######## block 1 ########
===== config.mk =====
export PLATFORM = sky130hd
export DESIGN_NAME = fetch_queue_stage
export DESIGN_NICKNAME = d
export VERILOG_FILES = /design/src/rtl/mips_pkg.sv /design/src/rtl/sync_fifo.sv /design/src/rtl/fetch_queue_stage.sv
export SDC_FILE = /design/constraint.sdc
export NUM_CORES = 1
export LEC_CHECK = 0
export ABC_AREA = 1
export CELL_PAD_IN_SITES_DETAIL_PLACEMENT = 2
export CELL_PAD_IN_SITES_GLOBAL_PLACEMENT = 2
export CORE_MARGIN = 2
export CORE_UTILIZATION = 40
export CTS_BUF_LIST = sky130_fd_sc_hd__clkbuf_2
export CTS_CLUSTER_DIAMETER = 120
export DETAILED_ROUTE_END_ITERATION = 10
export PLACE_DENSITY_LB_ADDON = 0.1
export SYNTH_ARGS = -nofsm -noshare
export SYNTH_HDL_FRONTEND = slang
export SYNTH_SLANG_ARGS = --single-unit

===== constraint.sdc =====
create_clock -name clk -period 10.02 [get_ports clk]
set_input_delay 1.002 -clock clk [delete_from_list [all_inputs] [get_ports clk]]
set_output_delay 1.002 -clock clk [all_outputs]
set_load 0.03 [all_outputs]

===== src/rtl/mips_pkg.sv =====
// Shared front-end definitions: datapath width defaults, reset PC, fetch step and NOP.
// Also holds the push/pop classification used by the instruction queue.
package mips_pkg;

  localparam int          ADDR_W_DEF   = 32;
  localparam int          INST_W_DEF   = 32;
  localparam logic [31:0] RESET_PC_DEF = 32'h0;
  localparam int          PC_STEP_DEF  = 4;
  localparam logic [31:0] INST_NOP     = 32'h0;

  typedef enum logic [1:0] {
    FQ_HOLD = 2'b00,
    FQ_POP  = 2'b01,
    FQ_PUSH = 2'b10,
    FQ_BOTH = 2'b11
  } fifo_op_e;

  function automatic fifo_op_e fifo_op(input logic push, input logic pop);
    fifo_op_e op;
    case ({push, pop})
      2'b10:   op = FQ_PUSH;
      2'b01:   op = FQ_POP;
      2'b11:   op = FQ_BOTH;
      default: op = FQ_HOLD;
    endcase
    return op;
  endfunction

endpackage


===== src/rtl/sync_fifo.sv =====
// Synchronous circular FIFO with flush; head is read combinationally from the storage.
// Control state is reset; the storage array is data only and is never reset.
module sync_fifo
  import mips_pkg::*;
#(
  parameter int WIDTH = 64,
  parameter int DEPTH = 4
) (
  input  logic                       clk,
  input  logic                       rst,
  input  logic                       push,
  input  logic                       pop,
  input  logic                       flush,
  input  logic [WIDTH-1:0]           wdata,
  output logic [WIDTH-1:0]           head,
  output logic                       empty,
  output logic                       full,
  output logic [$clog2(DEPTH+1)-1:0] count
);

  localparam int PTR_W = $clog2(DEPTH);
  localparam int CNT_W = $clog2(DEPTH+1);
  localparam logic [CNT_W-1:0] DEPTH_C = CNT_W'(DEPTH);

  logic [WIDTH-1:0] mem_q [DEPTH];
  logic [PTR_W-1:0] wr_ptr_q, wr_ptr_d;
  logic [PTR_W-1:0] rd_ptr_q, rd_ptr_d;
  logic [CNT_W-1:0] count_q, count_d;
  logic             push_ok;
  logic             pop_ok;

  assign empty = (count_q == '0);
  assign full  = (count_q == DEPTH_C);
  assign count = count_q;
  assign head  = mem_q[rd_ptr_q];

  // Guard against overflow/underflow: a push into a full queue needs a same-cycle pop.
  assign pop_ok  = pop && !empty;
  assign push_ok = push && (!full || pop_ok);

  always_comb begin
    wr_ptr_d = wr_ptr_q;
    rd_ptr_d = rd_ptr_q;
    count_d  = count_q;
    if (flush) begin
      wr_ptr_d = '0;
      rd_ptr_d = '0;
      count_d  = '0;
    end else begin
      case (fifo_op(push_ok, pop_ok))
        FQ_PUSH: begin
          wr_ptr_d = wr_ptr_q + PTR_W'(1);
          count_d  = count_q + CNT_W'(1);
        end
        FQ_POP: begin
          rd_ptr_d = rd_ptr_q + PTR_W'(1);
          count_d  = count_q - CNT_W'(1);
        end
        FQ_BOTH: begin
          wr_ptr_d = wr_ptr_q + PTR_W'(1);
          rd_ptr_d = rd_ptr_q + PTR_W'(1);
        end
        default: ;
      endcase
    end
  end

  always_ff @(posedge clk) begin
    if (rst) begin
      wr_ptr_q <= '0;
      rd_ptr_q <= '0;
      count_q  <= '0;
    end else begin
      wr_ptr_q <= wr_ptr_d;
      rd_ptr_q <= rd_ptr_d;
      count_q  <= count_d;
    end
  end

  always_ff @(posedge clk) begin
    if (push_ok && !flush) begin
      mem_q[wr_ptr_q] <= wdata;
    end
  end

endmodule


===== src/rtl/fetch_queue_stage.sv =====
// Instruction-fetch front end: owns the PC, reads the async ROM and queues {pc,inst} pairs
// toward ID with a valid/ready handshake; redirects reload the PC and flush the queue.
module fetch_queue_stage
  import mips_pkg::*;
#(
  parameter int                ADDR_W   = ADDR_W_DEF,
  parameter int                INST_W   = INST_W_DEF,
  parameter int                DEPTH    = 4,
  parameter logic [ADDR_W-1:0] RESET_PC = ADDR_W'(RESET_PC_DEF),
  parameter int                PC_STEP  = PC_STEP_DEF
) (
  input  logic                       clk,
  input  logic                       rst,
  output logic [ADDR_W-1:0]          rom_pc,
  input  logic [INST_W-1:0]          rom_inst,
  input  logic                       redirect_valid,
  input  logic [ADDR_W-1:0]          redirect_pc,
  output logic                       id_valid,
  input  logic                       id_ready,
  output logic [ADDR_W-1:0]          id_pc,
  output logic [INST_W-1:0]          id_inst,
  output logic [$clog2(DEPTH+1)-1:0] q_count
);

  localparam int ENTRY_W = ADDR_W + INST_W;

  logic [ADDR_W-1:0]  pc_q, pc_d;
  logic               fetch;
  logic               pop;
  logic [ENTRY_W-1:0] fifo_head;
  logic               fifo_empty;
  logic               fifo_full;

  assign rom_pc   = pc_q;
  assign id_valid = !fifo_empty;
  assign pop      = id_valid && id_ready;
  // A full queue still accepts a fetch when the head leaves in the same cycle.
  assign fetch    = !redirect_valid && (!fifo_full || pop);

  assign id_pc   = id_valid ? fifo_head[ENTRY_W-1 -: ADDR_W] : '0;
  assign id_inst = id_valid ? fifo_head[INST_W-1:0] : INST_W'(INST_NOP);

  always_comb begin
    pc_d = pc_q;
    if (redirect_valid) begin
      pc_d = {redirect_pc[ADDR_W-1:2], 2'b00};
    end else if (fetch) begin
      pc_d = pc_q + ADDR_W'(PC_STEP);
    end
  end

  always_ff @(posedge clk) begin
    if (rst) begin
      pc_q <= RESET_PC;
    end else begin
      pc_q <= pc_d;
    end
  end

  // A pop coinciding with a redirect still completes the handshake; the flush discards it.
  sync_fifo #(
    .WIDTH (ENTRY_W),
    .DEPTH (DEPTH)
  ) u_queue (
    .clk   (clk),
    .rst   (rst),
    .push  (fetch),
    .pop   (pop),
    .flush (redirect_valid),
    .wdata ({pc_q, rom_inst}),
    .head  (fifo_head),
    .empty (fifo_empty),
    .full  (fifo_full),
    .count (q_count)
  );

endmodule

######## block 2 ########
## src/rtl/z16_fetch_unit.sv

```systemverilog
// Z16 instruction fetch stage: owns the program counter, issues one read per
// cycle to instruction memory, buffers returned words with their PCs in a
// small prefetch FIFO and hands them to decode over a valid/ready handshake.
// A redirect from execute drops everything buffered or in flight and
// restarts fetch at the new PC.
module z16_fetch_unit #(
  parameter int          DEPTH    = 4,
  parameter logic [15:0] RESET_PC = 16'h0000
) (
  input  logic        i_clk,
  input  logic        i_rst,
  output logic        o_imem_req,
  output logic [15:0] o_imem_addr,
  input  logic        i_imem_ready,
  input  logic [15:0] i_imem_rdata,
  output logic        o_instr_valid,
  output logic [15:0] o_instr,
  output logic [15:0] o_instr_pc,
  input  logic        i_instr_ready,
  input  logic        i_redirect,
  input  logic [15:0] i_redirect_pc
);

  localparam int AW = $clog2(DEPTH);
  localparam logic [AW+1:0] DEPTH_W = (AW+2)'(DEPTH);

  logic [15:0]   r_pc;
  logic          inflight_valid;
  logic [15:0]   inflight_pc;
  logic [15:0]   instr_mem [DEPTH];
  logic [15:0]   pc_mem    [DEPTH];
  logic [AW-1:0] rd_ptr;
  logic [AW-1:0] wr_ptr;
  logic [AW:0]   count;
  logic [AW+1:0] credit_used;
  logic          fire;
  logic          push;
  logic          pop;

  // Every accepted request owns a FIFO slot from the moment it is issued, so
  // the slots in use are the buffered entries plus the one in flight.
  assign credit_used = {1'b0, count} + {{(AW+1){1'b0}}, inflight_valid};

  assign o_imem_req    = !i_rst && !i_redirect && (credit_used < DEPTH_W);
  assign o_imem_addr   = r_pc;
  assign fire          = o_imem_req && i_imem_ready;
  assign push          = inflight_valid;
  assign o_instr_valid = (count != '0);
  assign pop           = o_instr_valid && i_instr_ready;

  // The head is shown only while valid; an empty FIFO presents zeros.
  assign o_instr    = o_instr_valid ? instr_mem[rd_ptr] : 16'h0000;
  assign o_instr_pc = o_instr_valid ? pc_mem[rd_ptr]    : 16'h0000;

  // PC, in-flight tracking and FIFO bookkeeping; redirect overrides any
  // accept, push or pop happening in the same cycle.
  always_ff @(posedge i_clk) begin
    if (i_rst) begin
      r_pc           <= RESET_PC;
      inflight_valid <= 1'b0;
      inflight_pc    <= 16'h0000;
      rd_ptr         <= '0;
      wr_ptr         <= '0;
      count          <= '0;
    end else if (i_redirect) begin
      r_pc           <= i_redirect_pc & 16'hFFFE;
      inflight_valid <= 1'b0;
      rd_ptr         <= '0;
      wr_ptr         <= '0;
      count          <= '0;
    end else begin
      if (fire) begin
        r_pc        <= r_pc + 16'd2;
        inflight_pc <= r_pc;
      end
      inflight_valid <= fire;
      if (push) begin
        wr_ptr <= wr_ptr + 1'b1;
      end
      if (pop) begin
        rd_ptr <= rd_ptr + 1'b1;
      end
      case ({push, pop})
        2'b10:   count <= count + 1'b1;
        2'b01:   count <= count - 1'b1;
        default: count <= count;
      endcase
    end
  end

  // Slot storage needs no reset: a slot is only read after it has been written.
  always_ff @(posedge i_clk) begin
    if (!i_rst && !i_redirect && push) begin
      instr_mem[wr_ptr] <= i_imem_rdata;
      pc_mem[wr_ptr]    <= inflight_pc;
    end
  end

endmodule

```

## config.mk

```make
export PLATFORM = sky130hd
export DESIGN_NAME = z16_fetch_unit
export DESIGN_NICKNAME = d
export VERILOG_FILES = /design/src/rtl/z16_fetch_unit.sv
export SDC_FILE = /design/constraint.sdc
export NUM_CORES = 1
export LEC_CHECK = 0
export CAP_MARGIN = 25
export CORE_MARGIN = 5
export CORE_UTILIZATION = 41
export CTS_BUF_LIST = sky130_fd_sc_hd__clkbuf_4
export DETAILED_ROUTE_END_ITERATION = 12
export PLACE_DENSITY = 0.73
export SLEW_MARGIN = 10
export SYNTH_ARGS = -nofsm -noshare
export SYNTH_HDL_FRONTEND = slang
export SYNTH_SLANG_ARGS = --single-unit
```

## constraint.sdc

```tcl
create_clock -name i_clk -period 3.35 [get_ports i_clk]
set_input_delay 0.5025 -clock i_clk [delete_from_list [all_inputs] [get_ports i_clk]]
set_output_delay 0.5025 -clock i_clk [all_outputs]
set_load 0.01 [all_outputs]
```

######## block 3 ########
**config.mk**
```make
export PLATFORM = sky130hd
export DESIGN_NAME = reed_conditioner
export DESIGN_NICKNAME = d
export VERILOG_FILES = /design/src/rtl/reed_conditioner.sv
export SDC_FILE = /design/constraint.sdc
export NUM_CORES = 1
export LEC_CHECK = 0
export CORE_MARGIN = 10
export CORE_UTILIZATION = 30
export DETAILED_ROUTE_END_ITERATION = 8
export PLACE_DENSITY = 0.55
export SLEW_MARGIN = 20
export SYNTH_ARGS = -nofsm -noshare
export SYNTH_HDL_FRONTEND = slang
export SYNTH_SLANG_ARGS = --single-unit
```
**constraint.sdc**
```tcl
create_clock -name i_clock -period 5.2 [get_ports i_clock]
set_input_delay 1.04 -clock i_clock [delete_from_list [all_inputs] [get_ports i_clock]]
set_output_delay 1.04 -clock i_clock [all_outputs]
set_load 0.005 [all_outputs]
```
**src/rtl/reed_conditioner.sv**
```systemverilog
// Reed-contact conditioner: synchronises and debounces the raw contact, emits one
// pulse per accepted closure, measures the closure-to-closure period and flags a stopped wheel.
module reed_conditioner #(
  parameter int unsigned DEBOUNCE = 16,
  parameter logic [15:0] TIMEOUT  = 16'd50000
) (
  input  logic        i_clock,
  input  logic        i_reset,
  input  logic        i_reed_raw,
  output logic        o_reed,
  output logic [15:0] o_period,
  output logic        o_period_valid,
  output logic        o_stopped
);

  typedef enum logic [1:0] {
    ST_OPEN    = 2'd0,
    ST_CLOSING = 2'd1,
    ST_CLOSED  = 2'd2,
    ST_OPENING = 2'd3
  } state_t;

  localparam logic [7:0]  DEB_LIMIT  = 8'(DEBOUNCE);
  localparam logic [15:0] TIMEOUT_M1 = TIMEOUT - 16'd1;

  logic        r_sync1;
  logic        r_sync2;
  state_t      r_state;
  logic [7:0]  r_cnt;
  logic        r_reed;
  logic [15:0] r_interval;
  logic [15:0] r_period;
  logic        r_period_valid;
  logic        r_stopped;
  logic        w_close;

  // Closure accepted on this edge: the same edge that raises the reed pulse.
  assign w_close = (r_state == ST_CLOSING) && r_sync2 && (r_cnt == DEB_LIMIT);

  // Two-flop synchroniser for the asynchronous contact input.
  always_ff @(posedge i_clock or posedge i_reset) begin
    if (i_reset) begin
      r_sync1 <= 1'b0;
      r_sync2 <= 1'b0;
    end else begin
      r_sync1 <= i_reed_raw;
      r_sync2 <= r_sync1;
    end
  end

  // Debounce FSM with the registered closure pulse.
  always_ff @(posedge i_clock or posedge i_reset) begin
    if (i_reset) begin
      r_state <= ST_OPEN;
      r_cnt   <= 8'd0;
      r_reed  <= 1'b0;
    end else begin
      r_reed <= 1'b0;
      case (r_state)
        ST_OPEN: begin
          if (r_sync2) begin
            r_state <= ST_CLOSING;
            r_cnt   <= 8'd1;
          end else begin
            r_cnt <= 8'd0;
          end
        end
        ST_CLOSING: begin
          if (!r_sync2) begin
            r_state <= ST_OPEN;
            r_cnt   <= 8'd0;
          end else if (r_cnt == DEB_LIMIT) begin
            r_state <= ST_CLOSED;
            r_cnt   <= 8'd0;
            r_reed  <= 1'b1;
          end else begin
            r_cnt <= r_cnt + 8'd1;
          end
        end
        ST_CLOSED: begin
          if (!r_sync2) begin
            r_state <= ST_OPENING;
            r_cnt   <= 8'd1;
          end else begin
            r_cnt <= 8'd0;
          end
        end
        ST_OPENING: begin
          if (r_sync2) begin
            r_state <= ST_CLOSED;
            r_cnt   <= 8'd0;
          end else if (r_cnt == DEB_LIMIT) begin
            r_state <= ST_OPEN;
            r_cnt   <= 8'd0;
          end else begin
            r_cnt <= r_cnt + 8'd1;
          end
        end
        default: begin
          r_state <= ST_OPEN;
          r_cnt   <= 8'd0;
        end
      endcase
    end
  end

  // Interval counter, period capture and stopped flag; a closure beats a coincident timeout.
  always_ff @(posedge i_clock or posedge i_reset) begin
    if (i_reset) begin
      r_interval     <= 16'd0;
      r_period       <= 16'd0;
      r_period_valid <= 1'b0;
      r_stopped      <= 1'b1;
    end else begin
      r_period_valid <= 1'b0;
      if (w_close) begin
        r_interval <= 16'd1;
        if (!r_stopped) begin
          r_period       <= r_interval;
          r_period_valid <= 1'b1;
        end
      end else if (r_interval != 16'hFFFF) begin
        r_interval <= r_interval + 16'd1;
      end

      if (r_reed) begin
        r_stopped <= 1'b0;
      end else if (!w_close && (r_interval == TIMEOUT_M1)) begin
        r_stopped <= 1'b1;
      end
    end
  end

  assign o_reed         = r_reed;
  assign o_period       = r_period;
  assign o_period_valid = r_period_valid;
  assign o_stopped      = r_stopped;

endmodule

```

==> screenshots <==
Placement by cell class.
picture 1
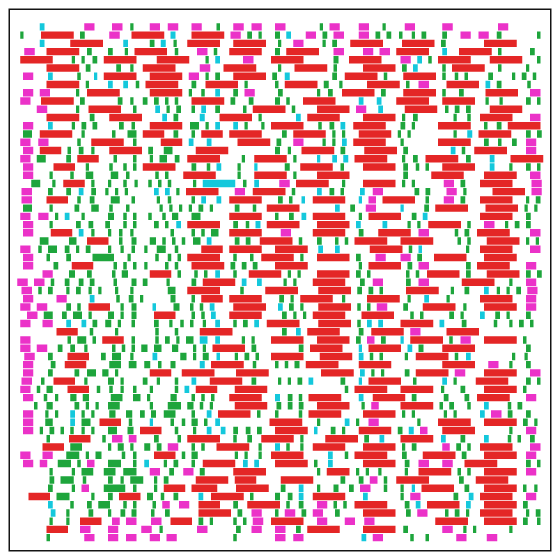
picture 2
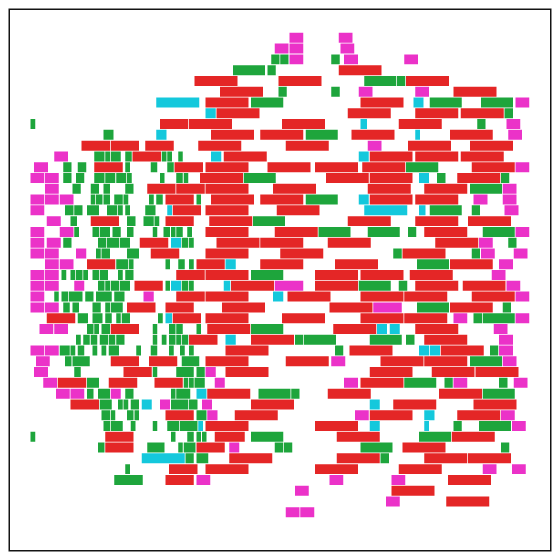
picture 3
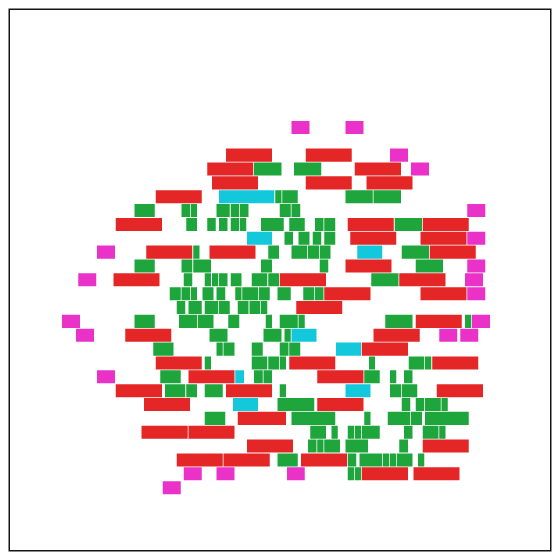
| from | picture |
|---|---|
| block 1 | picture 1 |
| block 3 | picture 3 |
| block 2 | picture 2 |
- most cells: picture 1
- fewest sequential cells: picture 3

Figure 1. Congestion heat map (block 2).
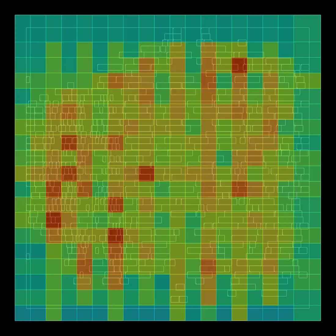
gr usage total: 14.5%
Final Util: 50.3%
most used routing layer: met2

Figure 2. Routed metal per tile (block 2).
The bar under the picture is 50 um long. 27 x 27 tiles, from dark blue (low) to red (high), scaled to the fullest tile. Values are wire area over tile area, all layers added.
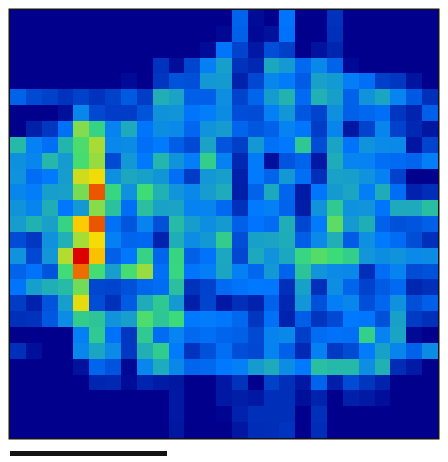
tiles over half the peak: 3.8%
fullest tile: 0.56
mean over tiles: 0.11
nearly empty tiles: 24%
emptiest ninth of the die: top left
WL/cell: 16.7 um
Via Count: 3,805
final WL: 12.4 mm

==> flow_summary.json, block 2 <==
{
  "hold_ws_ns": 0.498,
  "logic_family": "multiplexers",
  "fp-row-count": 46,
  "setup_violations": 0,
  "antenna_found_initial": 0,
  "status": "complete, no violations",
  "cp_num_buf_inv": 2,
  "xor_area_share_pct": 0.805,
  "cts_setup_buffers": 0,
  "grt_pass1_vias": 4006,
  "multi_input_comb_cells": 226,
  "cts_tree": "yes",
  "critPathLaunchType": "register",
  "whs_endpoint": "inflight_pc[12]$_SDFFE_PP0P_",
  "comb_share_pct": 23.4,
  "dp.cells": 714
}
-- block 2: synthesized netlist by cell type, drive strengths merged (5+ instances only) --
master  number  area [um^2]
clkbuf      15         56.3
mux4        31          698
dfxtp       40          801
edfxtp     124         3720
nand3        6         30.0
buf         11         55.0
and3         9         56.3
nand3b       5         37.5
nand2       41          154
a21oi       25          125
nor2        10         37.5
nor3         5         25.0
ha           6         75.1
a31oi        8         50.1
inv         13         48.8
and2        33          206
-- block 2: per-layer routing --
| metal | up-vias | part of all wire, % | GRT usage, % |
|---|---|---|---|
| li1 | 1807 | - | - |
| met4 | 0 | 1.4 | 4.98 |
| met3 | 17 | 6.5 | 4.37 |
| met5 | - | 0 | 0 |
| met1 | 1862 | 44 | 18.9 |
| met2 | 119 | 48 | 23.1 |
-- block 2: power by group --
part | switching (mW) | internal [mW] | leakage [nW]
combinational | 0.0835 | 0.104 | 0.905
clock | 0.619 | 0.519 | 0.152
sequential | 0.0278 | 2.19 | 1.40
total | 0.731 | 2.82 | 2.46
-- block 2: state kept, by name, summed over array words and instances, names as in the netlist, named ones only --
register,count
inflight_valid,1
instr_mem,64
inflight_pc,15
pc_mem,60
rd_ptr,2
count,3
o_imem_addr,15
wr_ptr,2
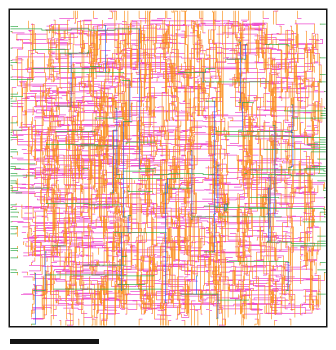
Figure 3: block 1, routed metal, one color a layer.
The bar under the picture is 50 um long.
| layer | color | wire length |
|---|---|---|
| met4 | blue | 862 um |
| met3 | green | 1,660 um |
| met2 | orange | 20.4 mm |
| met1 | magenta | 15,900 um |

==> flow_summary.json, block 1 <==
{
  "layout_setup_ws_ns": 4.71,
  "nFillCells": 3095,
  "worstPathMaxFanout": 78,
  "avgSynthCellArea_um2": 10.6,
  "flops": 287,
  "die_area_mm2": 0.0318,
  "status": "complete, no violations",
  "top_cell": "nor2_1",
  "max_freq_mhz": 188,
  "largestClassByArea": "flip-flops and latches",
  "nClkBuffers": 107,
  "fp-row-count": 63,
  "comb_share_pct": 23.8,
  "ys_sh_simple_pct": 15.7,
  "yosysWarnings": 0
}
-- block 1: flip-flops by register name, indices dropped and copies added (netlist names), named ones only --
| register | flops |
|---|---|
| u_queue.mem_q | 248 |
| u_queue.wr_ptr_q | 2 |
| u_queue.count | 3 |
| u_queue.rd_ptr_q | 2 |
| rom_pc | 30 |
-- block 1: critical path, cell delays in order (launching register included) --
cell and delay (ns):
dfxtp_4 0.86, clkinv_2 0.74, buf_4 0.58, o21ai_0 0.37, a21oi_1 0.15, clkdlybuf4s50_1 0.65
-- block 1: layout by cell type (no fill, tap or decap), drive strengths merged, types with 3 or more instances in the layout --
cell type      instances
edfxtp               248
buf                   12
clkinv                26
a21oi                 92
a22o                  10
clkbuf               107
xor2                   5
nand2                124
nand3b                 6
clkdlybuf4s50        161
a31oi                  8
nand3                 18
nor2                 315
dfxtp                 39
o21ai                145
nand4                  3
inv                   47
ha                     8
conb                   4
-- block 1: power breakdown --
part	switching (mW)	total [mW]	internal, mW	leakage, nW
logic	0.189	0.296	0.107	2.12
clock network	0.505	0.821	0.317	0.531
registers	0.0381	1.38	1.35	2.63
Figure 4. Routed metal, one color a layer (block 3).
The bar under the picture is 20 um long.
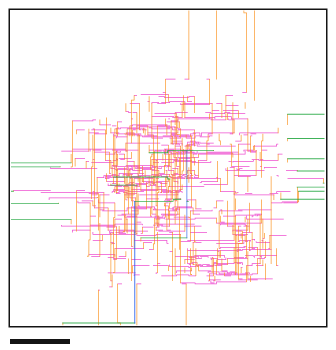
| layer | color | wire length |
|---|---|---|
| met4 | blue | 70.0 um |
| met2 | orange | 1,900 um |
| met3 | green | 257 um |
| met1 | magenta | 2,130 um |

==> flow_summary.json, block 3 <==
{
  "timing.rr.end": "o_period[12]$_DFFE_PP0P_",
  "track_usage_pct": 8.13,
  "overflow": 0,
  "leakagePower_nw": 1.13,
  "clock-sinks": 47,
  "crit_chain": "clkdlybuf4s50_1",
  "netlist_instances": 189,
  "hold_violations": 0,
  "clock-skew-final_ns": 0.00580,
  "crit_end": "o_stopped",
  "common_cells": "dfrtp_1, nor2_1, nand2_1",
  "max_freq_mhz": 407,
  "edf_count": 0,
  "tns_ns": 0,
  "clock-root-buffer": "clkbuf_8",
  "p_comb_uw": 15.8,
  "status": "complete, no violations",
  "antenna_found_initial": 0,
  "startpoint": "o_stopped$_DFFE_PP1P_",
  "final_cells": 311,
  "period_needed_ns": 2.45,
  "critPathKind": "reg -> out",
  "pwr-share-seq_pct": 56.1,
  "fin_area_mm2": 0.00263,
  "top_power_group": "registers",
  "r2r-start": "r_cnt[0]$_DFF_PP0_",
  "numCtsBuffers": 5,
  "cts_setup_buffers": 0,
  "mostFrequentLayoutCells": "dfrtp_1, clkdlybuf4s50_1, nor2_1, nand2_1, nand3_1",
  "hold_depth": 0
}
-- block 3: final cells by class --
class | instances | area [um^2] | area share (%)
Tap cell | 99 | 124 | 4.71
Sequential cell | 47 | 1180 | 44.8
Inverter | 7 | 26.3 | 1.00
Clock buffer | 6 | 82.6 | 3.14
Multi-Input combinational cell | 129 | 972 | 37.0
Clock inverter | 2 | 35.0 | 1.33
Timing Repair Buffer | 21 | 210 | 8.00
-- block 3: kinds of logic (layout without fill, tap and decap cells) --
kind of cell	after synthesis	after routing	synth area share, %
AND-OR/OR-AND	27	27	7.95
adder cells (fa/ha/maj)	3	3	1.69
multiplexers	20	20	11.5
buffers and inverters	13	36	3.16
flip-flops	47	47	53.0
XOR/XNOR	7	7	2.76
AND/OR/NAND/NOR	72	72	19.9
-- block 3: registers in the layout (all words and copies together) (netlist names), named ones only --
signal,flops
o_reed,1
o_stopped,1
o_period_valid,1
r_sync2,1
r_cnt,8
o_period,16
r_sync1,1
r_state,1
r_interval,16
-- block 3: per-layer routing --
metal,GRT usage (%),part of all wire (%),vias to the layer above
met5,0,0,-
met4,3.09,1.6,0
met3,3.08,5.9,5
met2,11.5,44,26
met1,10.9,49,723
li1,-,-,738

######## block 4 ########
Figure 5. Placement by cell class (block 4).
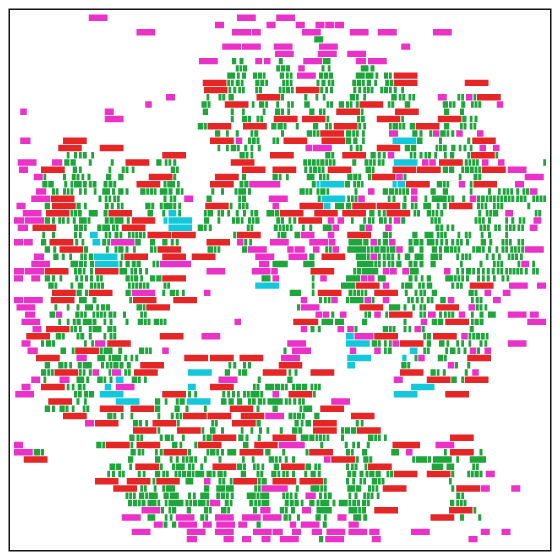

File: src/rtl/wb_pkg.sv
// Shared types, default sizes and the block-alignment helper for write_back_buffer.
package wb_pkg;

    typedef enum logic [1:0] {
        IDLE,
        REQ,
        GAP
    } wb_state_t;

    localparam int WB_ADDR_LENGTH   = 10;
    localparam int WB_BLOCK_SIZE    = 32;
    localparam int WB_DEPTH         = 4;
    localparam int BYTE_SELECT_SIZE = $clog2(WB_BLOCK_SIZE / 8);
    localparam int ADDR_MAX         = 32;

    // Callers zero-extend narrower addresses to ADDR_MAX and truncate the result back.
    function automatic logic [ADDR_MAX-1:0] block_align(input logic [ADDR_MAX-1:0] addr,
                                                        input int bsel_w);
        logic [ADDR_MAX-1:0] mask;
        mask = {ADDR_MAX{1'b1}} << bsel_w;
        return addr & mask;
    endfunction

endpackage

File: src/rtl/wb_addr_match.sv
// Per-entry block-address comparator with youngest-entry priority (entry closest to tail wins).
module wb_addr_match
#(
    parameter int ADDR_LENGTH = 10,
    parameter int DEPTH       = 4,
    parameter int PTR_W       = 2
) (
    input  logic [DEPTH-1:0]             valid_i,
    input  logic [DEPTH*ADDR_LENGTH-1:0] addr_i,
    input  logic [ADDR_LENGTH-1:0]       probe_i,
    input  logic [PTR_W-1:0]             tail_i,
    output logic                         hit_o,
    output logic [PTR_W-1:0]             hit_idx_o,
    output logic [DEPTH-1:0]             match_o
);

    for (genvar gi = 0; gi < DEPTH; gi++) begin : g_cmp
        assign match_o[gi] = valid_i[gi] &&
                             (addr_i[gi*ADDR_LENGTH +: ADDR_LENGTH] == probe_i);
    end

    // Walk from oldest (tail-DEPTH == tail) to youngest (tail-1); the last match seen wins.
    always_comb begin
        hit_o     = 1'b0;
        hit_idx_o = '0;
        for (int k = DEPTH; k >= 1; k--) begin
            if (match_o[tail_i - PTR_W'(k)]) begin
                hit_o     = 1'b1;
                hit_idx_o = tail_i - PTR_W'(k);
            end
        end
    end

endmodule

File: src/rtl/write_back_buffer.sv
// FIFO of dirty evicted blocks drained to the lower level through a req/ack FSM, with a
// combinational lookup port. Define WB_COALESCE_EN to merge pushes into matching entries.
module write_back_buffer
    import wb_pkg::*;
#(
    parameter int ADDR_LENGTH = WB_ADDR_LENGTH,
    parameter int BLOCK_SIZE  = WB_BLOCK_SIZE,
    parameter int DEPTH       = WB_DEPTH
) (
    input  logic                     clk,
    input  logic                     reset,
    input  logic                     wb_enable_in,
    input  logic [ADDR_LENGTH-1:0]   wb_addr_in,
    input  logic [BLOCK_SIZE-1:0]    wb_data_in,
    output logic                     full,
    output logic                     empty,
    output logic [$clog2(DEPTH):0]   count,
    output logic                     overflow,
    input  logic [ADDR_LENGTH-1:0]   lookup_addr,
    output logic                     lookup_hit,
    output logic [BLOCK_SIZE-1:0]    lookup_data,
    output logic                     mem_write,
    output logic [ADDR_LENGTH-1:0]   mem_addr,
    output logic [BLOCK_SIZE-1:0]    mem_data,
    input  logic                     mem_ack
);

    localparam int PTR_W  = $clog2(DEPTH);
    localparam int BSEL_W = $clog2(BLOCK_SIZE / 8);

    function automatic logic [ADDR_LENGTH-1:0] align_addr(input logic [ADDR_LENGTH-1:0] a);
        return ADDR_LENGTH'(block_align(ADDR_MAX'(a), BSEL_W));
    endfunction

    logic [DEPTH-1:0]             valid_q;
    logic [ADDR_LENGTH-1:0]       addr_q [DEPTH];
    logic [BLOCK_SIZE-1:0]        data_q [DEPTH];
    logic [PTR_W-1:0]             head_q;
    logic [PTR_W-1:0]             tail_q;
    logic [PTR_W:0]               count_q;
    logic [PTR_W:0]               count_d;
    logic                         overflow_q;
    logic                         mem_write_q;
    wb_state_t                    state_q;

    logic [DEPTH*ADDR_LENGTH-1:0] addr_flat;
    logic [ADDR_LENGTH-1:0]       push_addr;
    logic                         do_pop;
    logic                         do_merge;
    logic                         do_alloc;
    logic                         do_drop;
    logic [PTR_W-1:0]             merge_idx;
    logic                         lk_hit;
    logic [PTR_W-1:0]             lk_idx;
    logic [DEPTH-1:0]             lk_match;
    logic                         unused_match;

    for (genvar gi = 0; gi < DEPTH; gi++) begin : g_flat
        assign addr_flat[gi*ADDR_LENGTH +: ADDR_LENGTH] = addr_q[gi];
    end

    assign push_addr = align_addr(wb_addr_in);

    wb_addr_match #(
        .ADDR_LENGTH (ADDR_LENGTH),
        .DEPTH       (DEPTH),
        .PTR_W       (PTR_W)
    ) u_lookup_match (
        .valid_i   (valid_q),
        .addr_i    (addr_flat),
        .probe_i   (align_addr(lookup_addr)),
        .tail_i    (tail_q),
        .hit_o     (lk_hit),
        .hit_idx_o (lk_idx),
        .match_o   (lk_match)
    );

`ifdef WB_COALESCE_EN
    logic [DEPTH-1:0] co_valid;
    logic             co_hit;
    logic [PTR_W-1:0] co_idx;
    logic [DEPTH-1:0] co_match;

    // The head being offered to the lower level is frozen, so it is not a merge target.
    always_comb begin
        co_valid = valid_q;
        if (state_q == REQ) begin
            co_valid[head_q] = 1'b0;
        end
    end

    wb_addr_match #(
        .ADDR_LENGTH (ADDR_LENGTH),
        .DEPTH       (DEPTH),
        .PTR_W       (PTR_W)
    ) u_coalesce_match (
        .valid_i   (co_valid),
        .addr_i    (addr_flat),
        .probe_i   (push_addr),
        .tail_i    (tail_q),
        .hit_o     (co_hit),
        .hit_idx_o (co_idx),
        .match_o   (co_match)
    );

    assign do_merge     = wb_enable_in && co_hit;
    assign merge_idx    = co_idx;
    assign unused_match = ^{lk_match, co_match};
`else
    assign do_merge     = 1'b0;
    assign merge_idx    = '0;
    assign unused_match = ^lk_match;
`endif

    // full comes from pre-edge state, so a same-edge pop never makes room for a push.
    assign do_pop   = mem_write_q && mem_ack;
    assign do_alloc = wb_enable_in && !do_merge && !full;
    assign do_drop  = wb_enable_in && !do_merge && full;
    assign count_d  = count_q + (PTR_W+1)'(do_alloc) - (PTR_W+1)'(do_pop);

    always_ff @(posedge clk or negedge reset) begin
        if (!reset) begin
            valid_q    <= '0;
            head_q     <= '0;
            tail_q     <= '0;
            count_q    <= '0;
            overflow_q <= 1'b0;
            for (int i = 0; i < DEPTH; i++) begin
                addr_q[i] <= '0;
                data_q[i] <= '0;
            end
        end else begin
            if (do_pop) begin
                valid_q[head_q] <= 1'b0;
                head_q          <= head_q + PTR_W'(1);
            end
            if (do_alloc) begin
                valid_q[tail_q] <= 1'b1;
                addr_q[tail_q]  <= push_addr;
                data_q[tail_q]  <= wb_data_in;
                tail_q          <= tail_q + PTR_W'(1);
            end
            if (do_merge) begin
                data_q[merge_idx] <= wb_data_in;
            end
            if (do_drop) begin
                overflow_q <= 1'b1;
            end
            count_q <= count_d;
        end
    end

    always_ff @(posedge clk or negedge reset) begin
        if (!reset) begin
            state_q     <= IDLE;
            mem_write_q <= 1'b0;
        end else begin
            case (state_q)
                IDLE: begin
                    if (count_q != '0) begin
                        state_q     <= REQ;
                        mem_write_q <= 1'b1;
                    end
                end
                REQ: begin
                    if (mem_ack) begin
                        state_q     <= GAP;
                        mem_write_q <= 1'b0;
                    end
                end
                GAP: begin
                    if (count_q != '0) begin
                        state_q     <= REQ;
                        mem_write_q <= 1'b1;
                    end else begin
                        state_q <= IDLE;
                    end
                end
                default: begin
                    state_q     <= IDLE;
                    mem_write_q <= 1'b0;
                end
            endcase
        end
    end

    // Head cannot move or be merged while mem_write is high, so these stay stable in REQ.
    assign mem_write   = mem_write_q;
    assign mem_addr    = mem_write_q ? addr_q[head_q] : '0;
    assign mem_data    = mem_write_q ? data_q[head_q] : '0;
    assign full        = (count_q == (PTR_W+1)'(DEPTH));
    assign empty       = (count_q == '0);
    assign count       = count_q;
    assign overflow    = overflow_q;
    assign lookup_hit  = lk_hit;
    assign lookup_data = lk_hit ? data_q[lk_idx] : '0;

endmodule

File: config.mk
export PLATFORM = sky130hd
export DESIGN_NAME = write_back_buffer
export DESIGN_NICKNAME = d
export VERILOG_FILES = /design/src/rtl/wb_pkg.sv /design/src/rtl/wb_addr_match.sv /design/src/rtl/write_back_buffer.sv
export SDC_FILE = /design/constraint.sdc
export NUM_CORES = 1
export LEC_CHECK = 0
export ABC_AREA = 1
export CORE_MARGIN = 1
export CORE_UTILIZATION = 28
export DETAILED_ROUTE_END_ITERATION = 12
export REMOVE_ABC_BUFFERS = 1
export SLEW_MARGIN = 20
export SYNTH_ARGS = -nofsm -noshare
export SYNTH_HDL_FRONTEND = slang
export SYNTH_HIERARCHICAL = 1
export SYNTH_SLANG_ARGS = --single-unit
File: constraint.sdc
create_clock -name clk -period 2.7 [get_ports clk]
set_input_delay 0.405 -clock clk [delete_from_list [all_inputs] [get_ports clk]]
set_output_delay 0.405 -clock clk [all_outputs]
set_load 0.05 [all_outputs]
######## block 5 ########
===== src/rtl/inst_fetch_unit.sv =====
// Instruction fetch unit: issues in-order requests to instruction memory,
// buffers returned words with their PCs in a small FIFO and presents one
// instruction per cycle to decode. Handles redirects and halt/resume.
//
// state  | meaning
// RUN    | fetching and delivering instructions
// DRAIN  | halt seen, discarding responses still in flight
// HALTED | idle until resume
module inst_fetch_unit #(
    parameter logic [31:0] RESET_PC = 32'h0000_0000,
    parameter int unsigned DEPTH    = 2,
    parameter logic [31:0] NOP_INST = 32'h0000_0013
) (
    input  logic        clk,
    input  logic        rst,
    output logic        imem_req,
    output logic [31:0] imem_addr,
    input  logic        imem_gnt,
    input  logic        imem_rvalid,
    input  logic [31:0] imem_rdata,
    input  logic        redirect_valid,
    input  logic [31:0] redirect_pc,
    input  logic        halt,
    input  logic [31:0] halt_pc,
    input  logic        resume,
    input  logic        stall,
    output logic        inst_valid,
    output logic [31:0] inst,
    output logic [31:0] inst_pc,
    output logic        halted
);
    localparam int PW = (DEPTH > 1) ? $clog2(DEPTH) : 1;
    localparam int CW = $clog2(DEPTH + 1);
    localparam logic [CW:0] DEPTH_W = (CW + 1)'(DEPTH);

    typedef enum logic [1:0] {
        RUN    = 2'd0,
        DRAIN  = 2'd1,
        HALTED = 2'd2
    } state_t;

    state_t        state;
    logic          active;
    logic [31:0]   fetch_pc;
    logic [31:0]   resume_pc;
    logic [CW-1:0] outstanding;
    logic [CW-1:0] drop;

    logic [31:0]   fifo_word [DEPTH];
    logic [31:0]   fifo_pc   [DEPTH];
    logic [PW-1:0] fifo_rd;
    logic [PW-1:0] fifo_wr;
    logic [CW-1:0] fifo_count;

    // PC of every in-flight request, in issue order; its occupancy equals outstanding
    logic [31:0]   pcq [DEPTH];
    logic [PW-1:0] pcq_rd;
    logic [PW-1:0] pcq_wr;

    logic          in_run;
    logic [CW:0]   occupancy;
    logic          fire;
    logic          pop;
    logic          push;
    logic          flush;
    logic [CW-1:0] out_after;

    assign in_run    = (state == RUN);
    assign occupancy = {1'b0, outstanding} + {1'b0, fifo_count};
    assign imem_req  = active && in_run && (occupancy < DEPTH_W) && !redirect_valid && !halt;
    assign imem_addr = fetch_pc;
    assign fire      = imem_req && imem_gnt;

    assign inst_valid = in_run && (fifo_count != '0) && !redirect_valid;
    assign inst       = inst_valid ? fifo_word[fifo_rd] : NOP_INST;
    assign inst_pc    = inst_valid ? fifo_pc[fifo_rd] : 32'h0;
    assign halted     = (state == HALTED);

    assign pop       = inst_valid && !stall;
    assign flush     = in_run && (halt || redirect_valid);
    // a word is kept only when it is not owed to an earlier flush and nothing flushes now
    assign push      = imem_rvalid && in_run && (drop == '0) && !flush;
    assign out_after = outstanding - CW'(imem_rvalid);

    // control FSM: fetch PC, outstanding/drop accounting, halt and resume sequencing
    always_ff @(posedge clk or negedge rst) begin
        if (!rst) begin
            state       <= RUN;
            active      <= 1'b0;
            fetch_pc    <= RESET_PC;
            resume_pc   <= RESET_PC;
            outstanding <= '0;
            drop        <= '0;
        end else begin
            active      <= 1'b1;
            outstanding <= outstanding + CW'(fire) - CW'(imem_rvalid);
            if (fire) begin
                fetch_pc <= fetch_pc + 32'd4;
            end
            case (state)
                RUN: begin
                    if (halt) begin
                        resume_pc <= halt_pc + 32'd4;
                        drop      <= '0;
                        state     <= (out_after != '0) ? DRAIN : HALTED;
                    end else if (redirect_valid) begin
                        fetch_pc <= redirect_pc;
                        drop     <= out_after;
                    end else if (imem_rvalid && (drop != '0)) begin
                        drop <= drop - CW'(1);
                    end
                end
                DRAIN: begin
                    if (out_after == '0) begin
                        state <= HALTED;
                    end
                end
                HALTED: begin
                    if (resume) begin
                        fetch_pc <= redirect_valid ? redirect_pc : resume_pc;
                        state    <= RUN;
                    end else if (redirect_valid) begin
                        resume_pc <= redirect_pc;
                    end
                end
                default: state <= RUN;
            endcase
        end
    end

    // FIFO and PC-queue pointers; a flush empties the FIFO but in-flight PCs stay queued
    always_ff @(posedge clk or negedge rst) begin
        if (!rst) begin
            fifo_rd    <= '0;
            fifo_wr    <= '0;
            fifo_count <= '0;
            pcq_rd     <= '0;
            pcq_wr     <= '0;
        end else begin
            if (flush) begin
                fifo_rd    <= '0;
                fifo_wr    <= '0;
                fifo_count <= '0;
            end else begin
                if (push) begin
                    fifo_wr <= fifo_wr + PW'(1);
                end
                if (pop) begin
                    fifo_rd <= fifo_rd + PW'(1);
                end
                fifo_count <= fifo_count + CW'(push) - CW'(pop);
            end
            if (fire) begin
                pcq_wr <= pcq_wr + PW'(1);
            end
            if (imem_rvalid) begin
                pcq_rd <= pcq_rd + PW'(1);
            end
        end
    end

    // storage arrays carry no reset; valid entries are tracked by the pointers above
    always_ff @(posedge clk) begin
        if (push) begin
            fifo_word[fifo_wr] <= imem_rdata;
            fifo_pc[fifo_wr]   <= pcq[pcq_rd];
        end
        if (fire) begin
            pcq[pcq_wr] <= fetch_pc;
        end
    end

endmodule


===== config.mk =====
export PLATFORM = sky130hd
export DESIGN_NAME = inst_fetch_unit
export DESIGN_NICKNAME = d
export VERILOG_FILES = /design/src/rtl/inst_fetch_unit.sv
export SDC_FILE = /design/constraint.sdc
export NUM_CORES = 1
export LEC_CHECK = 0
export ABC_AREA = 1
export CORE_ASPECT_RATIO = 2
export CORE_MARGIN = 5
export CORE_UTILIZATION = 59
export DETAILED_ROUTE_END_ITERATION = 8
export PLACE_DENSITY_LB_ADDON = 0.15
export SLEW_MARGIN = 15
export SYNTH_ARGS = -nofsm -noshare
export SYNTH_HDL_FRONTEND = slang
export SYNTH_SLANG_ARGS = --single-unit

===== constraint.sdc =====
create_clock -name clk -period 13.3 [get_ports clk]
set_input_delay 1.995 -clock clk [delete_from_list [all_inputs] [get_ports clk]]
set_output_delay 1.995 -clock clk [all_outputs]
set_load 0.005 [all_outputs]

######## block 6 ########
--- config.mk ---
export PLATFORM = sky130hd
export DESIGN_NAME = adc_pipe_dec_corrector
export DESIGN_NICKNAME = d
export VERILOG_FILES = /design/src/rtl/adc_pipe_dec_corrector.sv
export SDC_FILE = /design/constraint.sdc
export NUM_CORES = 1
export LEC_CHECK = 0
export CAP_MARGIN = 10
export CORE_MARGIN = 1
export CORE_UTILIZATION = 35
export CTS_CLUSTER_SIZE = 16
export DETAILED_ROUTE_END_ITERATION = 16
export SLEW_MARGIN = 20
export SYNTH_ARGS = -nofsm -noshare
export SYNTH_HDL_FRONTEND = slang
export SYNTH_SLANG_ARGS = --single-unit
export TNS_END_PERCENT = 50
--- constraint.sdc ---
create_clock -name clock_i -period 3.6 [get_ports clock_i]
set_input_delay 0.54 -clock clock_i [delete_from_list [all_inputs] [get_ports clock_i]]
set_output_delay 0.54 -clock clock_i [all_outputs]
set_load 0.05 [all_outputs]
--- src/rtl/adc_pipe_dec_corrector.sv ---
`default_nettype none
// ============================================================================
// adc_pipe_dec_corrector : pipelined-ADC stage alignment, overlap sum, offset, clamp
// Revision: 1.0
// ============================================================================
module adc_pipe_dec_corrector #(
    parameter int NUM_STAGES     = 6,
    parameter int BITS_PER_STAGE = 2,
    parameter int REDUNDANCY     = 1,
    parameter int BITS_ADC_STAGE = 2,
    parameter int NUM_BITS       = NUM_STAGES*(BITS_PER_STAGE-REDUNDANCY)+BITS_ADC_STAGE,
    parameter int OFFSET_W       = 6,
    parameter int CNT_W          = 16
) (
    input  logic                                 clock_i,
    input  logic                                 reset_i,
    input  logic                                 valid_i,
    input  logic [NUM_STAGES*BITS_PER_STAGE-1:0] d_stage_i,
    input  logic [BITS_ADC_STAGE-1:0]            d_last_stage_i,
    input  logic [OFFSET_W-1:0]                  offset_i,
    input  logic                                 clear_i,
    output logic [NUM_BITS-1:0]                  d_o,
    output logic                                 valid_o,
    output logic                                 ovf_o,
    output logic                                 unf_o,
    output logic                                 code_err_o,
    output logic [CNT_W-1:0]                     sat_count_o
);

    localparam int c_SUM_W = NUM_BITS + 2;
    localparam logic [BITS_PER_STAGE-1:0] c_ILLEGAL = '1;
    localparam logic [BITS_PER_STAGE-1:0] c_REPL    = BITS_PER_STAGE'((2**BITS_PER_STAGE)-2);
    localparam logic signed [c_SUM_W-1:0] c_MAX_CODE = c_SUM_W'((2**NUM_BITS)-1);

    function automatic int stage_shift(input int j);
        return (NUM_STAGES-1-j)*(BITS_PER_STAGE-REDUNDANCY) + BITS_ADC_STAGE - REDUNDANCY;
    endfunction

    logic [BITS_PER_STAGE-1:0] aligned [NUM_STAGES];
    logic [NUM_STAGES-1:0]     vtok_q;

    // Stage j is launched j cycles after stage 0, so it needs NUM_STAGES-j taps to line up.
    generate
        for (genvar j = 0; j < NUM_STAGES; j++) begin : g_stage
            localparam int c_DEPTH = NUM_STAGES - j;
            logic [BITS_PER_STAGE-1:0] line_q [c_DEPTH];

            always_ff @(posedge clock_i or posedge reset_i) begin
                if (reset_i) begin
                    for (int k = 0; k < c_DEPTH; k++) line_q[k] <= '0;
                end else begin
                    line_q[0] <= d_stage_i[j*BITS_PER_STAGE +: BITS_PER_STAGE];
                    for (int k = 1; k < c_DEPTH; k++) line_q[k] <= line_q[k-1];
                end
            end

            assign aligned[j] = line_q[c_DEPTH-1];
        end
    endgenerate

    always_ff @(posedge clock_i or posedge reset_i) begin
        if (reset_i) begin
            vtok_q <= '0;
        end else begin
            vtok_q[0] <= valid_i;
            for (int k = 1; k < NUM_STAGES; k++) vtok_q[k] <= vtok_q[k-1];
        end
    end

    logic signed [c_SUM_W-1:0] sum_d;
    logic                      err_d;
    logic [BITS_PER_STAGE-1:0] code_w;

    always_comb begin
        sum_d  = c_SUM_W'($signed(offset_i));
        sum_d  = sum_d + c_SUM_W'(d_last_stage_i);
        err_d  = 1'b0;
        code_w = '0;
        for (int j = 0; j < NUM_STAGES; j++) begin
            code_w = aligned[j];
            if (REDUNDANCY >= 1 && code_w == c_ILLEGAL) begin
                code_w = c_REPL;
                err_d  = 1'b1;
            end
            sum_d = sum_d + (c_SUM_W'(code_w) << stage_shift(j));
        end
    end

    logic signed [c_SUM_W-1:0] sum_q;
    logic                      v1_q;
    logic                      err1_q;

    always_ff @(posedge clock_i or posedge reset_i) begin
        if (reset_i) begin
            sum_q  <= '0;
            v1_q   <= 1'b0;
            err1_q <= 1'b0;
        end else begin
            sum_q  <= sum_d;
            v1_q   <= vtok_q[NUM_STAGES-1];
            err1_q <= err_d;
        end
    end

    logic [NUM_BITS-1:0] clamp_d;
    logic                ovf_d;
    logic                unf_d;
    logic [CNT_W-1:0]    cnt_d;

    always_comb begin
        clamp_d = sum_q[NUM_BITS-1:0];
        ovf_d   = 1'b0;
        unf_d   = 1'b0;
        if (sum_q[c_SUM_W-1]) begin
            clamp_d = '0;
            unf_d   = 1'b1;
        end else if (sum_q > c_MAX_CODE) begin
            clamp_d = '1;
            ovf_d   = 1'b1;
        end
    end

    // Clear takes priority over a coincident increment.
    always_comb begin
        cnt_d = sat_count_o;
        if (v1_q && (ovf_d || unf_d) && sat_count_o != '1) cnt_d = sat_count_o + 1'b1;
        if (clear_i) cnt_d = '0;
    end

    always_ff @(posedge clock_i or posedge reset_i) begin
        if (reset_i) begin
            d_o         <= '0;
            valid_o     <= 1'b0;
            ovf_o       <= 1'b0;
            unf_o       <= 1'b0;
            code_err_o  <= 1'b0;
            sat_count_o <= '0;
        end else begin
            valid_o     <= v1_q;
            ovf_o       <= v1_q & ovf_d;
            unf_o       <= v1_q & unf_d;
            code_err_o  <= v1_q & err1_q;
            sat_count_o <= cnt_d;
            if (v1_q) d_o <= clamp_d;
        end
    end

endmodule
`default_nettype wire
######## block 7 ########
$ cat src/rtl/waveform_uart_tx.sv
// rtl/waveform_uart_tx.sv - snapshots a 32-sample waveform and pulse height, sends them as a checksummed UART 8N1 frame
module waveform_uart_tx #(
   parameter int CLKS_PER_BIT = 434
) (
   input  logic        clk,
   input  logic        reset,
   input  logic        longTrigger,
   input  logic [13:0] waveform [0:31],
   input  logic [13:0] pulseHeight,
   output logic        tx,
   output logic        busy,
   output logic [7:0]  droppedFrames
);

   typedef enum logic [1:0] {
      S_IDLE,
      S_START,
      S_DATA,
      S_STOP
   } state_t;

   localparam logic [6:0] LAST_BYTE = 7'd67;
   localparam logic [7:0] HEADER    = 8'hA5;

   state_t      r_state;
   logic        r_trig_d;
   logic [13:0] r_wave [0:31];
   logic [13:0] r_ph;
   logic [7:0]  r_shift;
   logic [7:0]  r_csum;
   logic [15:0] r_bit_timer;
   logic [2:0]  r_bit_index;
   logic [6:0]  r_byte_index;
   logic        r_tx;
   logic        r_busy;
   logic [7:0]  r_dropped;

   logic        w_capture;
   logic        w_bit_done;
   logic [6:0]  w_next_index;
   logic [5:0]  w_sample_off;
   logic [13:0] w_sample;
   logic [7:0]  w_next_byte;

   // Falling edge of longTrigger marks a completed capture.
   assign w_capture    = r_trig_d & ~longTrigger;
   assign w_bit_done   = (r_bit_timer == 16'(CLKS_PER_BIT - 1));
   assign w_next_index = r_byte_index + 7'd1;
   // Bytes 3..66 map to sample (idx-3)/2; even offset is the high byte.
   assign w_sample_off = w_next_index[5:0] - 6'd3;
   assign w_sample     = r_wave[w_sample_off[5:1]];

   assign tx            = r_tx;
   assign busy          = r_busy;
   assign droppedFrames = r_dropped;

   // Select the frame byte that will be loaded next, after the current one finishes.
   always_comb begin
      w_next_byte = 8'h00;
      if (w_next_index == 7'd1) begin
         w_next_byte = {2'b00, r_ph[13:8]};
      end else if (w_next_index == 7'd2) begin
         w_next_byte = r_ph[7:0];
      end else if (w_next_index == LAST_BYTE) begin
         w_next_byte = r_csum;
      end else if (w_sample_off[0] == 1'b0) begin
         w_next_byte = {2'b00, w_sample[13:8]};
      end else begin
         w_next_byte = w_sample[7:0];
      end
   end

   // Snapshot buffer: loaded only when an idle capture is accepted, so later input changes are ignored.
   always_ff @(posedge clk) begin
      if (!reset && w_capture && !r_busy) begin
         r_ph <= pulseHeight;
         for (int i = 0; i < 32; i++) begin
            r_wave[i] <= waveform[i];
         end
      end
   end

   // Edge detect, overrun counter and the serializer state machine.
   always_ff @(posedge clk) begin
      if (reset) begin
         r_state      <= S_IDLE;
         r_trig_d     <= 1'b0;
         r_shift      <= 8'h00;
         r_csum       <= 8'h00;
         r_bit_timer  <= 16'd0;
         r_bit_index  <= 3'd0;
         r_byte_index <= 7'd0;
         r_tx         <= 1'b1;
         r_busy       <= 1'b0;
         r_dropped    <= 8'd0;
      end else begin
         r_trig_d <= longTrigger;

         if (w_capture && r_busy && (r_dropped != 8'hFF)) begin
            r_dropped <= r_dropped + 8'd1;
         end

         case (r_state)
            S_IDLE: begin
               r_tx   <= 1'b1;
               r_busy <= 1'b0;
               if (w_capture) begin
                  r_state      <= S_START;
                  r_busy       <= 1'b1;
                  r_tx         <= 1'b0;
                  r_shift      <= HEADER;
                  r_csum       <= 8'h00;
                  r_bit_timer  <= 16'd0;
                  r_byte_index <= 7'd0;
               end
            end

            S_START: begin
               if (w_bit_done) begin
                  r_bit_timer <= 16'd0;
                  r_bit_index <= 3'd0;
                  r_tx        <= r_shift[0];
                  r_state     <= S_DATA;
               end else begin
                  r_bit_timer <= r_bit_timer + 16'd1;
               end
            end

            S_DATA: begin
               if (w_bit_done) begin
                  r_bit_timer <= 16'd0;
                  if (r_bit_index == 3'd7) begin
                     r_tx    <= 1'b1;
                     r_state <= S_STOP;
                  end else begin
                     r_bit_index <= r_bit_index + 3'd1;
                     r_shift     <= {1'b0, r_shift[7:1]};
                     r_tx        <= r_shift[1];
                  end
               end else begin
                  r_bit_timer <= r_bit_timer + 16'd1;
               end
            end

            S_STOP: begin
               if (w_bit_done) begin
                  r_bit_timer <= 16'd0;
                  if (r_byte_index < LAST_BYTE) begin
                     r_byte_index <= w_next_index;
                     r_shift      <= w_next_byte;
                     // The checksum itself is not folded into the running XOR.
                     if (w_next_index != LAST_BYTE) begin
                        r_csum <= r_csum ^ w_next_byte;
                     end
                     r_tx    <= 1'b0;
                     r_state <= S_START;
                  end else begin
                     r_tx    <= 1'b1;
                     r_busy  <= 1'b0;
                     r_state <= S_IDLE;
                  end
               end else begin
                  r_bit_timer <= r_bit_timer + 16'd1;
               end
            end

            default: begin
               r_state <= S_IDLE;
               r_tx    <= 1'b1;
               r_busy  <= 1'b0;
            end
         endcase
      end
   end

endmodule

$ cat config.mk
export PLATFORM = sky130hd
export DESIGN_NAME = waveform_uart_tx
export DESIGN_NICKNAME = d
export VERILOG_FILES = /design/src/rtl/waveform_uart_tx.sv
export SDC_FILE = /design/constraint.sdc
export NUM_CORES = 1
export LEC_CHECK = 0
export ABC_AREA = 1
export CORE_MARGIN = 2
export CORE_UTILIZATION = 35
export DETAILED_ROUTE_END_ITERATION = 10
export GPL_TIMING_DRIVEN = 1
export PLACE_DENSITY = 0.67
export SLEW_MARGIN = 20
export SYNTH_ARGS = -nofsm -noshare
export SYNTH_HDL_FRONTEND = slang
export SYNTH_SLANG_ARGS = --single-unit
$ cat constraint.sdc
create_clock -name clk -period 48 [get_ports clk]
set_clock_uncertainty 0.2 [all_clocks]
set_input_delay 12 -clock clk [delete_from_list [all_inputs] [get_ports clk]]
set_output_delay 12 -clock clk [all_outputs]
set_load 0.005 [all_outputs]
Figure 6. Placement by cell class (block 7).
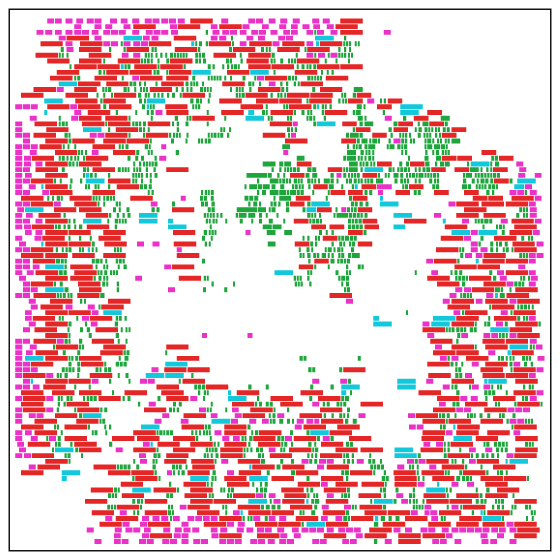
| class | color | cells | share of their area |
|---|---|---|---|
| other buffers and delay cells | magenta | 491 | 17% |
| clock drivers and dummy loads | cyan | 98 | 6.2% |
| flip-flops | red | 517 | 52% |
| all other logic | green | 1,534 | 24% |

==> flow_summary.json, block 7 <==
{
  "status": "complete, no violations",
  "drc": 0,
  "cp_num_buf_inv": 4,
  "arrival_ns": 15.76,
  "die_w_um": 257,
  "drt-met1-wl_mm": 26.5,
  "final_common_cell": "nand2_1",
  "fp-row-count": 92,
  "met1_usage_pct": 24.7,
  "core_region_area_mm2": 0.0631,
  "busiest_layer": "met2",
  "tns_ns": 0,
  "wl_per_cell_um": 18.8,
  "post-route-util_pct": 46.9,
  "dr.first_iter.drc_count": 1361,
  "path_delay_family": "buffers and inverters",
  "hold_violations": 0,
  "areaGrowthSynthToFinish_pct": 32.4,
  "synthAoiAreaFrac_pct": 6.94,
  "yosysWarnings": 0
}
==> block 7: power by group <==
group | switching (mW) | internal (mW)
Combinational | 0.597 | 0.246
Clock | 0.173 | 0.244
Sequential | 0.0115 | 0.514
==> block 7: layout make-up <==
| cell class | instances | area [um^2] |
|---|---|---|
| Antenna cell | 11 | 27.5 |
| Clock buffer | 69 | 1520 |
| Clock inverter | 29 | 263 |
| Fill cell | 5805 | 33500 |
| Inverter | 183 | 689 |
| Multi-Input combinational cell | 1351 | 6190 |
| Sequential cell | 517 | 15000 |
| Tap cell | 846 | 1060 |
| Timing Repair Buffer | 491 | 4890 |
==> block 7: through the flow <==
step / hold WS [ns] / area (um^2) / total power [mW] / setup slack, ns
finish: 0.268 / 29600 / 1.79 / 32.25
global route: 0.286 / 29600 / 1.93 / 32.03
CTS: 0.269 / 29600 / 1.82 / 32.03
detailed placement: 0.261 / 27800 / 1.40 / 31.41
global placement: 0.246 / 27800 / 1.38 / 31.51
floorplan: 0.234 / 22400 / 1.12 / 2.42
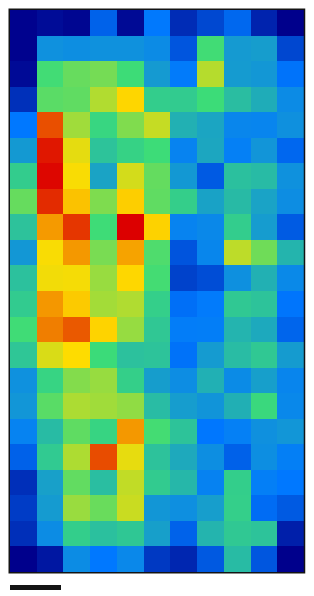
Figure 7: block 5, routed metal per tile.
The bar under the picture is 20 um long. 11 x 22 tiles, from dark blue (low) to red (high), scaled to the fullest tile. Values are wire area over tile area, all layers added.
fullest tile: 0.53
tiles over half the peak: 30%
nearly empty tiles: 2.5%
densest ninth of the die: left middle
mean over tiles: 0.22
Via Count: 10,400
final WL: 33.7 mm

Figure 8. Sequential cells grouped by signal name (block 5).
The bar under the picture is 20 um long.
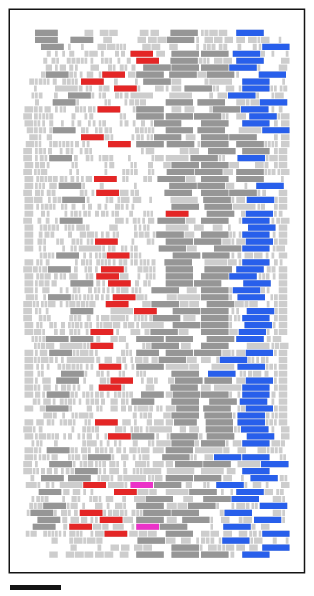
| netlist name | color | sequential cells |
|---|---|---|
| outstanding | magenta | 2 |
| imem_addr | red | 32 |
| fifo_word | blue | 64 |
not colored: 171

==> flow_summary.json, block 5 <==
{
  "multi_input_comb_cells": 914,
  "comb_share_pct": 28.8,
  "ys_cells": 1363,
  "met1_usage_pct": 28.4,
  "r2r_setup_slack_ns": 10.39,
  "hold_depth": 2,
  "firstDrtPassIters": 5,
  "routabilityCongestion": 0.935,
  "buf_share_pct": 13.0,
  "power_mw": 2.75,
  "nClkBuffers": 26,
  "ys_seq_share_pct": 59.3,
  "dp.cells": 1793,
  "post-route-util_pct": 74.3,
  "logic_family": "simple AND/OR/NAND/NOR gates",
  "status": "complete, no violations",
  "wl_per_cell_um": 18.4,
  "dpl_cell_area_mm2": 0.0152,
  "crit_chain": "buf_2 -> buf_4 -> nor2_4 -> o21ai_4 -> buf_4 -> inv_1 -> nand3_1 -> clkdlybuf4s50_1",
  "layout-drive-gt1-share_pct": 7.75
}
==> block 5: worst register-to-register path, stage by stage (launching register included) <==
cell and delay (ns):
dfrtp_1 0.46, nor2_2 0.13, buf_4 0.35, inv_2 0.35, nor2_2 0.71, inv_2 0.35, o21ai_0 0.31, inv_1 0.08
nand2_1 0.09
==> block 5: placed cells by master, fill, tap and decap left out, drive strengths merged, types with 5 or more instances in the layout <==
cell | synthesis | final
o22ai | 11 | 11
a21oi | 88 | 88
ha | 8 | 8
buf | 15 | 11
nand2 | 383 | 383
mux2 | 32 | 32
edfxtp | 192 | 192
xnor2 | 11 | 11
nor3 | 24 | 24
clkbuf | 39 | 26
clkinv | 0 | 7
nand4 | 18 | 18
o211ai | 14 | 14
clkdlybuf4s50 | 0 | 200
xor2 | 18 | 18
inv | 126 | 128
nand3 | 73 | 73
o21ai | 103 | 103
dfrtp | 77 | 77
nand3b | 5 | 5
nor2 | 105 | 105
bufinv | 0 | 5
==> block 5: sequential cells by signal, summed over array words and instances (netlist names) <==
name         cells
fifo_count       2
drop             2
pcq_rd           1
fifo_wr          1
fifo_pc         64
resume_pc       32
imem_addr       32
outstanding      2
fifo_rd          1
active           1
pcq             64
pcq_wr           1
fifo_word       64
state            2
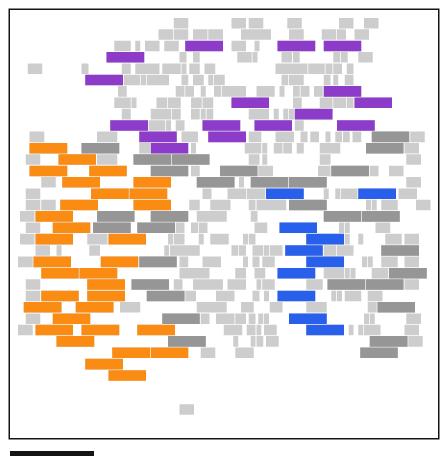
Figure 9: block 6, sequential cells grouped by signal name.
The bar under the picture is 20 um long.
| netlist name | color | sequential cells |
|---|---|---|
| sum_q | blue | 10 |
| g_stage.line_q | orange | 32 |
| sat_count_o | purple | 16 |
not colored: 30
Seq/total area: 50.4%
Final Util: 44.7%
Seq group: 1.15 mW
Register Area: 0.00220 mm^2

Figure 10. Congestion heat map (block 6).
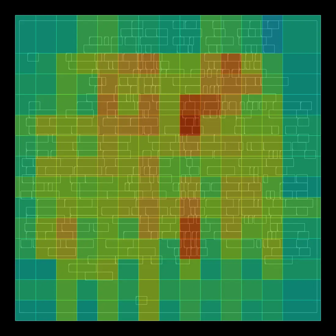
GR Layer Usage met1: 17.0%
most used routing layer: met2
gr usage total: 12.2%

==> flow_summary.json, block 6 <==
{
  "muxShareOfSynthArea_pct": 4.75,
  "edf_count": 0,
  "clock-sinks": 88,
  "clockBufferDepth": 2,
  "yosysWarnings": 0,
  "slew_violations": 0,
  "place_ws_ns": 0.348,
  "required_ns": 3.88,
  "power_mw": 2.25,
  "drc": 0,
  "max_freq_mhz": 348,
  "grt_pass1_vias": 1989,
  "endpoint_kind": "register",
  "status": "complete, no violations",
  "drt-met1-wl_mm": 2.74,
  "switchingPower_uw": 690,
  "nFillCells": 921,
  "power_clock_uw": 632,
  "tightest_slew_ns": 0.872,
  "cts_setup_buffers": 0,
  "leakagePower_nw": 1.87,
  "ys_sh_adder_pct": 7.87,
  "synth.distinct_cells": 42,
  "clock.latency.late_pin_ns": 0.35,
  "met3_length_um": 260,
  "layout-drive-gt1-share_pct": 11.7,
  "avgSynthCellArea_um2": 12.8
}
## block 6: registers in the layout, indices dropped and copies added, names as in the netlist
signal	flops
err1_q	1
sat_count_o	16
valid_o	1
code_err_o	1
vtok_q	6
v1_q	1
ovf_o	1
g_stage.line_q	32
d_o	8
sum_q	10
aligned	10
unf_o	1
## block 6: Yosys cell counts (all sizes together) (4+ instances only)
cell	number
nand4	7
ha	11
nor2b	12
a21oi	10
inv	15
fa	7
dfrtp	88
nor2	29
nand2	9
mux2	14
clkbuf	8
or3	5
xnor2	5
o21ai	6
nand3	11
o31ai	4
## block 6: worst max-delay path, delay by kind of cell
family                   cells  cell delay [ns]
AND-OR/OR-AND                3             0.73
buffers and inverters        3             0.55
adder cells (fa/ha/maj)      3             1.17
XOR/XNOR                     1             0.16
## block 6: final cells by class
class / instances / area (um^2) / share of cell area (%)
Tap cell: 133 / 166 / 3.81
Multi-Input combinational cell: 161 / 1220 / 28.1
Clock buffer: 10 / 138 / 3.15
Timing Repair Buffer: 53 / 526 / 12.0
Inverter: 15 / 57.6 / 1.32
Sequential cell: 88 / 2200 / 50.4
Clock inverter: 6 / 51.3 / 1.18
Figure 11. Routed metal per tile (block 4).
The bar under the picture is 50 um long. 20 x 20 tiles, from dark blue (low) to red (high), scaled to the fullest tile. Values are wire area over tile area, all layers added.
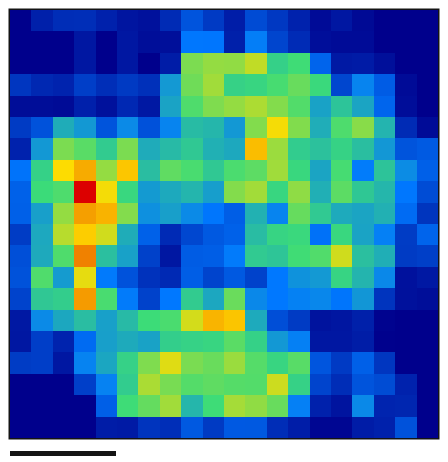
mean over tiles: 0.17
fullest tile: 0.59
nearly empty tiles: 11%
tiles over half the peak: 22%

Figure 12. Congestion heat map (block 4).
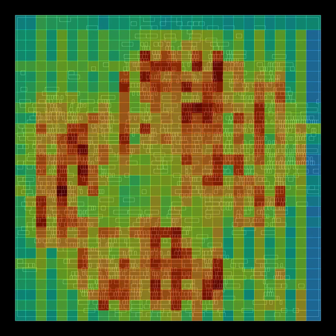
WL/cell: 17.8 um
Final Util: 39.3%

About Figure 5:
| class | color | cells | share of their area |
|---|---|---|---|
| other buffers and delay cells | magenta | 252 | 21% |
| clock drivers and dummy loads | cyan | 32 | 3.6% |
| flip-flops | red | 175 | 29% |
| all other logic | green | 1,460 | 46% |

==> flow_summary.json, block 4 <==
{
  "status": "finished, violations left",
  "failed_checks": "hold timing, setup timing",
  "grt_first_pass_wirelength_mm": 67.8,
  "path_delay_family": "simple AND/OR/NAND/NOR gates",
  "antenna_cells": 0,
  "cts_hold_buf": 0,
  "vdd_drop_max_v": 0.000891,
  "layout_setup_ws_ns": -0.617,
  "hold_violations": 10,
  "final_common_cell": "nand2_1",
  "endpoint_kind": "output pin",
  "r2r_setup_slack_ns": 0.65,
  "period_needed_ns": 3.32,
  "avgSynthCellArea_um2": 6.50,
  "crit_path_top_delay_cell": "dfrtp_1",
  "hold_ws_ns": -0.00931,
  "setup_violations": 32
}
block 4: state kept, by name, indices dropped and copies added, names as in the netlist:
register	flops
mem_write	1
data_q	128
head_q	2
count	3
tail_q	2
addr_flat	32
overflow	1
valid_q	4
state_q	2
block 4: layer usage:
metal / track usage (%) / up-vias / wire length (um)
li1: - / 5798 / -
met1: 28.6 / 5796 / 19200
met2: 34.1 / 434 / 20500
met3: 3.47 / 91 / 2600
met4: 7.98 / 2 / 1240
met5: 0 / - / 15
block 4: report_power, final:
part           total [mW]  leakage [nW]  internal [mW]  switching [mW]
clock network        2.38         0.262           1.19            1.18
registers            4.69          2.18           3.84           0.849
logic                12.2          5.66           4.58            7.60
block 4: stage by stage:
| stage | util (%) | setup TNS (ns) | cells |
|---|---|---|---|
| 6_report | 39.3 | -17.64 | 2444 |
| 2_1_floorplan | - | -356.51 | 1635 |
| 5_1_grt | 39.3 | -24.90 | 2444 |
| 4_1_cts | 38.5 | -15.94 | 2437 |
| 3_3_place_gp | 36.1 | -23.73 | 2398 |
| 3_5_place_dp | 36.1 | -23.57 | 2398 |

## Gallery

Routed metal, one color a layer.
image #1
The bar under the picture is 20 um long.
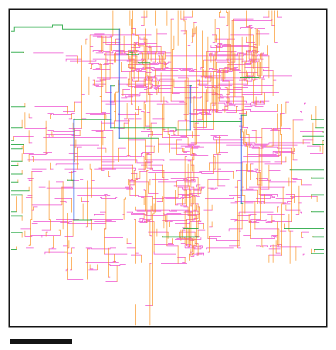
image #2
The bar under the picture is 50 um long.
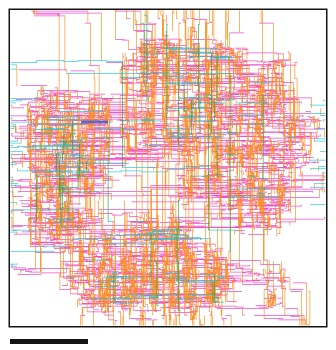
image #3
The bar under the picture is 20 um long.
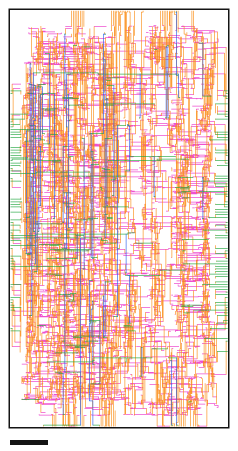
image #4
The bar under the picture is 100 um long.
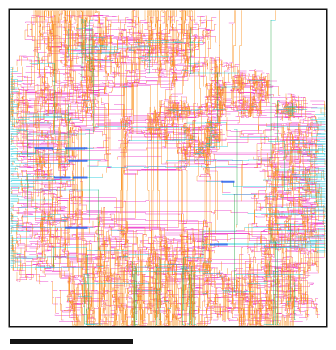
Block 6 is image #1.
Block 4 is image #2.
Block 7 is image #4.
Block 5 is image #3.
- least wire: image #1
- most wire: image #4


######## block 8 ########
Figure 13. Placement by cell class (block 8).
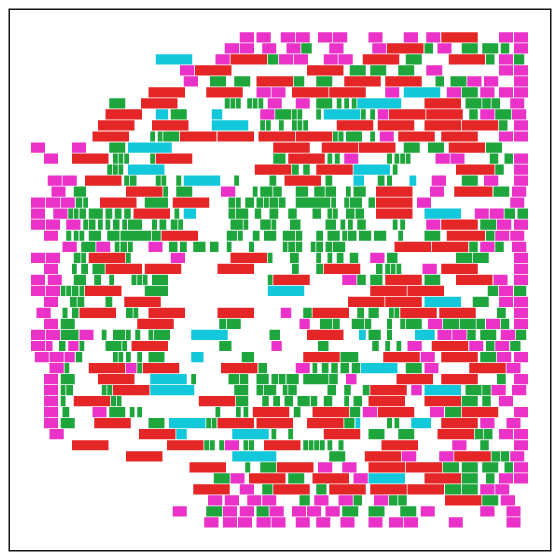

## config.mk

```make
export PLATFORM = sky130hd
export DESIGN_NAME = if_fetch_unit_flat
export DESIGN_NICKNAME = d
export VERILOG_FILES = /design/src/rtl/riscv_pipe_pkg.sv /design/src/rtl/if_fetch_unit_if.sv /design/src/rtl/if_fetch_unit_pc_sel.sv /design/src/rtl/if_fetch_unit.sv /design/src/flat_wrapper.sv
export SDC_FILE = /design/constraint.sdc
export NUM_CORES = 1
export LEC_CHECK = 0
export ABC_CLOCK_PERIOD_IN_PS = 5570
export CORE_MARGIN = 5
export CORE_UTILIZATION = 40
export DETAILED_ROUTE_END_ITERATION = 16
export GPL_ROUTABILITY_DRIVEN = 1
export PLACE_DENSITY = 0.72
export REMOVE_ABC_BUFFERS = 1
export SETUP_SLACK_MARGIN = 0.3
export SYNTH_ARGS = -nofsm -noshare
export SYNTH_HDL_FRONTEND = slang
export SYNTH_SLANG_ARGS = --single-unit
```

## constraint.sdc

```tcl
create_clock -name clk -period 5.57 [get_ports clk]
set_input_delay 1.3925 -clock clk [delete_from_list [all_inputs] [get_ports clk]]
set_output_delay 1.3925 -clock clk [all_outputs]
set_load 0.03 [all_outputs]
```

## src/rtl/riscv_pipe_pkg.sv

```systemverilog
// Shared fetch/decode pipeline definitions: bubble instruction, reset PC, fetch FSM encoding.
package riscv_pipe_pkg;

  localparam logic [31:0] NOP_INSTR        = 32'h0000_0013;
  localparam logic [31:0] RESET_PC_DEFAULT = 32'h0000_0000;

  typedef enum logic [1:0] {
    REQ  = 2'd0,
    WAIT = 2'd1,
    DROP = 2'd2
  } fetch_state_t;

endpackage

```

## src/rtl/if_fetch_unit_if.sv

```systemverilog
// Instruction-memory req/gnt/rvalid bus; one outstanding request at a time.
interface if_fetch_unit_if;

  logic        imem_req;
  logic [31:0] imem_addr;
  logic        imem_gnt;
  logic        imem_rvalid;
  logic [31:0] imem_rdata;

  modport master (
    output imem_req,
    output imem_addr,
    input  imem_gnt,
    input  imem_rvalid,
    input  imem_rdata
  );

  modport slave (
    input  imem_req,
    input  imem_addr,
    output imem_gnt,
    output imem_rvalid,
    output imem_rdata
  );

endinterface

```

## src/rtl/if_fetch_unit_pc_sel.sv

```systemverilog
// Next fetch-PC priority mux: branch over jal (branch is the older instruction), then pc+4.
// Purely combinational, zero latency.
module fetch_pc_sel (
  input  logic [31:0] pc_q,
  input  logic        advance,
  input  logic        flush_branch,
  input  logic        flush_jal,
  input  logic [31:0] branch_target,
  input  logic [31:0] jal_target,
  output logic        redirect,
  output logic [31:0] pc_next
);

  assign redirect = flush_branch | flush_jal;

  always_comb begin
    pc_next = pc_q;
    if (flush_branch)
      pc_next = branch_target;
    else if (flush_jal)
      pc_next = jal_target;
    else if (advance)
      pc_next = pc_q + 32'd4;
  end

endmodule

```

## src/rtl/if_fetch_unit.sv

```systemverilog
// Fetch stage: one outstanding imem request, 1-entry output buffer; gnt in N gives fetch_valid in N+2.
// Stalled by IFID_write=0 (no issue while buffer full); redirects drop in-flight responses.
module if_fetch_unit
  import riscv_pipe_pkg::*;
#(
  parameter logic [31:0] RESET_PC  = RESET_PC_DEFAULT,
  parameter logic [31:0] NOP_INSTR = riscv_pipe_pkg::NOP_INSTR
) (
  input  logic                    clk,
  input  logic                    reset,
  input  logic                    IFID_write,
  input  logic                    flush_jal,
  input  logic                    flush_branch,
  input  logic [31:0]             jal_target,
  input  logic [31:0]             branch_target,
  if_fetch_unit_if.master         imem,
  output logic [31:0]             pc_out,
  output logic [31:0]             instr_out,
  output logic                    fetch_valid
);

  fetch_state_t state;
  logic [31:0]  pc_q;
  logic [31:0]  pc_next;
  logic [31:0]  inflight_pc;
  logic         ob_valid;
  logic [31:0]  ob_pc;
  logic [31:0]  ob_instr;

  logic redirect;
  logic consume;
  logic issue;
  logic fire;
  logic load;

  assign consume = ob_valid & IFID_write & ~redirect;
  // Gated by reset so the bus stays quiet while reset is held.
  assign issue   = reset & (state == REQ) & ~redirect & (~ob_valid | consume);
  assign fire    = issue & imem.imem_gnt;
  assign load    = (state == WAIT) & imem.imem_rvalid & ~redirect;

  fetch_pc_sel u_pc_sel (
    .pc_q          (pc_q),
    .advance       (fire),
    .flush_branch  (flush_branch),
    .flush_jal     (flush_jal),
    .branch_target (branch_target),
    .jal_target    (jal_target),
    .redirect      (redirect),
    .pc_next       (pc_next)
  );

  always_ff @(posedge clk or negedge reset) begin
    if (!reset) begin
      state       <= REQ;
      pc_q        <= RESET_PC;
      inflight_pc <= 32'd0;
      ob_valid    <= 1'b0;
      ob_pc       <= 32'd0;
      ob_instr    <= NOP_INSTR;
    end else begin
      pc_q <= pc_next;
      if (fire)
        inflight_pc <= pc_q;

      case (state)
        REQ:     if (fire) state <= WAIT;
        WAIT: begin
          if (imem.imem_rvalid)
            state <= REQ;
          else if (redirect)
            state <= DROP;
        end
        DROP:    if (imem.imem_rvalid) state <= REQ;
        default: state <= REQ;
      endcase

      // Buffer is always empty when a response lands, so load never overwrites live data.
      if (redirect) begin
        ob_valid <= 1'b0;
      end else if (load) begin
        ob_valid <= 1'b1;
        ob_pc    <= inflight_pc;
        ob_instr <= imem.imem_rdata;
      end else if (consume) begin
        ob_valid <= 1'b0;
      end
    end
  end

  assign imem.imem_req  = issue;
  assign imem.imem_addr = pc_q;

  assign pc_out      = ob_pc;
  assign instr_out   = ob_valid ? ob_instr : NOP_INSTR;
  assign fetch_valid = ob_valid;

endmodule

```

## src/flat_wrapper.sv

```systemverilog
// flat-port wrapper written by rule: the top's interface ports become plain ports
module if_fetch_unit_flat import riscv_pipe_pkg::*;
#(
  parameter logic [31:0] RESET_PC  = RESET_PC_DEFAULT,
  parameter logic [31:0] NOP_INSTR = riscv_pipe_pkg::NOP_INSTR
)
  (clk, reset, IFID_write, flush_jal, flush_branch, jal_target, branch_target, pc_out, instr_out, fetch_valid, imem_imem_req, imem_imem_addr, imem_imem_gnt, imem_imem_rvalid, imem_imem_rdata);
  if_fetch_unit_if imem_i ();
  input  logic clk;
  input  logic reset;
  input  logic IFID_write;
  input  logic flush_jal;
  input  logic flush_branch;
  input  logic [31:0] jal_target;
  input  logic [31:0] branch_target;
  output logic [31:0] pc_out;
  output logic [31:0] instr_out;
  output logic fetch_valid;
  output wire logic [$bits(imem_i.imem_req)-1:0] imem_imem_req;
  output wire logic [$bits(imem_i.imem_addr)-1:0] imem_imem_addr;
  input wire logic [$bits(imem_i.imem_gnt)-1:0] imem_imem_gnt;
  input wire logic [$bits(imem_i.imem_rvalid)-1:0] imem_imem_rvalid;
  input wire logic [$bits(imem_i.imem_rdata)-1:0] imem_imem_rdata;
  assign imem_imem_req = imem_i.imem_req;
  assign imem_imem_addr = imem_i.imem_addr;
  assign imem_i.imem_gnt = imem_imem_gnt;
  assign imem_i.imem_rvalid = imem_imem_rvalid;
  assign imem_i.imem_rdata = imem_imem_rdata;
  if_fetch_unit #(.RESET_PC(RESET_PC), .NOP_INSTR(NOP_INSTR)) u_core (.clk(clk), .reset(reset), .IFID_write(IFID_write), .flush_jal(flush_jal), .flush_branch(flush_branch), .jal_target(jal_target), .branch_target(branch_target), .imem(imem_i), .pc_out(pc_out), .instr_out(instr_out), .fetch_valid(fetch_valid));
endmodule
```

######## block 9 ########
[src/rtl/mc_sequencer.sv]
// -----------------------------------------------------------------------------
// mc_sequencer
// Multicycle control FSM for a shared MIPS-subset datapath (PC, unified memory,
// IR, register bank, A/B, ALUOut, EPC, ula32 ALU). Each state drives one cycle
// of mux selects and load enables. Memory access states are stretched by
// MEM_WAIT extra cycles. ALU overflow and unknown opcodes/functs are routed
// through EXC, which saves PC-4 to EPC and jumps to the exception vector.
//
// Ports
//   clk         system clock
//   reset       asynchronous, active-high reset
//   opcode      IR[31:26]
//   funct       IR[5:0]
//   overflow    ula32 Overflow
//   zero        ula32 z
//   pc_write    PC load enable
//   pc_src      PC source: 0=ALU result, 1=ALUOut, 2=jump target, 3=exc vector
//   iord        memory address: 0=PC, 1=ALUOut
//   mem_wr      memory write strobe
//   ir_write    IR load
//   mdr_load    memory data register load
//   ab_load     A/B load
//   aluout_load ALUOut load
//   reg_write   register bank write
//   reg_dst     write register: 0=rt, 1=rd
//   mem_to_reg  write data: 0=ALUOut, 1=MDR
//   alu_src_a   ALU A: 0=PC, 1=A
//   alu_src_b   ALU B: 0=B, 1=4, 2=sign-ext imm, 3=sign-ext imm<<2
//   alu_op      ula32 Seletor: 001 add, 010 sub, 011 and
//   epc_write   EPC load
//   state       current state code (debug)
// -----------------------------------------------------------------------------
module mc_sequencer #(
  parameter int unsigned MEM_WAIT = 1,
  parameter int unsigned STATE_W  = 4
) (
  input  logic               clk,
  input  logic               reset,
  input  logic [5:0]         opcode,
  input  logic [5:0]         funct,
  input  logic               overflow,
  input  logic               zero,
  output logic               pc_write,
  output logic [1:0]         pc_src,
  output logic               iord,
  output logic               mem_wr,
  output logic               ir_write,
  output logic               mdr_load,
  output logic               ab_load,
  output logic               aluout_load,
  output logic               reg_write,
  output logic               reg_dst,
  output logic               mem_to_reg,
  output logic               alu_src_a,
  output logic [1:0]         alu_src_b,
  output logic [2:0]         alu_op,
  output logic               epc_write,
  output logic [STATE_W-1:0] state
);

  typedef enum logic [3:0] {
    S_RST    = 4'd0,
    S_FETCH  = 4'd1,
    S_DECODE = 4'd2,
    S_EXEC_R = 4'd3,
    S_EXEC_I = 4'd4,
    S_ADDR   = 4'd5,
    S_MEM_RD = 4'd6,
    S_MEM_WB = 4'd7,
    S_MEM_WR = 4'd8,
    S_R_WB   = 4'd9,
    S_I_WB   = 4'd10,
    S_BRANCH = 4'd11,
    S_JUMP   = 4'd12,
    S_EXC    = 4'd13
  } state_e;

  localparam logic [5:0] OP_RTYPE = 6'h00;
  localparam logic [5:0] OP_J     = 6'h02;
  localparam logic [5:0] OP_BEQ   = 6'h04;
  localparam logic [5:0] OP_BNE   = 6'h05;
  localparam logic [5:0] OP_ADDI  = 6'h08;
  localparam logic [5:0] OP_LW    = 6'h23;
  localparam logic [5:0] OP_SW    = 6'h2B;

  localparam logic [5:0] FN_ADD = 6'h20;
  localparam logic [5:0] FN_SUB = 6'h22;
  localparam logic [5:0] FN_AND = 6'h24;

  localparam logic [2:0] ALU_NONE = 3'b000;
  localparam logic [2:0] ALU_ADD  = 3'b001;
  localparam logic [2:0] ALU_SUB  = 3'b010;
  localparam logic [2:0] ALU_AND  = 3'b011;

  localparam logic [3:0] WAIT_LAST = 4'(MEM_WAIT);

  state_e     state_q, state_d;
  logic [3:0] cnt_q, cnt_d;

  logic       cnt_done;
  logic       mem_state;
  logic [2:0] fn_alu_op;
  logic       fn_valid;
  logic       fn_arith;

  assign cnt_done  = (cnt_q == WAIT_LAST);
  assign mem_state = (state_q == S_FETCH) || (state_q == S_MEM_RD) ||
                     (state_q == S_MEM_WR);

  // R-type function decode; fn_arith marks the ops whose overflow traps.
  always_comb begin
    fn_alu_op = ALU_NONE;
    fn_valid  = 1'b1;
    fn_arith  = 1'b0;
    unique case (funct)
      FN_ADD:  begin fn_alu_op = ALU_ADD; fn_arith = 1'b1; end
      FN_SUB:  begin fn_alu_op = ALU_SUB; fn_arith = 1'b1; end
      FN_AND:  fn_alu_op = ALU_AND;
      default: fn_valid  = 1'b0;
    endcase
  end

  // State register and wait counter.
  always_ff @(posedge clk or posedge reset) begin
    if (reset) begin
      state_q <= S_RST;
      cnt_q   <= 4'd0;
    end else begin
      // NOTE: clocked state uses non-blocking assignment so every register
      // samples the pre-edge values, independent of statement order.
      state_q <= state_d;
      cnt_q   <= cnt_d;
    end
  end

  // Next-state and counter logic.
  always_comb begin
    // NOTE: every comb output gets a default up front; a path that leaves one
    // unassigned would infer a latch.
    state_d = state_q;
    cnt_d   = 4'd0;

    // The counter only runs while stretching a memory access and restarts
    // from zero on the way out, so each access gets the full MEM_WAIT+1.
    if (mem_state && !cnt_done) begin
      cnt_d = cnt_q + 4'd1;
    end

    unique case (state_q)
      S_RST:    state_d = S_FETCH;
      S_FETCH:  if (cnt_done) state_d = S_DECODE;
      S_DECODE: begin
        unique case (opcode)
          OP_RTYPE:      state_d = S_EXEC_R;
          OP_ADDI:       state_d = S_EXEC_I;
          OP_LW, OP_SW:  state_d = S_ADDR;
          OP_BEQ, OP_BNE: state_d = S_BRANCH;
          OP_J:          state_d = S_JUMP;
          default:       state_d = S_EXC;
        endcase
      end
      S_EXEC_R: begin
        if (!fn_valid || (fn_arith && overflow)) state_d = S_EXC;
        else                                     state_d = S_R_WB;
      end
      S_EXEC_I: state_d = overflow ? S_EXC : S_I_WB;
      S_ADDR:   state_d = (opcode == OP_LW) ? S_MEM_RD : S_MEM_WR;
      S_MEM_RD: if (cnt_done) state_d = S_MEM_WB;
      S_MEM_WR: if (cnt_done) state_d = S_FETCH;
      S_MEM_WB, S_R_WB, S_I_WB,
      S_BRANCH, S_JUMP, S_EXC: state_d = S_FETCH;
      default:  state_d = S_RST;
    endcase
  end

  // Output decode of the registered state (plus funct/zero where needed).
  always_comb begin
    pc_write    = 1'b0;
    pc_src      = 2'd0;
    iord        = 1'b0;
    mem_wr      = 1'b0;
    ir_write    = 1'b0;
    mdr_load    = 1'b0;
    ab_load     = 1'b0;
    aluout_load = 1'b0;
    reg_write   = 1'b0;
    reg_dst     = 1'b0;
    mem_to_reg  = 1'b0;
    alu_src_a   = 1'b0;
    alu_src_b   = 2'd0;
    alu_op      = ALU_NONE;
    epc_write   = 1'b0;

    unique case (state_q)
      S_FETCH: begin
        // Loads happen only on the last cycle of the stretched access.
        if (cnt_done) begin
          ir_write  = 1'b1;
          pc_write  = 1'b1;
          alu_src_b = 2'd1;
          alu_op    = ALU_ADD;
        end
      end
      S_DECODE: begin
        // Precompute the branch target into ALUOut while A/B load.
        ab_load     = 1'b1;
        aluout_load = 1'b1;
        alu_src_b   = 2'd3;
        alu_op      = ALU_ADD;
      end
      S_EXEC_R: begin
        alu_src_a   = 1'b1;
        alu_op      = fn_alu_op;
        aluout_load = fn_valid;
      end
      S_EXEC_I, S_ADDR: begin
        alu_src_a   = 1'b1;
        alu_src_b   = 2'd2;
        alu_op      = ALU_ADD;
        aluout_load = 1'b1;
      end
      S_MEM_RD: begin
        iord     = 1'b1;
        mdr_load = cnt_done;
      end
      S_MEM_WB: begin
        reg_write  = 1'b1;
        mem_to_reg = 1'b1;
      end
      S_MEM_WR: begin
        iord   = 1'b1;
        mem_wr = 1'b1;
      end
      S_R_WB: begin
        reg_write = 1'b1;
        reg_dst   = 1'b1;
      end
      S_I_WB:   reg_write = 1'b1;
      S_BRANCH: begin
        alu_src_a = 1'b1;
        alu_op    = ALU_SUB;
        pc_src    = 2'd1;
        pc_write  = (opcode == OP_BEQ) ? zero : ~zero;
      end
      S_JUMP: begin
        pc_write = 1'b1;
        pc_src   = 2'd2;
      end
      S_EXC: begin
        // PC already advanced in FETCH; PC-4 points back at the faulting word.
        epc_write = 1'b1;
        alu_src_b = 2'd1;
        alu_op    = ALU_SUB;
        pc_write  = 1'b1;
        pc_src    = 2'd3;
      end
      default: ;
    endcase
  end

  assign state = STATE_W'(state_q);

endmodule

[config.mk]
export PLATFORM = sky130hd
export DESIGN_NAME = mc_sequencer
export DESIGN_NICKNAME = d
export VERILOG_FILES = /design/src/rtl/mc_sequencer.sv
export SDC_FILE = /design/constraint.sdc
export NUM_CORES = 1
export LEC_CHECK = 0
export CELL_PAD_IN_SITES_DETAIL_PLACEMENT = 0
export CELL_PAD_IN_SITES_GLOBAL_PLACEMENT = 1
export CORE_UTILIZATION = 32
export CTS_BUF_LIST = sky130_fd_sc_hd__clkbuf_2 sky130_fd_sc_hd__clkbuf_4 sky130_fd_sc_hd__clkbuf_8
export DETAILED_ROUTE_END_ITERATION = 8
export GPL_ROUTABILITY_DRIVEN = 0
export PLACE_DENSITY_LB_ADDON = 0.2
export SLEW_MARGIN = 20
export SYNTH_ARGS = -nofsm -noshare
export SYNTH_HDL_FRONTEND = slang
export SYNTH_SLANG_ARGS = --single-unit
export TNS_END_PERCENT = 50
[constraint.sdc]
create_clock -name clk -period 5.12 [get_ports clk]
set_input_delay 0.768 -clock clk [delete_from_list [all_inputs] [get_ports clk]]
set_output_delay 0.768 -clock clk [all_outputs]
set_load 0.01 [all_outputs]
Figure 14. Placement by cell class (block 9).
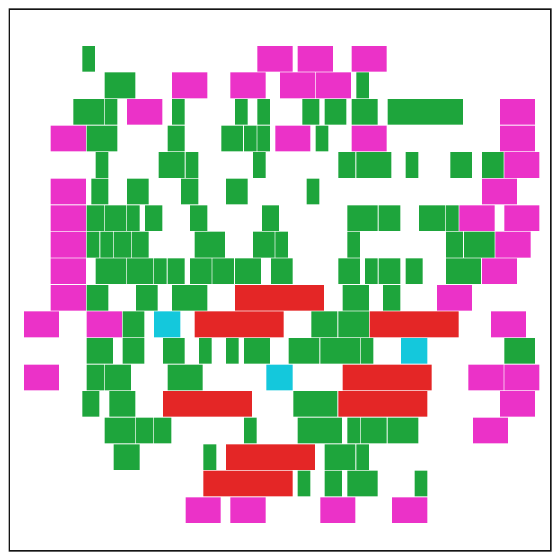
| class | color | cells | share of their area |
|---|---|---|---|
| all other logic | green | 105 | 52% |
| other buffers and delay cells | magenta | 37 | 30% |
| cells driving clock nets | cyan | 3 | 1.8% |
| flip-flops | red | 8 | 16% |

==> flow_summary.json, block 9 <==
{
  "worstHoldPathType": "reg -> reg",
  "hold_violations": 0,
  "status": "complete, no violations",
  "overflow": 0,
  "firstDrtPassIters": 5,
  "clockBufferDepth": 2,
  "cts_setup_buffers": 0,
  "tightest_slew_ns": 0.757,
  "num_io_pins": 39,
  "critPathKind": "in -> out",
  "xor_area_share_pct": 6.74,
  "die_area_mm2": 0.00306,
  "comb_share_pct": 49.4,
  "tns_ns": 0,
  "cp_num_buf_inv": 2,
  "muxShareOfSynthArea_pct": 2.20,
  "dp.cells": 180
}
block 9: placed cells by master, fill, tap and decap left out, drive strengths merged, types with 2 or more instances in the layout:
cell / count
clkdlybuf4s50: 37
nor2: 17
nand2: 8
dfrtp: 8
nor3: 7
nand2b: 6
inv: 5
nand3: 5
xnor2: 4
o21ai: 4
a21oi: 4
xor2: 3
clkbuf: 3
o21a: 2
a31oi: 2
nand4: 2
and3: 2
nor2b: 2
o211ai: 2
mux2i: 2
o21bai: 2
nor3b: 2
ha: 2
nor4: 2
block 9: where the power goes:
part / switching [mW] / internal [mW]
clock: 0.0214 / 0.0268
sequential: 0.0788 / 0.0823
combinational: 0.167 / 0.208
total: 0.268 / 0.317
block 9: final timing paths:
check	from	slack, ns	cells after the start	to
min in group asynchronous	reset	0.76	2	cnt_q[1]$_DFF_PP0_
max	opcode[1]	1.64	6	pc_write
min	cnt_q[0]$_DFF_PP0_	0.50	1	cnt_q[0]$_DFF_PP0_
max in group asynchronous	reset	4.13	2	state[2]$_DFFE_PP0P_
max reg2reg	state[1]$_DFFE_PP0P_	3.17	4	cnt_q[2]$_DFF_PP0_
min reg2reg	cnt_q[0]$_DFF_PP0_	0.50	1	cnt_q[0]$_DFF_PP0_
Figure 15. Sequential cells grouped by signal name (block 8).
The bar under the picture is 50 um long.
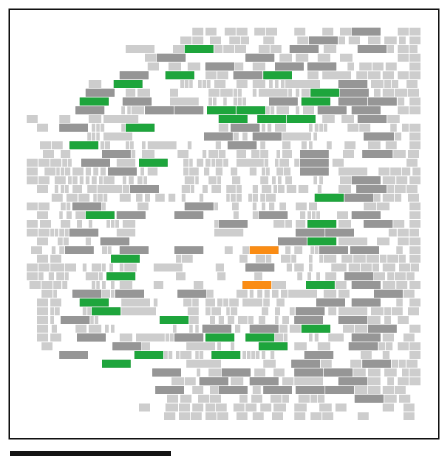
| netlist name | color | sequential cells |
|---|---|---|
| u_core.state | orange | 2 |
| u_core.inflight_pc | green | 32 |
not colored: 97
Seq group: 1.19 mW
Register Area: 0.00328 mm^2

About Figure 13:
| class | color | cells | share of their area |
|---|---|---|---|
| clock drivers and dummy loads | cyan | 32 | 7.4% |
| other buffers and delay cells | magenta | 209 | 24% |
| flip-flops | red | 131 | 38% |
| all other logic | green | 412 | 31% |
Final Util: 59.0%
Seq/total area: 37.0%

==> flow_summary.json, block 8 <==
{
  "maxCapViolations": 0,
  "slew_headroom_pct": 36.0,
  "cts_tree": "yes",
  "synthAoiAreaFrac_pct": 8.59,
  "floorplan.core_util_pct": 40.4,
  "synth_flops": 131,
  "tns_ns": 0,
  "num_tap_cells": 188,
  "internal_power_mw": 2.13,
  "clkTransAtPathRegs_ns": 0.06,
  "status": "complete, no violations",
  "clockBufferDepth": 2,
  "synth.distinct_cells": 54,
  "grt_max_degree": 70,
  "r2r-start": "u_core.fetch_valid$_DFFE_PN0P_",
  "logic_family": "simple AND/OR/NAND/NOR gates",
  "clock.latency.late_pin_ns": 0.42,
  "switchingPower_uw": 797,
  "arrival_ns": 2.99,
  "hpwlAfterDp_mm": 13.1,
  "htreeDepth": 4,
  "die_w_um": 133,
  "hold_violations": 0,
  "drt-met1-wl_mm": 7.58,
  "fp-row-count": 45,
  "required_ns": 4.18,
  "buf_share_pct": 23.3,
  "nClkBuffers": 20,
  "crit_end": "imem_imem_req"
}
-- block 8: worst max-delay path, stage by stage --
cell             delay (ns)
clkdlybuf4s50_1        0.43
nor2_1                 0.14
buf_4                  0.17
and3_1                 0.18
clkdlybuf4s50_1        0.68
-- block 8: flip-flops by register name, summed over array words and instances, names as in the netlist --
| register | cells |
|---|---|
| u_core.state | 2 |
| u_core.fetch_valid | 1 |
| u_core.imem.imem_addr | 32 |
| u_core.pc_out | 32 |
| u_core.inflight_pc | 32 |
| u_core.ob_instr | 32 |
-- block 8: how the worst min path moves through the flow --
stage / end / depth (start not counted)
after floorplan: u_core.inflight_pc[0]$_DFFE_PN0P_ / 2
after CTS: u_core.inflight_pc[2]$_DFFE_PN0P_ / 2
after global routing: u_core.inflight_pc[31]$_DFFE_PN0P_ / 2
after detailed placement: u_core.inflight_pc[2]$_DFFE_PN0P_ / 2
final: u_core.inflight_pc[31]$_DFFE_PN0P_ / 2
after global placement: u_core.inflight_pc[26]$_DFFE_PN0P_ / 2
-- block 8: metrics by stage --
step | instances | area, um^2
after global routing | 972 | 8870
after global placement | 940 | 8240
after CTS | 972 | 8870
after floorplan | 543 | 5920
final | 972 | 8870
after detailed placement | 940 | 8240

######## block 10 ########
Figure 16. Placement by cell class (block 10).
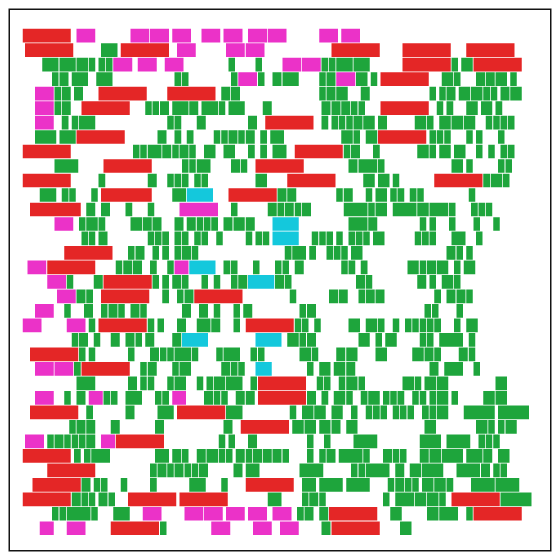

`src/rtl/tetris_board_engine.sv`:
```
// Small Tetris board engine: alternating single/bar pieces, lateral moves, gravity and hard drop,
// lock into the stored board, then one full-row clear per cycle.
//   state    | meaning
//   SPAWN    | place next piece at top, or detect blocked spawn
//   FALL     | active piece: lateral moves, gravity or drop descent
//   LOCK     | merge piece into stored board
//   CLEAR    | remove lowest full row per cycle, then respawn
//   GAMEOVER | frozen until reset
module tetris_board_engine #(
  parameter int COLS     = 4,
  parameter int ROWS     = 8,
  parameter int GRAV_DIV = 4,
  parameter int SCORE_W  = 8
) (
  input  logic                 in_clk,
  input  logic                 in_restart_n,
  input  logic [1:0]           in_move,
  output logic [COLS*ROWS-1:0] board_out,
  output logic [SCORE_W-1:0]   out_score,
  output logic                 out_game_over,
  output logic                 out_piece_valid
);

  localparam int N         = COLS * ROWS;
  localparam int CW        = $clog2(COLS);
  localparam int RW        = $clog2(ROWS);
  localparam int GW        = (GRAV_DIV > 1) ? $clog2(GRAV_DIV) : 1;
  localparam int SPAWN_COL = COLS / 2 - 1;

  typedef enum logic [2:0] {S_SPAWN, S_FALL, S_LOCK, S_CLEAR, S_GAMEOVER} state_t;

  state_t             state_q, state_d;
  logic [N-1:0]       board_q, board_d;
  logic [SCORE_W-1:0] score_q, score_d;
  logic [RW-1:0]      row_q, row_d;
  logic [CW-1:0]      col_q, col_d;
  logic [GW-1:0]      grav_q, grav_d;
  logic               drop_q, drop_d;
  logic               bar_q, bar_d;
  logic               next_bar_q, next_bar_d;

  logic [CW-1:0]      c_lat;
  logic               grav_tc;
  logic               full_found;
  int                 full_row;
  logic [N-1:0]       board_shift;

  // Occupancy mask of a piece whose left cell sits at (r, c); a bar also covers c+1.
  function automatic logic [N-1:0] cells(input logic bar, input int r, input int c);
    logic [N-1:0] m;
    m = '0;
    m[COLS-1:0] = (bar ? COLS'(3) : COLS'(1)) << c;
    return m << (r * COLS);
  endfunction

  always_comb begin
    full_found  = 1'b0;
    full_row    = 0;
    board_shift = '0;
    for (int r = 0; r < ROWS; r++) begin
      if (&board_q[r*COLS +: COLS]) begin
        full_found = 1'b1;
        full_row   = r;
      end
    end
    for (int r = 0; r < ROWS; r++) begin
      if (r > full_row)
        board_shift[r*COLS +: COLS] = board_q[r*COLS +: COLS];
      else if (r == 0)
        board_shift[r*COLS +: COLS] = '0;
      else
        board_shift[r*COLS +: COLS] = board_q[(r-1)*COLS +: COLS];
    end
  end

  always_comb begin
    state_d    = state_q;
    board_d    = board_q;
    score_d    = score_q;
    row_d      = row_q;
    col_d      = col_q;
    grav_d     = grav_q;
    drop_d     = drop_q;
    bar_d      = bar_q;
    next_bar_d = next_bar_q;
    c_lat      = col_q;
    grav_tc    = (grav_q == GW'(GRAV_DIV - 1));
    case (state_q)
      S_SPAWN: begin
        grav_d     = '0;
        drop_d     = 1'b0;
        bar_d      = next_bar_q;
        next_bar_d = ~next_bar_q;
        row_d      = '0;
        col_d      = CW'(SPAWN_COL);
        if ((cells(next_bar_q, 0, SPAWN_COL) & board_q) != '0)
          state_d = S_GAMEOVER;
        else
          state_d = S_FALL;
      end
      S_FALL: begin
        drop_d = drop_q || (in_move == 2'd3);
        if (!drop_q) begin
          if (in_move == 2'd1 && col_q != '0 &&
              (cells(bar_q, int'(row_q), int'(col_q) - 1) & board_q) == '0)
            c_lat = col_q - 1'b1;
          else if (in_move == 2'd2 && int'(col_q) + int'(bar_q) < COLS - 1 &&
                   (cells(bar_q, int'(row_q), int'(col_q) + 1) & board_q) == '0)
            c_lat = col_q + 1'b1;
        end
        col_d  = c_lat;
        grav_d = grav_tc ? '0 : grav_q + 1'b1;
        // Descent is tried from the post-lateral column.
        if (drop_q || grav_tc) begin
          if (row_q == RW'(ROWS - 1) ||
              (cells(bar_q, int'(row_q) + 1, int'(c_lat)) & board_q) != '0)
            state_d = S_LOCK;
          else
            row_d = row_q + 1'b1;
        end
      end
      S_LOCK: begin
        board_d = board_q | cells(bar_q, int'(row_q), int'(col_q));
        state_d = S_CLEAR;
      end
      S_CLEAR: begin
        if (full_found) begin
          board_d = board_shift;
          if (score_q != '1)
            score_d = score_q + 1'b1;
        end else begin
          state_d = S_SPAWN;
        end
      end
      S_GAMEOVER: begin
        state_d = S_GAMEOVER;
      end
      default: state_d = S_SPAWN;
    endcase
  end

  always_ff @(posedge in_clk or negedge in_restart_n) begin
    if (!in_restart_n) begin
      state_q    <= S_SPAWN;
      board_q    <= '0;
      score_q    <= '0;
      row_q      <= '0;
      col_q      <= '0;
      grav_q     <= '0;
      drop_q     <= 1'b0;
      bar_q      <= 1'b0;
      next_bar_q <= 1'b0;
    end else begin
      state_q    <= state_d;
      board_q    <= board_d;
      score_q    <= score_d;
      row_q      <= row_d;
      col_q      <= col_d;
      grav_q     <= grav_d;
      drop_q     <= drop_d;
      bar_q      <= bar_d;
      next_bar_q <= next_bar_d;
    end
  end

  assign out_piece_valid = (state_q == S_FALL);
  assign out_game_over   = (state_q == S_GAMEOVER);
  assign out_score       = score_q;
  assign board_out       = board_q | (out_piece_valid ? cells(bar_q, int'(row_q), int'(col_q)) : '0);

endmodule

```
`config.mk`:
```
export PLATFORM = sky130hd
export DESIGN_NAME = tetris_board_engine
export DESIGN_NICKNAME = d
export VERILOG_FILES = /design/src/rtl/tetris_board_engine.sv
export SDC_FILE = /design/constraint.sdc
export NUM_CORES = 1
export LEC_CHECK = 0
export ABC_AREA = 1
export CORE_MARGIN = 2
export CORE_UTILIZATION = 48
export CTS_CLUSTER_DIAMETER = 30
export CTS_CLUSTER_SIZE = 10
export DETAILED_ROUTE_END_ITERATION = 16
export GPL_TIMING_DRIVEN = 0
export MAX_ROUTING_LAYER = met4
export PLACE_DENSITY = 0.69
export REMOVE_ABC_BUFFERS = 1
export SLEW_MARGIN = 20
export SYNTH_ARGS = -nofsm -noshare
export SYNTH_HDL_FRONTEND = slang
export SYNTH_SLANG_ARGS = --single-unit
```
`constraint.sdc`:
```
create_clock -name in_clk -period 8.85 [get_ports in_clk]
set_clock_uncertainty 0.15 [all_clocks]
set_input_delay 1.77 -clock in_clk [delete_from_list [all_inputs] [get_ports in_clk]]
set_output_delay 1.77 -clock in_clk [all_outputs]
set_load 0.005 [all_outputs]
```
######## block 11 ########
<file path="src/rtl/crank_cam_gen.sv">
// rtl/crank_cam_gen.sv - trigger-wheel crank/cam signal generator with missing-tooth gap
module crank_cam_gen #(
    parameter int TEETH     = 60,
    parameter int MISSING   = 2,
    parameter int TICK_W    = 6,
    parameter int PRESC_W   = 16,
    parameter int PRESC_RST = 0,
    parameter int CAM_ON    = 4,
    parameter int CAM_OFF   = 54
) (
    input  logic               clk,
    input  logic               rst,
    input  logic               ena,
    input  logic [PRESC_W-1:0] presc_top,
    input  logic               presc_load,
    input  logic               cam_ena,
    output logic               cap,
    output logic               cam,
    output logic [7:0]         tooth,
    output logic [TICK_W+1:0]  tick,
    output logic               rev_strobe,
    output logic               phase,
    output logic               pending
);

    localparam int TW = TICK_W + 2;
    localparam logic [7:0]         LAST       = 8'(TEETH - MISSING - 1);
    localparam logic [TW-1:0]      NORM_TOP   = TW'(2**TICK_W - 1);
    localparam logic [TW-1:0]      GAP_TOP    = TW'((MISSING + 1) * 2**TICK_W - 1);
    localparam logic [TW-1:0]      NORM_HALF  = TW'(2**(TICK_W - 1));
    localparam logic [TW-1:0]      GAP_HALF   = TW'((MISSING + 1) * 2**(TICK_W - 1));
    localparam logic [TW-1:0]      TICK_ONE   = TW'(1);
    localparam logic [PRESC_W-1:0] PRESC_ONE  = PRESC_W'(1);
    localparam logic [PRESC_W-1:0] PRESC_INIT = PRESC_W'(PRESC_RST);
    localparam logic [7:0]         CAM_ON_T   = 8'(CAM_ON);
    localparam logic [7:0]         CAM_OFF_T  = 8'(CAM_OFF);
    localparam logic [7:0]         TOOTH_ONE  = 8'd1;

    logic [PRESC_W-1:0] presc_cnt;
    logic [PRESC_W-1:0] presc_act;
    logic [PRESC_W-1:0] shadow;

    logic          tick_en;
    logic          tooth_end;
    logic          wrap;
    logic [TW-1:0] tooth_top;
    logic [TW-1:0] tick_n;
    logic [TW-1:0] cap_half;
    logic [7:0]    tooth_n;
    logic          phase_n;

    // >= rather than == so a top lowered while halted cannot strand the counter above it
    always_comb begin
        tooth_top = (tooth == LAST) ? GAP_TOP : NORM_TOP;
        tick_en   = ena && (presc_cnt >= presc_act);
        tooth_end = tick_en && (tick == tooth_top);
        wrap      = tooth_end && (tooth == LAST);
        tick_n    = tick;
        tooth_n   = tooth;
        phase_n   = phase;
        if (tick_en) begin
            if (tooth_end) begin
                tick_n = '0;
                if (wrap) begin
                    tooth_n = '0;
                    phase_n = ~phase;
                end else begin
                    tooth_n = tooth + TOOTH_ONE;
                end
            end else begin
                tick_n = tick + TICK_ONE;
            end
        end
        cap_half = (tooth_n == LAST) ? GAP_HALF : NORM_HALF;
    end

    // cap and cam are derived from the next tick/tooth so they stay aligned with them
    always_ff @(posedge clk or negedge rst) begin
        if (!rst) begin
            presc_cnt  <= '0;
            presc_act  <= PRESC_INIT;
            shadow     <= PRESC_INIT;
            pending    <= 1'b0;
            tick       <= '0;
            tooth      <= '0;
            phase      <= 1'b0;
            rev_strobe <= 1'b0;
            cap        <= 1'b0;
            cam        <= 1'b0;
        end else begin
            if (ena) begin
                presc_cnt <= tick_en ? '0 : presc_cnt + PRESC_ONE;
            end
            tick       <= tick_n;
            tooth      <= tooth_n;
            phase      <= phase_n;
            rev_strobe <= wrap;
            cap        <= (tick_n >= cap_half);
            cam        <= cam_ena & phase_n & (tooth_n >= CAM_ON_T) & (tooth_n < CAM_OFF_T);
            if (presc_load) begin
                shadow <= presc_top;
                if (!ena || wrap) begin
                    presc_act <= presc_top;
                    pending   <= 1'b0;
                end else begin
                    pending <= 1'b1;
                end
            end else if (wrap && pending) begin
                presc_act <= shadow;
                pending   <= 1'b0;
            end
        end
    end

endmodule
</file>
<file path="config.mk">
export PLATFORM = sky130hd
export DESIGN_NAME = crank_cam_gen
export DESIGN_NICKNAME = d
export VERILOG_FILES = /design/src/rtl/crank_cam_gen.sv
export SDC_FILE = /design/constraint.sdc
export NUM_CORES = 1
export LEC_CHECK = 0
export ABC_AREA = 1
export CAP_MARGIN = 20
export CORE_MARGIN = 2
export CORE_UTILIZATION = 60
export CTS_BUF_LIST = sky130_fd_sc_hd__clkbuf_8
export DETAILED_ROUTE_END_ITERATION = 8
export HOLD_SLACK_MARGIN = 0.15
export MAX_ROUTING_LAYER = met4
export PLACE_DENSITY_LB_ADDON = 0.05
export SLEW_MARGIN = 10
export SYNTH_ARGS = -nofsm -noshare
export SYNTH_HDL_FRONTEND = slang
export SYNTH_SLANG_ARGS = --single-unit
</file>
<file path="constraint.sdc">
create_clock -name clk -period 4.88 [get_ports clk]
set_input_delay 0.732 -clock clk [delete_from_list [all_inputs] [get_ports clk]]
set_output_delay 0.732 -clock clk [all_outputs]
set_load 0.05 [all_outputs]
</file>
######## block 12 ########
<file path="config.mk">
export PLATFORM = sky130hd
export DESIGN_NAME = nibble_serial_add_ctrl
export DESIGN_NICKNAME = d
export VERILOG_FILES = /design/src/rtl/nibble_serial_add_ctrl.sv
export SDC_FILE = /design/constraint.sdc
export NUM_CORES = 1
export LEC_CHECK = 0
export ABC_AREA = 1
export CORE_MARGIN = 10
export CORE_UTILIZATION = 45
export CTS_CLUSTER_SIZE = 20
export DETAILED_ROUTE_END_ITERATION = 10
export PLACE_DENSITY = 0.85
export SYNTH_ARGS = -nofsm -noshare
export SYNTH_HDL_FRONTEND = slang
export SYNTH_SLANG_ARGS = --single-unit
</file>
<file path="constraint.sdc">
create_clock -name clk -period 3 [get_ports clk]
set_input_delay 0.9 -clock clk [delete_from_list [all_inputs] [get_ports clk]]
set_output_delay 0.9 -clock clk [all_outputs]
set_load 0.01 [all_outputs]
</file>
<file path="src/rtl/nibble_serial_add_ctrl.sv">
// Round-robin sequencer that drives one shared 4-bit adder a nibble per clock to build W=4*NIBBLES sums.
// Optional macro SUBTRACT_EN adds per-requester subtract inputs (A - B - cin).
module nibble_serial_add_ctrl #(
  parameter int NIBBLES = 4
) (
  input  logic                 clk,
  input  logic                 rst,
  input  logic                 req0_valid,
  output logic                 req0_ready,
  input  logic [4*NIBBLES-1:0] req0_a,
  input  logic [4*NIBBLES-1:0] req0_b,
  input  logic                 req0_cin,
  input  logic                 req1_valid,
  output logic                 req1_ready,
  input  logic [4*NIBBLES-1:0] req1_a,
  input  logic [4*NIBBLES-1:0] req1_b,
  input  logic                 req1_cin,
`ifdef SUBTRACT_EN
  input  logic                 req0_sub,
  input  logic                 req1_sub,
`endif
  output logic [3:0]           add_a,
  output logic [3:0]           add_b,
  output logic                 add_cin,
  input  logic [3:0]           add_s,
  input  logic                 add_cout,
  output logic                 resp_valid,
  input  logic                 resp_ready,
  output logic [4*NIBBLES-1:0] resp_sum,
  output logic                 resp_cout,
  output logic                 resp_id
);

  localparam int W  = 4 * NIBBLES;
  localparam int KW = (NIBBLES > 1) ? $clog2(NIBBLES) : 1;
  localparam logic [KW-1:0] LAST_K = KW'(NIBBLES - 1);

  typedef enum logic [1:0] {IDLE, RUN, DONE} state_t;

  state_t        state_q, state_d;
  logic          rr_q, rr_d;
  logic [W-1:0]  op_a_q, op_a_d;
  logic [W-1:0]  op_b_q, op_b_d;
  logic [W-1:0]  sum_q, sum_d;
  logic          cin_q, cin_d;
  logic          sub_q, sub_d;
  logic          id_q, id_d;
  logic          carry_q, carry_d;
  logic          cout_q, cout_d;
  logic [KW-1:0] k_q, k_d;

  logic          grant_any;
  logic          grant_id;
  logic          sub_in;
  logic [KW+1:0] base;
  logic [3:0]    nib_a;
  logic [3:0]    nib_b;

  // With both requesters pending the pointer decides; otherwise the lone requester wins.
  assign grant_any = req0_valid | req1_valid;
  assign grant_id  = (req0_valid & req1_valid) ? rr_q : req1_valid;

`ifdef SUBTRACT_EN
  assign sub_in = grant_id ? req1_sub : req0_sub;
`else
  assign sub_in = 1'b0;
`endif

  assign base  = {k_q, 2'b00};
  assign nib_a = op_a_q[base +: 4];
  assign nib_b = op_b_q[base +: 4];

  // Ready is masked by rst so a grant cannot be advertised while the block is held in reset.
  assign req0_ready = (state_q == IDLE) & grant_any & ~grant_id & ~rst;
  assign req1_ready = (state_q == IDLE) & grant_any &  grant_id & ~rst;

  assign resp_sum  = sum_q;
  assign resp_cout = cout_q;
  assign resp_id   = id_q;

  always_comb begin
    state_d    = state_q;
    rr_d       = rr_q;
    op_a_d     = op_a_q;
    op_b_d     = op_b_q;
    sum_d      = sum_q;
    cin_d      = cin_q;
    sub_d      = sub_q;
    id_d       = id_q;
    carry_d    = carry_q;
    cout_d     = cout_q;
    k_d        = k_q;
    add_a      = 4'h0;
    add_b      = 4'h0;
    add_cin    = 1'b0;
    resp_valid = 1'b0;

    case (state_q)
      IDLE: begin
        if (grant_any) begin
          op_a_d  = grant_id ? req1_a : req0_a;
          op_b_d  = grant_id ? req1_b : req0_b;
          cin_d   = grant_id ? req1_cin : req0_cin;
          sub_d   = sub_in;
          id_d    = grant_id;
          rr_d    = ~grant_id;
          k_d     = '0;
          state_d = RUN;
        end
      end

      RUN: begin
        // Subtraction is A + ~B + ~cin, so only the B nibble and the first carry-in are inverted.
        add_a   = nib_a;
        add_b   = sub_q ? ~nib_b : nib_b;
        add_cin = (k_q == '0) ? (cin_q ^ sub_q) : carry_q;
        sum_d[base +: 4] = add_s;
        carry_d = add_cout;
        k_d     = k_q + 1'b1;
        if (k_q == LAST_K) begin
          cout_d  = add_cout;
          k_d     = '0;
          state_d = DONE;
        end
      end

      DONE: begin
        resp_valid = 1'b1;
        if (resp_ready) begin
          state_d = IDLE;
        end
      end

      default: state_d = IDLE;
    endcase
  end

  always_ff @(posedge clk or posedge rst) begin
    if (rst) begin
      state_q <= IDLE;
      rr_q    <= 1'b0;
      op_a_q  <= '0;
      op_b_q  <= '0;
      sum_q   <= '0;
      cin_q   <= 1'b0;
      sub_q   <= 1'b0;
      id_q    <= 1'b0;
      carry_q <= 1'b0;
      cout_q  <= 1'b0;
      k_q     <= '0;
    end else begin
      state_q <= state_d;
      rr_q    <= rr_d;
      op_a_q  <= op_a_d;
      op_b_q  <= op_b_d;
      sum_q   <= sum_d;
      cin_q   <= cin_d;
      sub_q   <= sub_d;
      id_q    <= id_d;
      carry_q <= carry_d;
      cout_q  <= cout_d;
      k_q     <= k_d;
    end
  end

endmodule
</file>
Figure 17. Routed metal, one color a layer (block 11).
The bar under the picture is 20 um long.
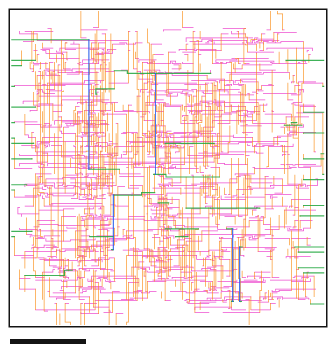
| layer | color | wire length |
|---|---|---|
| met3 | green | 278 um |
| met2 | orange | 3,630 um |
| met4 | blue | 108 um |
| met1 | magenta | 3,470 um |
final WL: 7.49 mm
gr usage total: 24.9%
Via Count: 3,008
WL/cell: 12.9 um

==> flow_summary.json, block 11 <==
{
  "status": "complete, no violations",
  "layout_setup_ws_ns": 1.76,
  "yosysWarnings": 0,
  "postRouteAntennaNets": 0,
  "overflow": 0,
  "startpoint": "presc_cnt[11]$_DFFE_PN0P_",
  "finalCritPeriodShare_pct": 63.9,
  "crit_end": "cap$_DFF_PN0_",
  "edf_count": 0,
  "core_region_area_mm2": 0.00596,
  "synthTopCellsByArea": "dfrtp_1, nand2_1, ha_1, inv_1, nor2_1",
  "required_ns": 5.11,
  "comb_share_pct": 38.8,
  "fp-row-count": 28,
  "cts.repair.resized": 0,
  "inv_count": 60,
  "firstDrtPassIters": 4,
  "drc": 0,
  "ys_cells": 455,
  "dpl_cell_area_mm2": 0.00420,
  "netlist_instances": 455,
  "slew_headroom_pct": 35.1,
  "max_freq_mhz": 321,
  "clock-skew-final_ns": 0.00921,
  "mostFrequentLayoutCells": "nand2_1, dfrtp_1, inv_1, clkdlybuf4s50_1, nor2_1",
  "fin_area_mm2": 0.00443,
  "die_w_um": 82.9,
  "netlist.area_leader.share_pct": 46.2,
  "floorplan.core_util_pct": 62.8,
  "final_common_cell": "nand2_1"
}
block 11: state kept, by name (all words and copies together) (netlist names):
name and count:
tick 8, presc_cnt 16, presc_act 16, shadow 16, phase 1, pending 1
rev_strobe 1, cap 1, tooth 8, cam 1
block 11: per-layer routing:
layer	global-route usage [%]	vias to the layer above	wire length [um]
li1	-	1552	-
met4	7.75	0	108
met5	-	-	0
met2	39.9	59	3630
met3	5.47	11	277
met1	31.8	1386	3470
block 11: cell families after synthesis:
logic type	synth area share, %
AOI/OAI and AO/OA	9.30
xor gates and xnor gates	3.28
adders and majority gates	7.03
buffers and inverters	7.83
DFF	46.2
and+or+nand+nor	26.4
block 11: worst max-delay path, stage by stage (launching register included):
cell and delay (ns):
dfrtp_1 0.42, ha_1 0.35, nand2_1 0.08, o21ai_0 0.21, a21oi_1 0.12, nand2_1 0.27, nand2_1 0.33, nor2_1 0.26
nand3_1 0.14, nor2_1 0.11, nand2_1 0.07, nand2_1 0.06, nand2_1 0.04, nor2_1 0.12, ha_1 0.24, a21oi_1 0.14
nand2_1 0.06
block 11: report_power, final:
part	total (mW)	internal, mW	switching, mW
clock	0.482	0.264	0.218
sequential	0.704	0.646	0.0572
combinational	0.410	0.154	0.256
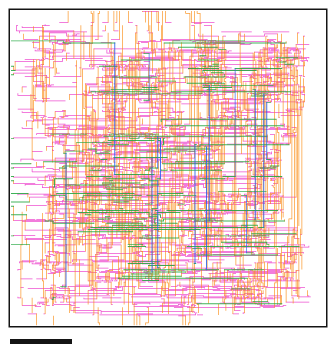
Figure 18: block 10, routed metal, one color a layer.
The bar under the picture is 20 um long.
| layer | color | wire length |
|---|---|---|
| met3 | green | 1,750 um |
| met2 | orange | 7,410 um |
| met4 | blue | 462 um |
| met1 | magenta | 6,980 um |
Via Count: 5,161
final WL: 16.6 mm
gr usage total: 34.1%

Notes on Figure 16 above:
| class | color | cells | share of their area |
|---|---|---|---|
| other buffers and delay cells | magenta | 50 | 9.9% |
| all other logic | green | 616 | 62% |
| clock drivers and dummy loads | cyan | 8 | 2.1% |
| flip-flops | red | 53 | 26% |
Core ar.: 0.00924 mm^2
post-route cell area: 0.00520 mm^2
Seq/total area: 25.6%
Final Util: 56.3%

==> flow_summary.json, block 10 <==
{
  "grt_pass1_vias": 4662,
  "clockBufferDepth": 2,
  "netlist_instances": 695,
  "yosysWarnings": 0,
  "dr.first_iter.drc_count": 492,
  "buf_share_pct": 9.58,
  "status": "complete, no violations",
  "whs_endpoint": "grav_q[0]$_DFFE_PN0P_",
  "n_all_buffers": 50,
  "clock.latency.late_pin_ns": 0.31,
  "cts_hold_buf": 0,
  "clockNetworkAreaShare_pct": 2.02,
  "netlist.area_leader.share_pct": 29.1,
  "nClkBuffers": 7,
  "viasPerCell": 6.03,
  "dp.cells": 848,
  "layout-drive-gt1-share_pct": 7.84,
  "crit_path_top_delay_cell": "clkinv_1",
  "numCtsBuffers": 5,
  "critPathMaxStageDelay_ns": 0.68,
  "wl_per_cell_um": 19.4
}
block 10: report_power, final:
group / leakage [nW] / switching, mW / total, mW / internal, mW
clock network: 0.0549 / 0.0884 / 0.161 / 0.0726
registers: 0.691 / 0.144 / 0.467 / 0.324
logic: 1.73 / 0.722 / 1.08 / 0.357
block 10: logic make-up after synthesis:
family | Yosys count | share of synthesized area [%]
DFF | 53 | 29.1
adders and majority gates | 14 | 3.85
AOI/OAI and AO/OA | 112 | 14.8
xor gates and xnor gates | 8 | 1.54
buffers and inverters | 118 | 10.4
muxes | 1 | 0.247
and+or+nand+nor | 389 | 40.0
block 10: per-stage QoR:
| stage | worst slack, ns | instance area (um^2) | total power [mW] | util (%) |
|---|---|---|---|---|
| final | 3.77 | 5200 | 1.71 | 56.3 |
| after global routing | 3.62 | 5200 | 1.82 | 56.3 |
| after CTS | 3.92 | 5200 | 1.67 | 56.3 |
| after detailed placement | 3.79 | 5090 | 1.51 | 55.1 |
| after global placement | 1.72 | 5030 | 1.49 | 54.5 |
| after floorplan | 4.11 | 4420 | 1.07 | - |
Figure 19. Routed metal, one color a layer (block 12).
The bar under the picture is 20 um long.
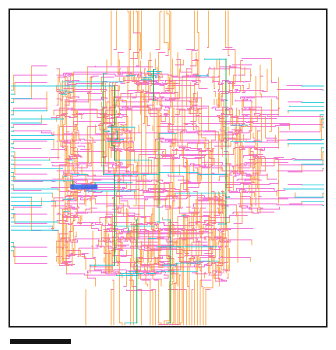
| layer | color | wire length |
|---|---|---|
| met1 | magenta | 4,110 um |
| met2 | orange | 4,580 um |
| met3 | cyan | 721 um |
| met4 | green | 258 um |
| met5 | blue | 7.40 um |
final WL: 9.68 mm
Via Count: 3,345
gr usage total: 18.0%

==> flow_summary.json, block 12 <==
{
  "status": "complete, no violations",
  "netlist_instances": 432,
  "async_flop_share_pct": 100,
  "syn_nets": 513,
  "maxCapViolations": 0,
  "tool_warnings": 30,
  "slew_headroom_pct": 67.0,
  "xor_area_share_pct": 0,
  "ys_sh_simple_pct": 39.7,
  "slew_violations": 0,
  "antenna_found_initial": 2,
  "wl_met2_mm": 4.58,
  "r2r-start": "k_q[0]$_DFFE_PP0P_",
  "internal_power_mw": 2.64,
  "drc": 0,
  "place_ws_ns": -0.286,
  "hold_violations": 0,
  "postRouteAntennaNets": 0,
  "synth.distinct_cells": 22,
  "endpoint_kind": "output pin",
  "routed.top_layer": "met5",
  "layout-drive-gt1-share_pct": 9.47,
  "synthTopCellsByArea": "dfrtp_1, nand2_1, nand3_1, nand4_1, inv_1",
  "layout_setup_ws_ns": 0.141,
  "switching_share_pct": 42.0
}
## block 12: through the flow
stage                     utilization, %  instance area [um^2]  setup TNS [ns]
after CTS                           67.1                  4610               0
after global routing                67.2                  4620               0
after detailed placement            64.1                  4400          -0.495
after floorplan                        -                  3200               0
final                               67.2                  4620               0
after global placement              64.1                  4400          -0.427
## block 12: per-layer routing
layer	global-route usage (%)	vias to the layer above
met5	0	-
met4	9.24	2
met3	5.51	24
met2	28.8	152
met1	21.0	1537
li1	-	1630
## block 12: sequential cells by signal, summed over array words and instances, names as in the netlist
name       cells
op_a_q        16
op_b_q        16
resp_sum      16
k_q            2
state_q        2
carry_q        1
cin_q          1
resp_cout      1
resp_id        1
rr_q           1
## block 12: final cells by class
cell class	instances	area, um^2
sequential	57	1430
fill	585	2250
inverter	54	203
tap	96	120
multi-input combinational	296	1440
antenna	1	2.50
timing repair buffer	126	1220
clock buffer	14	173
clock inverter	2	35.0
## block 12: cells by family (layout without fill, tap and decap cells)
kind of cell	after synthesis	after routing
AND-OR/OR-AND	18	18
adder cells (fa/ha/maj)	5	5
buffers and inverters	79	196
flip-flops	57	57
other	0	1
AND/OR/NAND/NOR	273	273

==> gallery <==
Sequential cells grouped by signal name.
The bar under the picture is 20 um long.
panel A
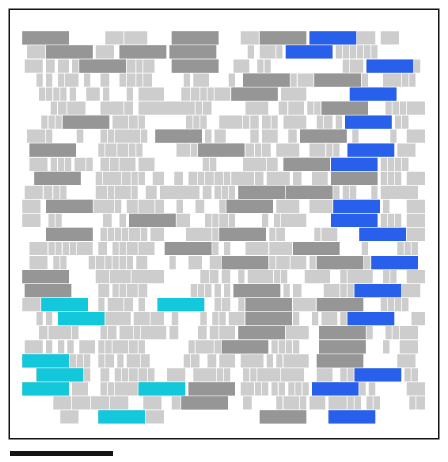
panel B
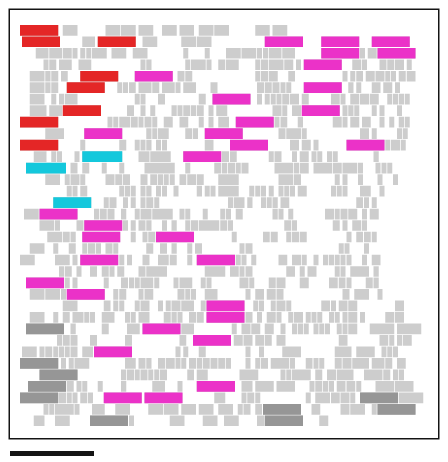
panel C
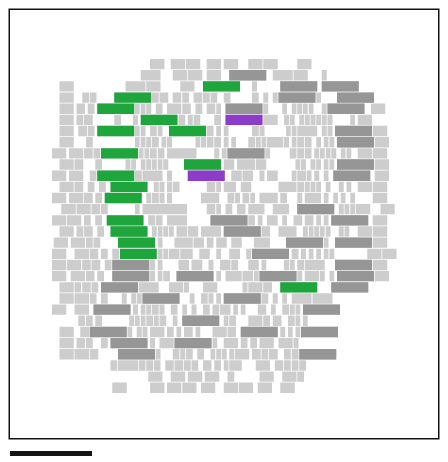
| picture | from |
|---|---|
| panel B | block 10 |
| panel C | block 12 |
| panel A | block 11 |

Key to panel A:
| netlist name | color | sequential cells |
|---|---|---|
| tick | cyan | 8 |
| shadow | blue | 16 |
not colored: 45



==> screenshots <==
Congestion heat map.
shot_01.png
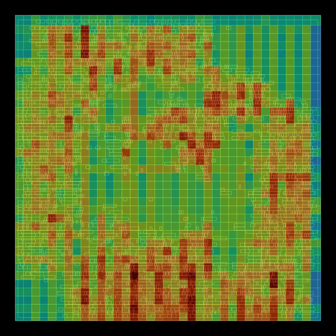
shot_02.png
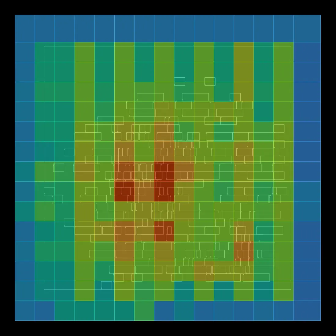
shot_03.png
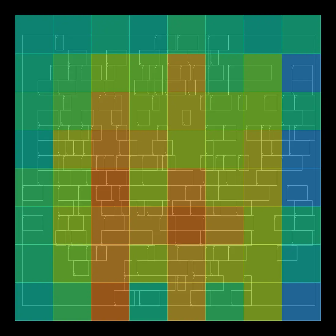
shot_04.png
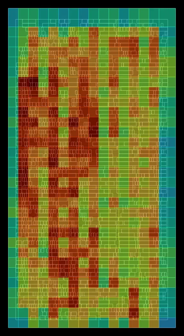
shot_05.png
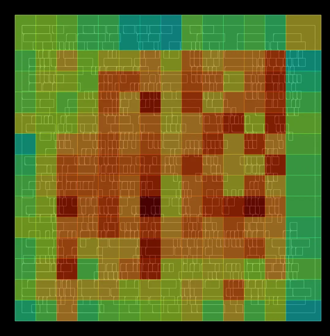
shot_06.png
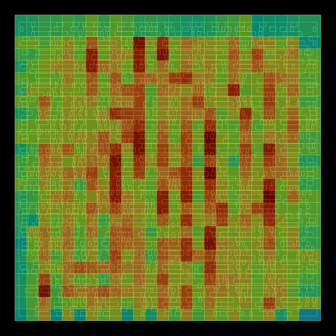
shot_04.png is block 5.
shot_01.png is block 7.
shot_05.png is block 10.
shot_06.png is block 1.
shot_03.png is block 9.
shot_02.png is block 3.


==> layout pictures side by side <==
Routed metal per tile.
(a)
The bar under the picture is 20 um long. 20 x 20 tiles, from dark blue (low) to red (high), scaled to the fullest tile. Values are wire area over tile area, all layers added.
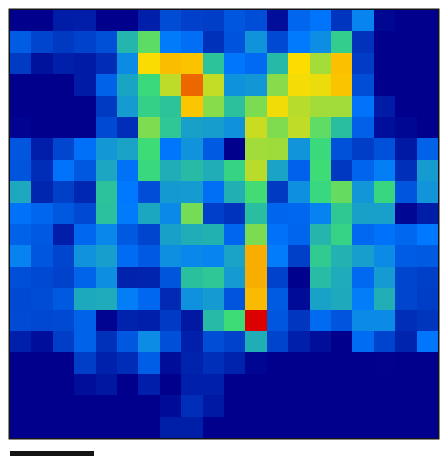
(b)
The bar under the picture is 100 um long. 26 x 26 tiles, from dark blue (low) to red (high), scaled to the fullest tile. Values are wire area over tile area, all layers added.
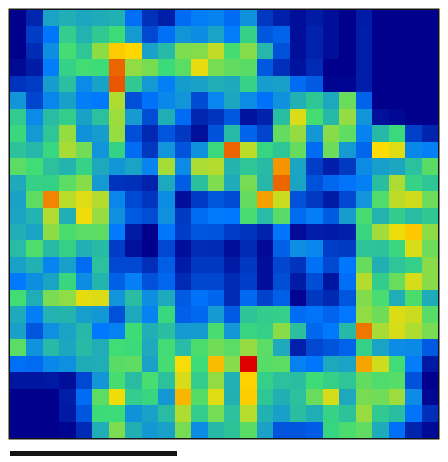
(c)
The bar under the picture is 20 um long. 21 x 21 tiles, from dark blue (low) to red (high), scaled to the fullest tile. Values are wire area over tile area, all layers added.
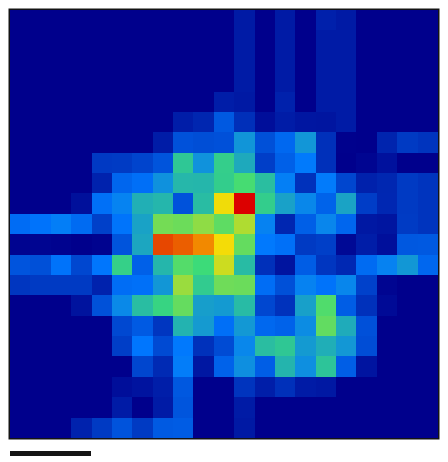
(d)
The bar under the picture is 50 um long. 36 x 36 tiles, from dark blue (low) to red (high), scaled to the fullest tile. Values are wire area over tile area, all layers added.
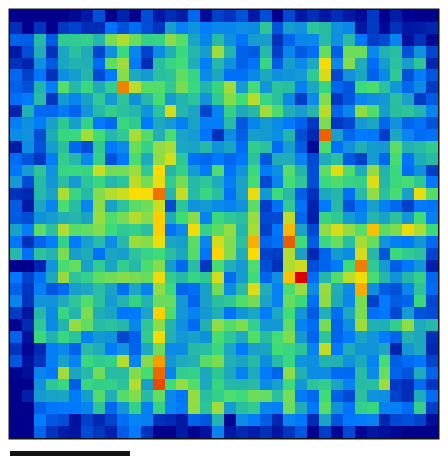
(e)
The bar under the picture is 20 um long. 20 x 20 tiles, from dark blue (low) to red (high), scaled to the fullest tile. Values are wire area over tile area, all layers added.
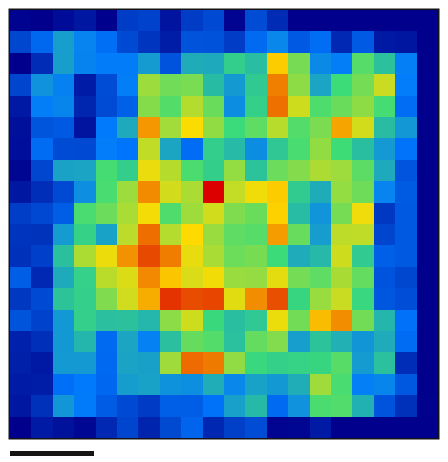
(f)
The bar under the picture is 20 um long. 11 x 11 tiles, from dark blue (low) to red (high), scaled to the fullest tile. Values are wire area over tile area, all layers added.
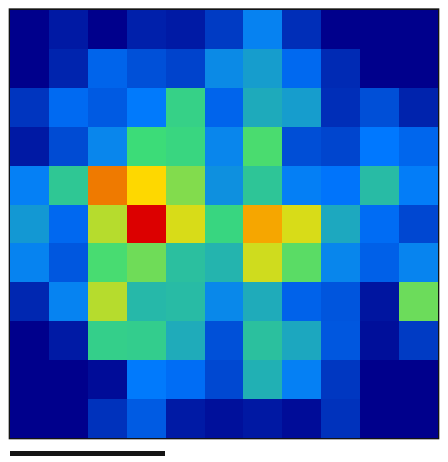
block 7 -> (b)
block 1 -> (d)
block 10 -> (e)
block 6 -> (a)
block 9 -> (f)
block 3 -> (c)

Key to (f):
fullest tile: 0.50
emptiest ninth of the die: top right
mean over tiles: 0.13
tiles over half the peak: 13%
nearly empty tiles: 14%
densest ninth of the die: middle

Power is estimated from default activity; no workload was simulated.
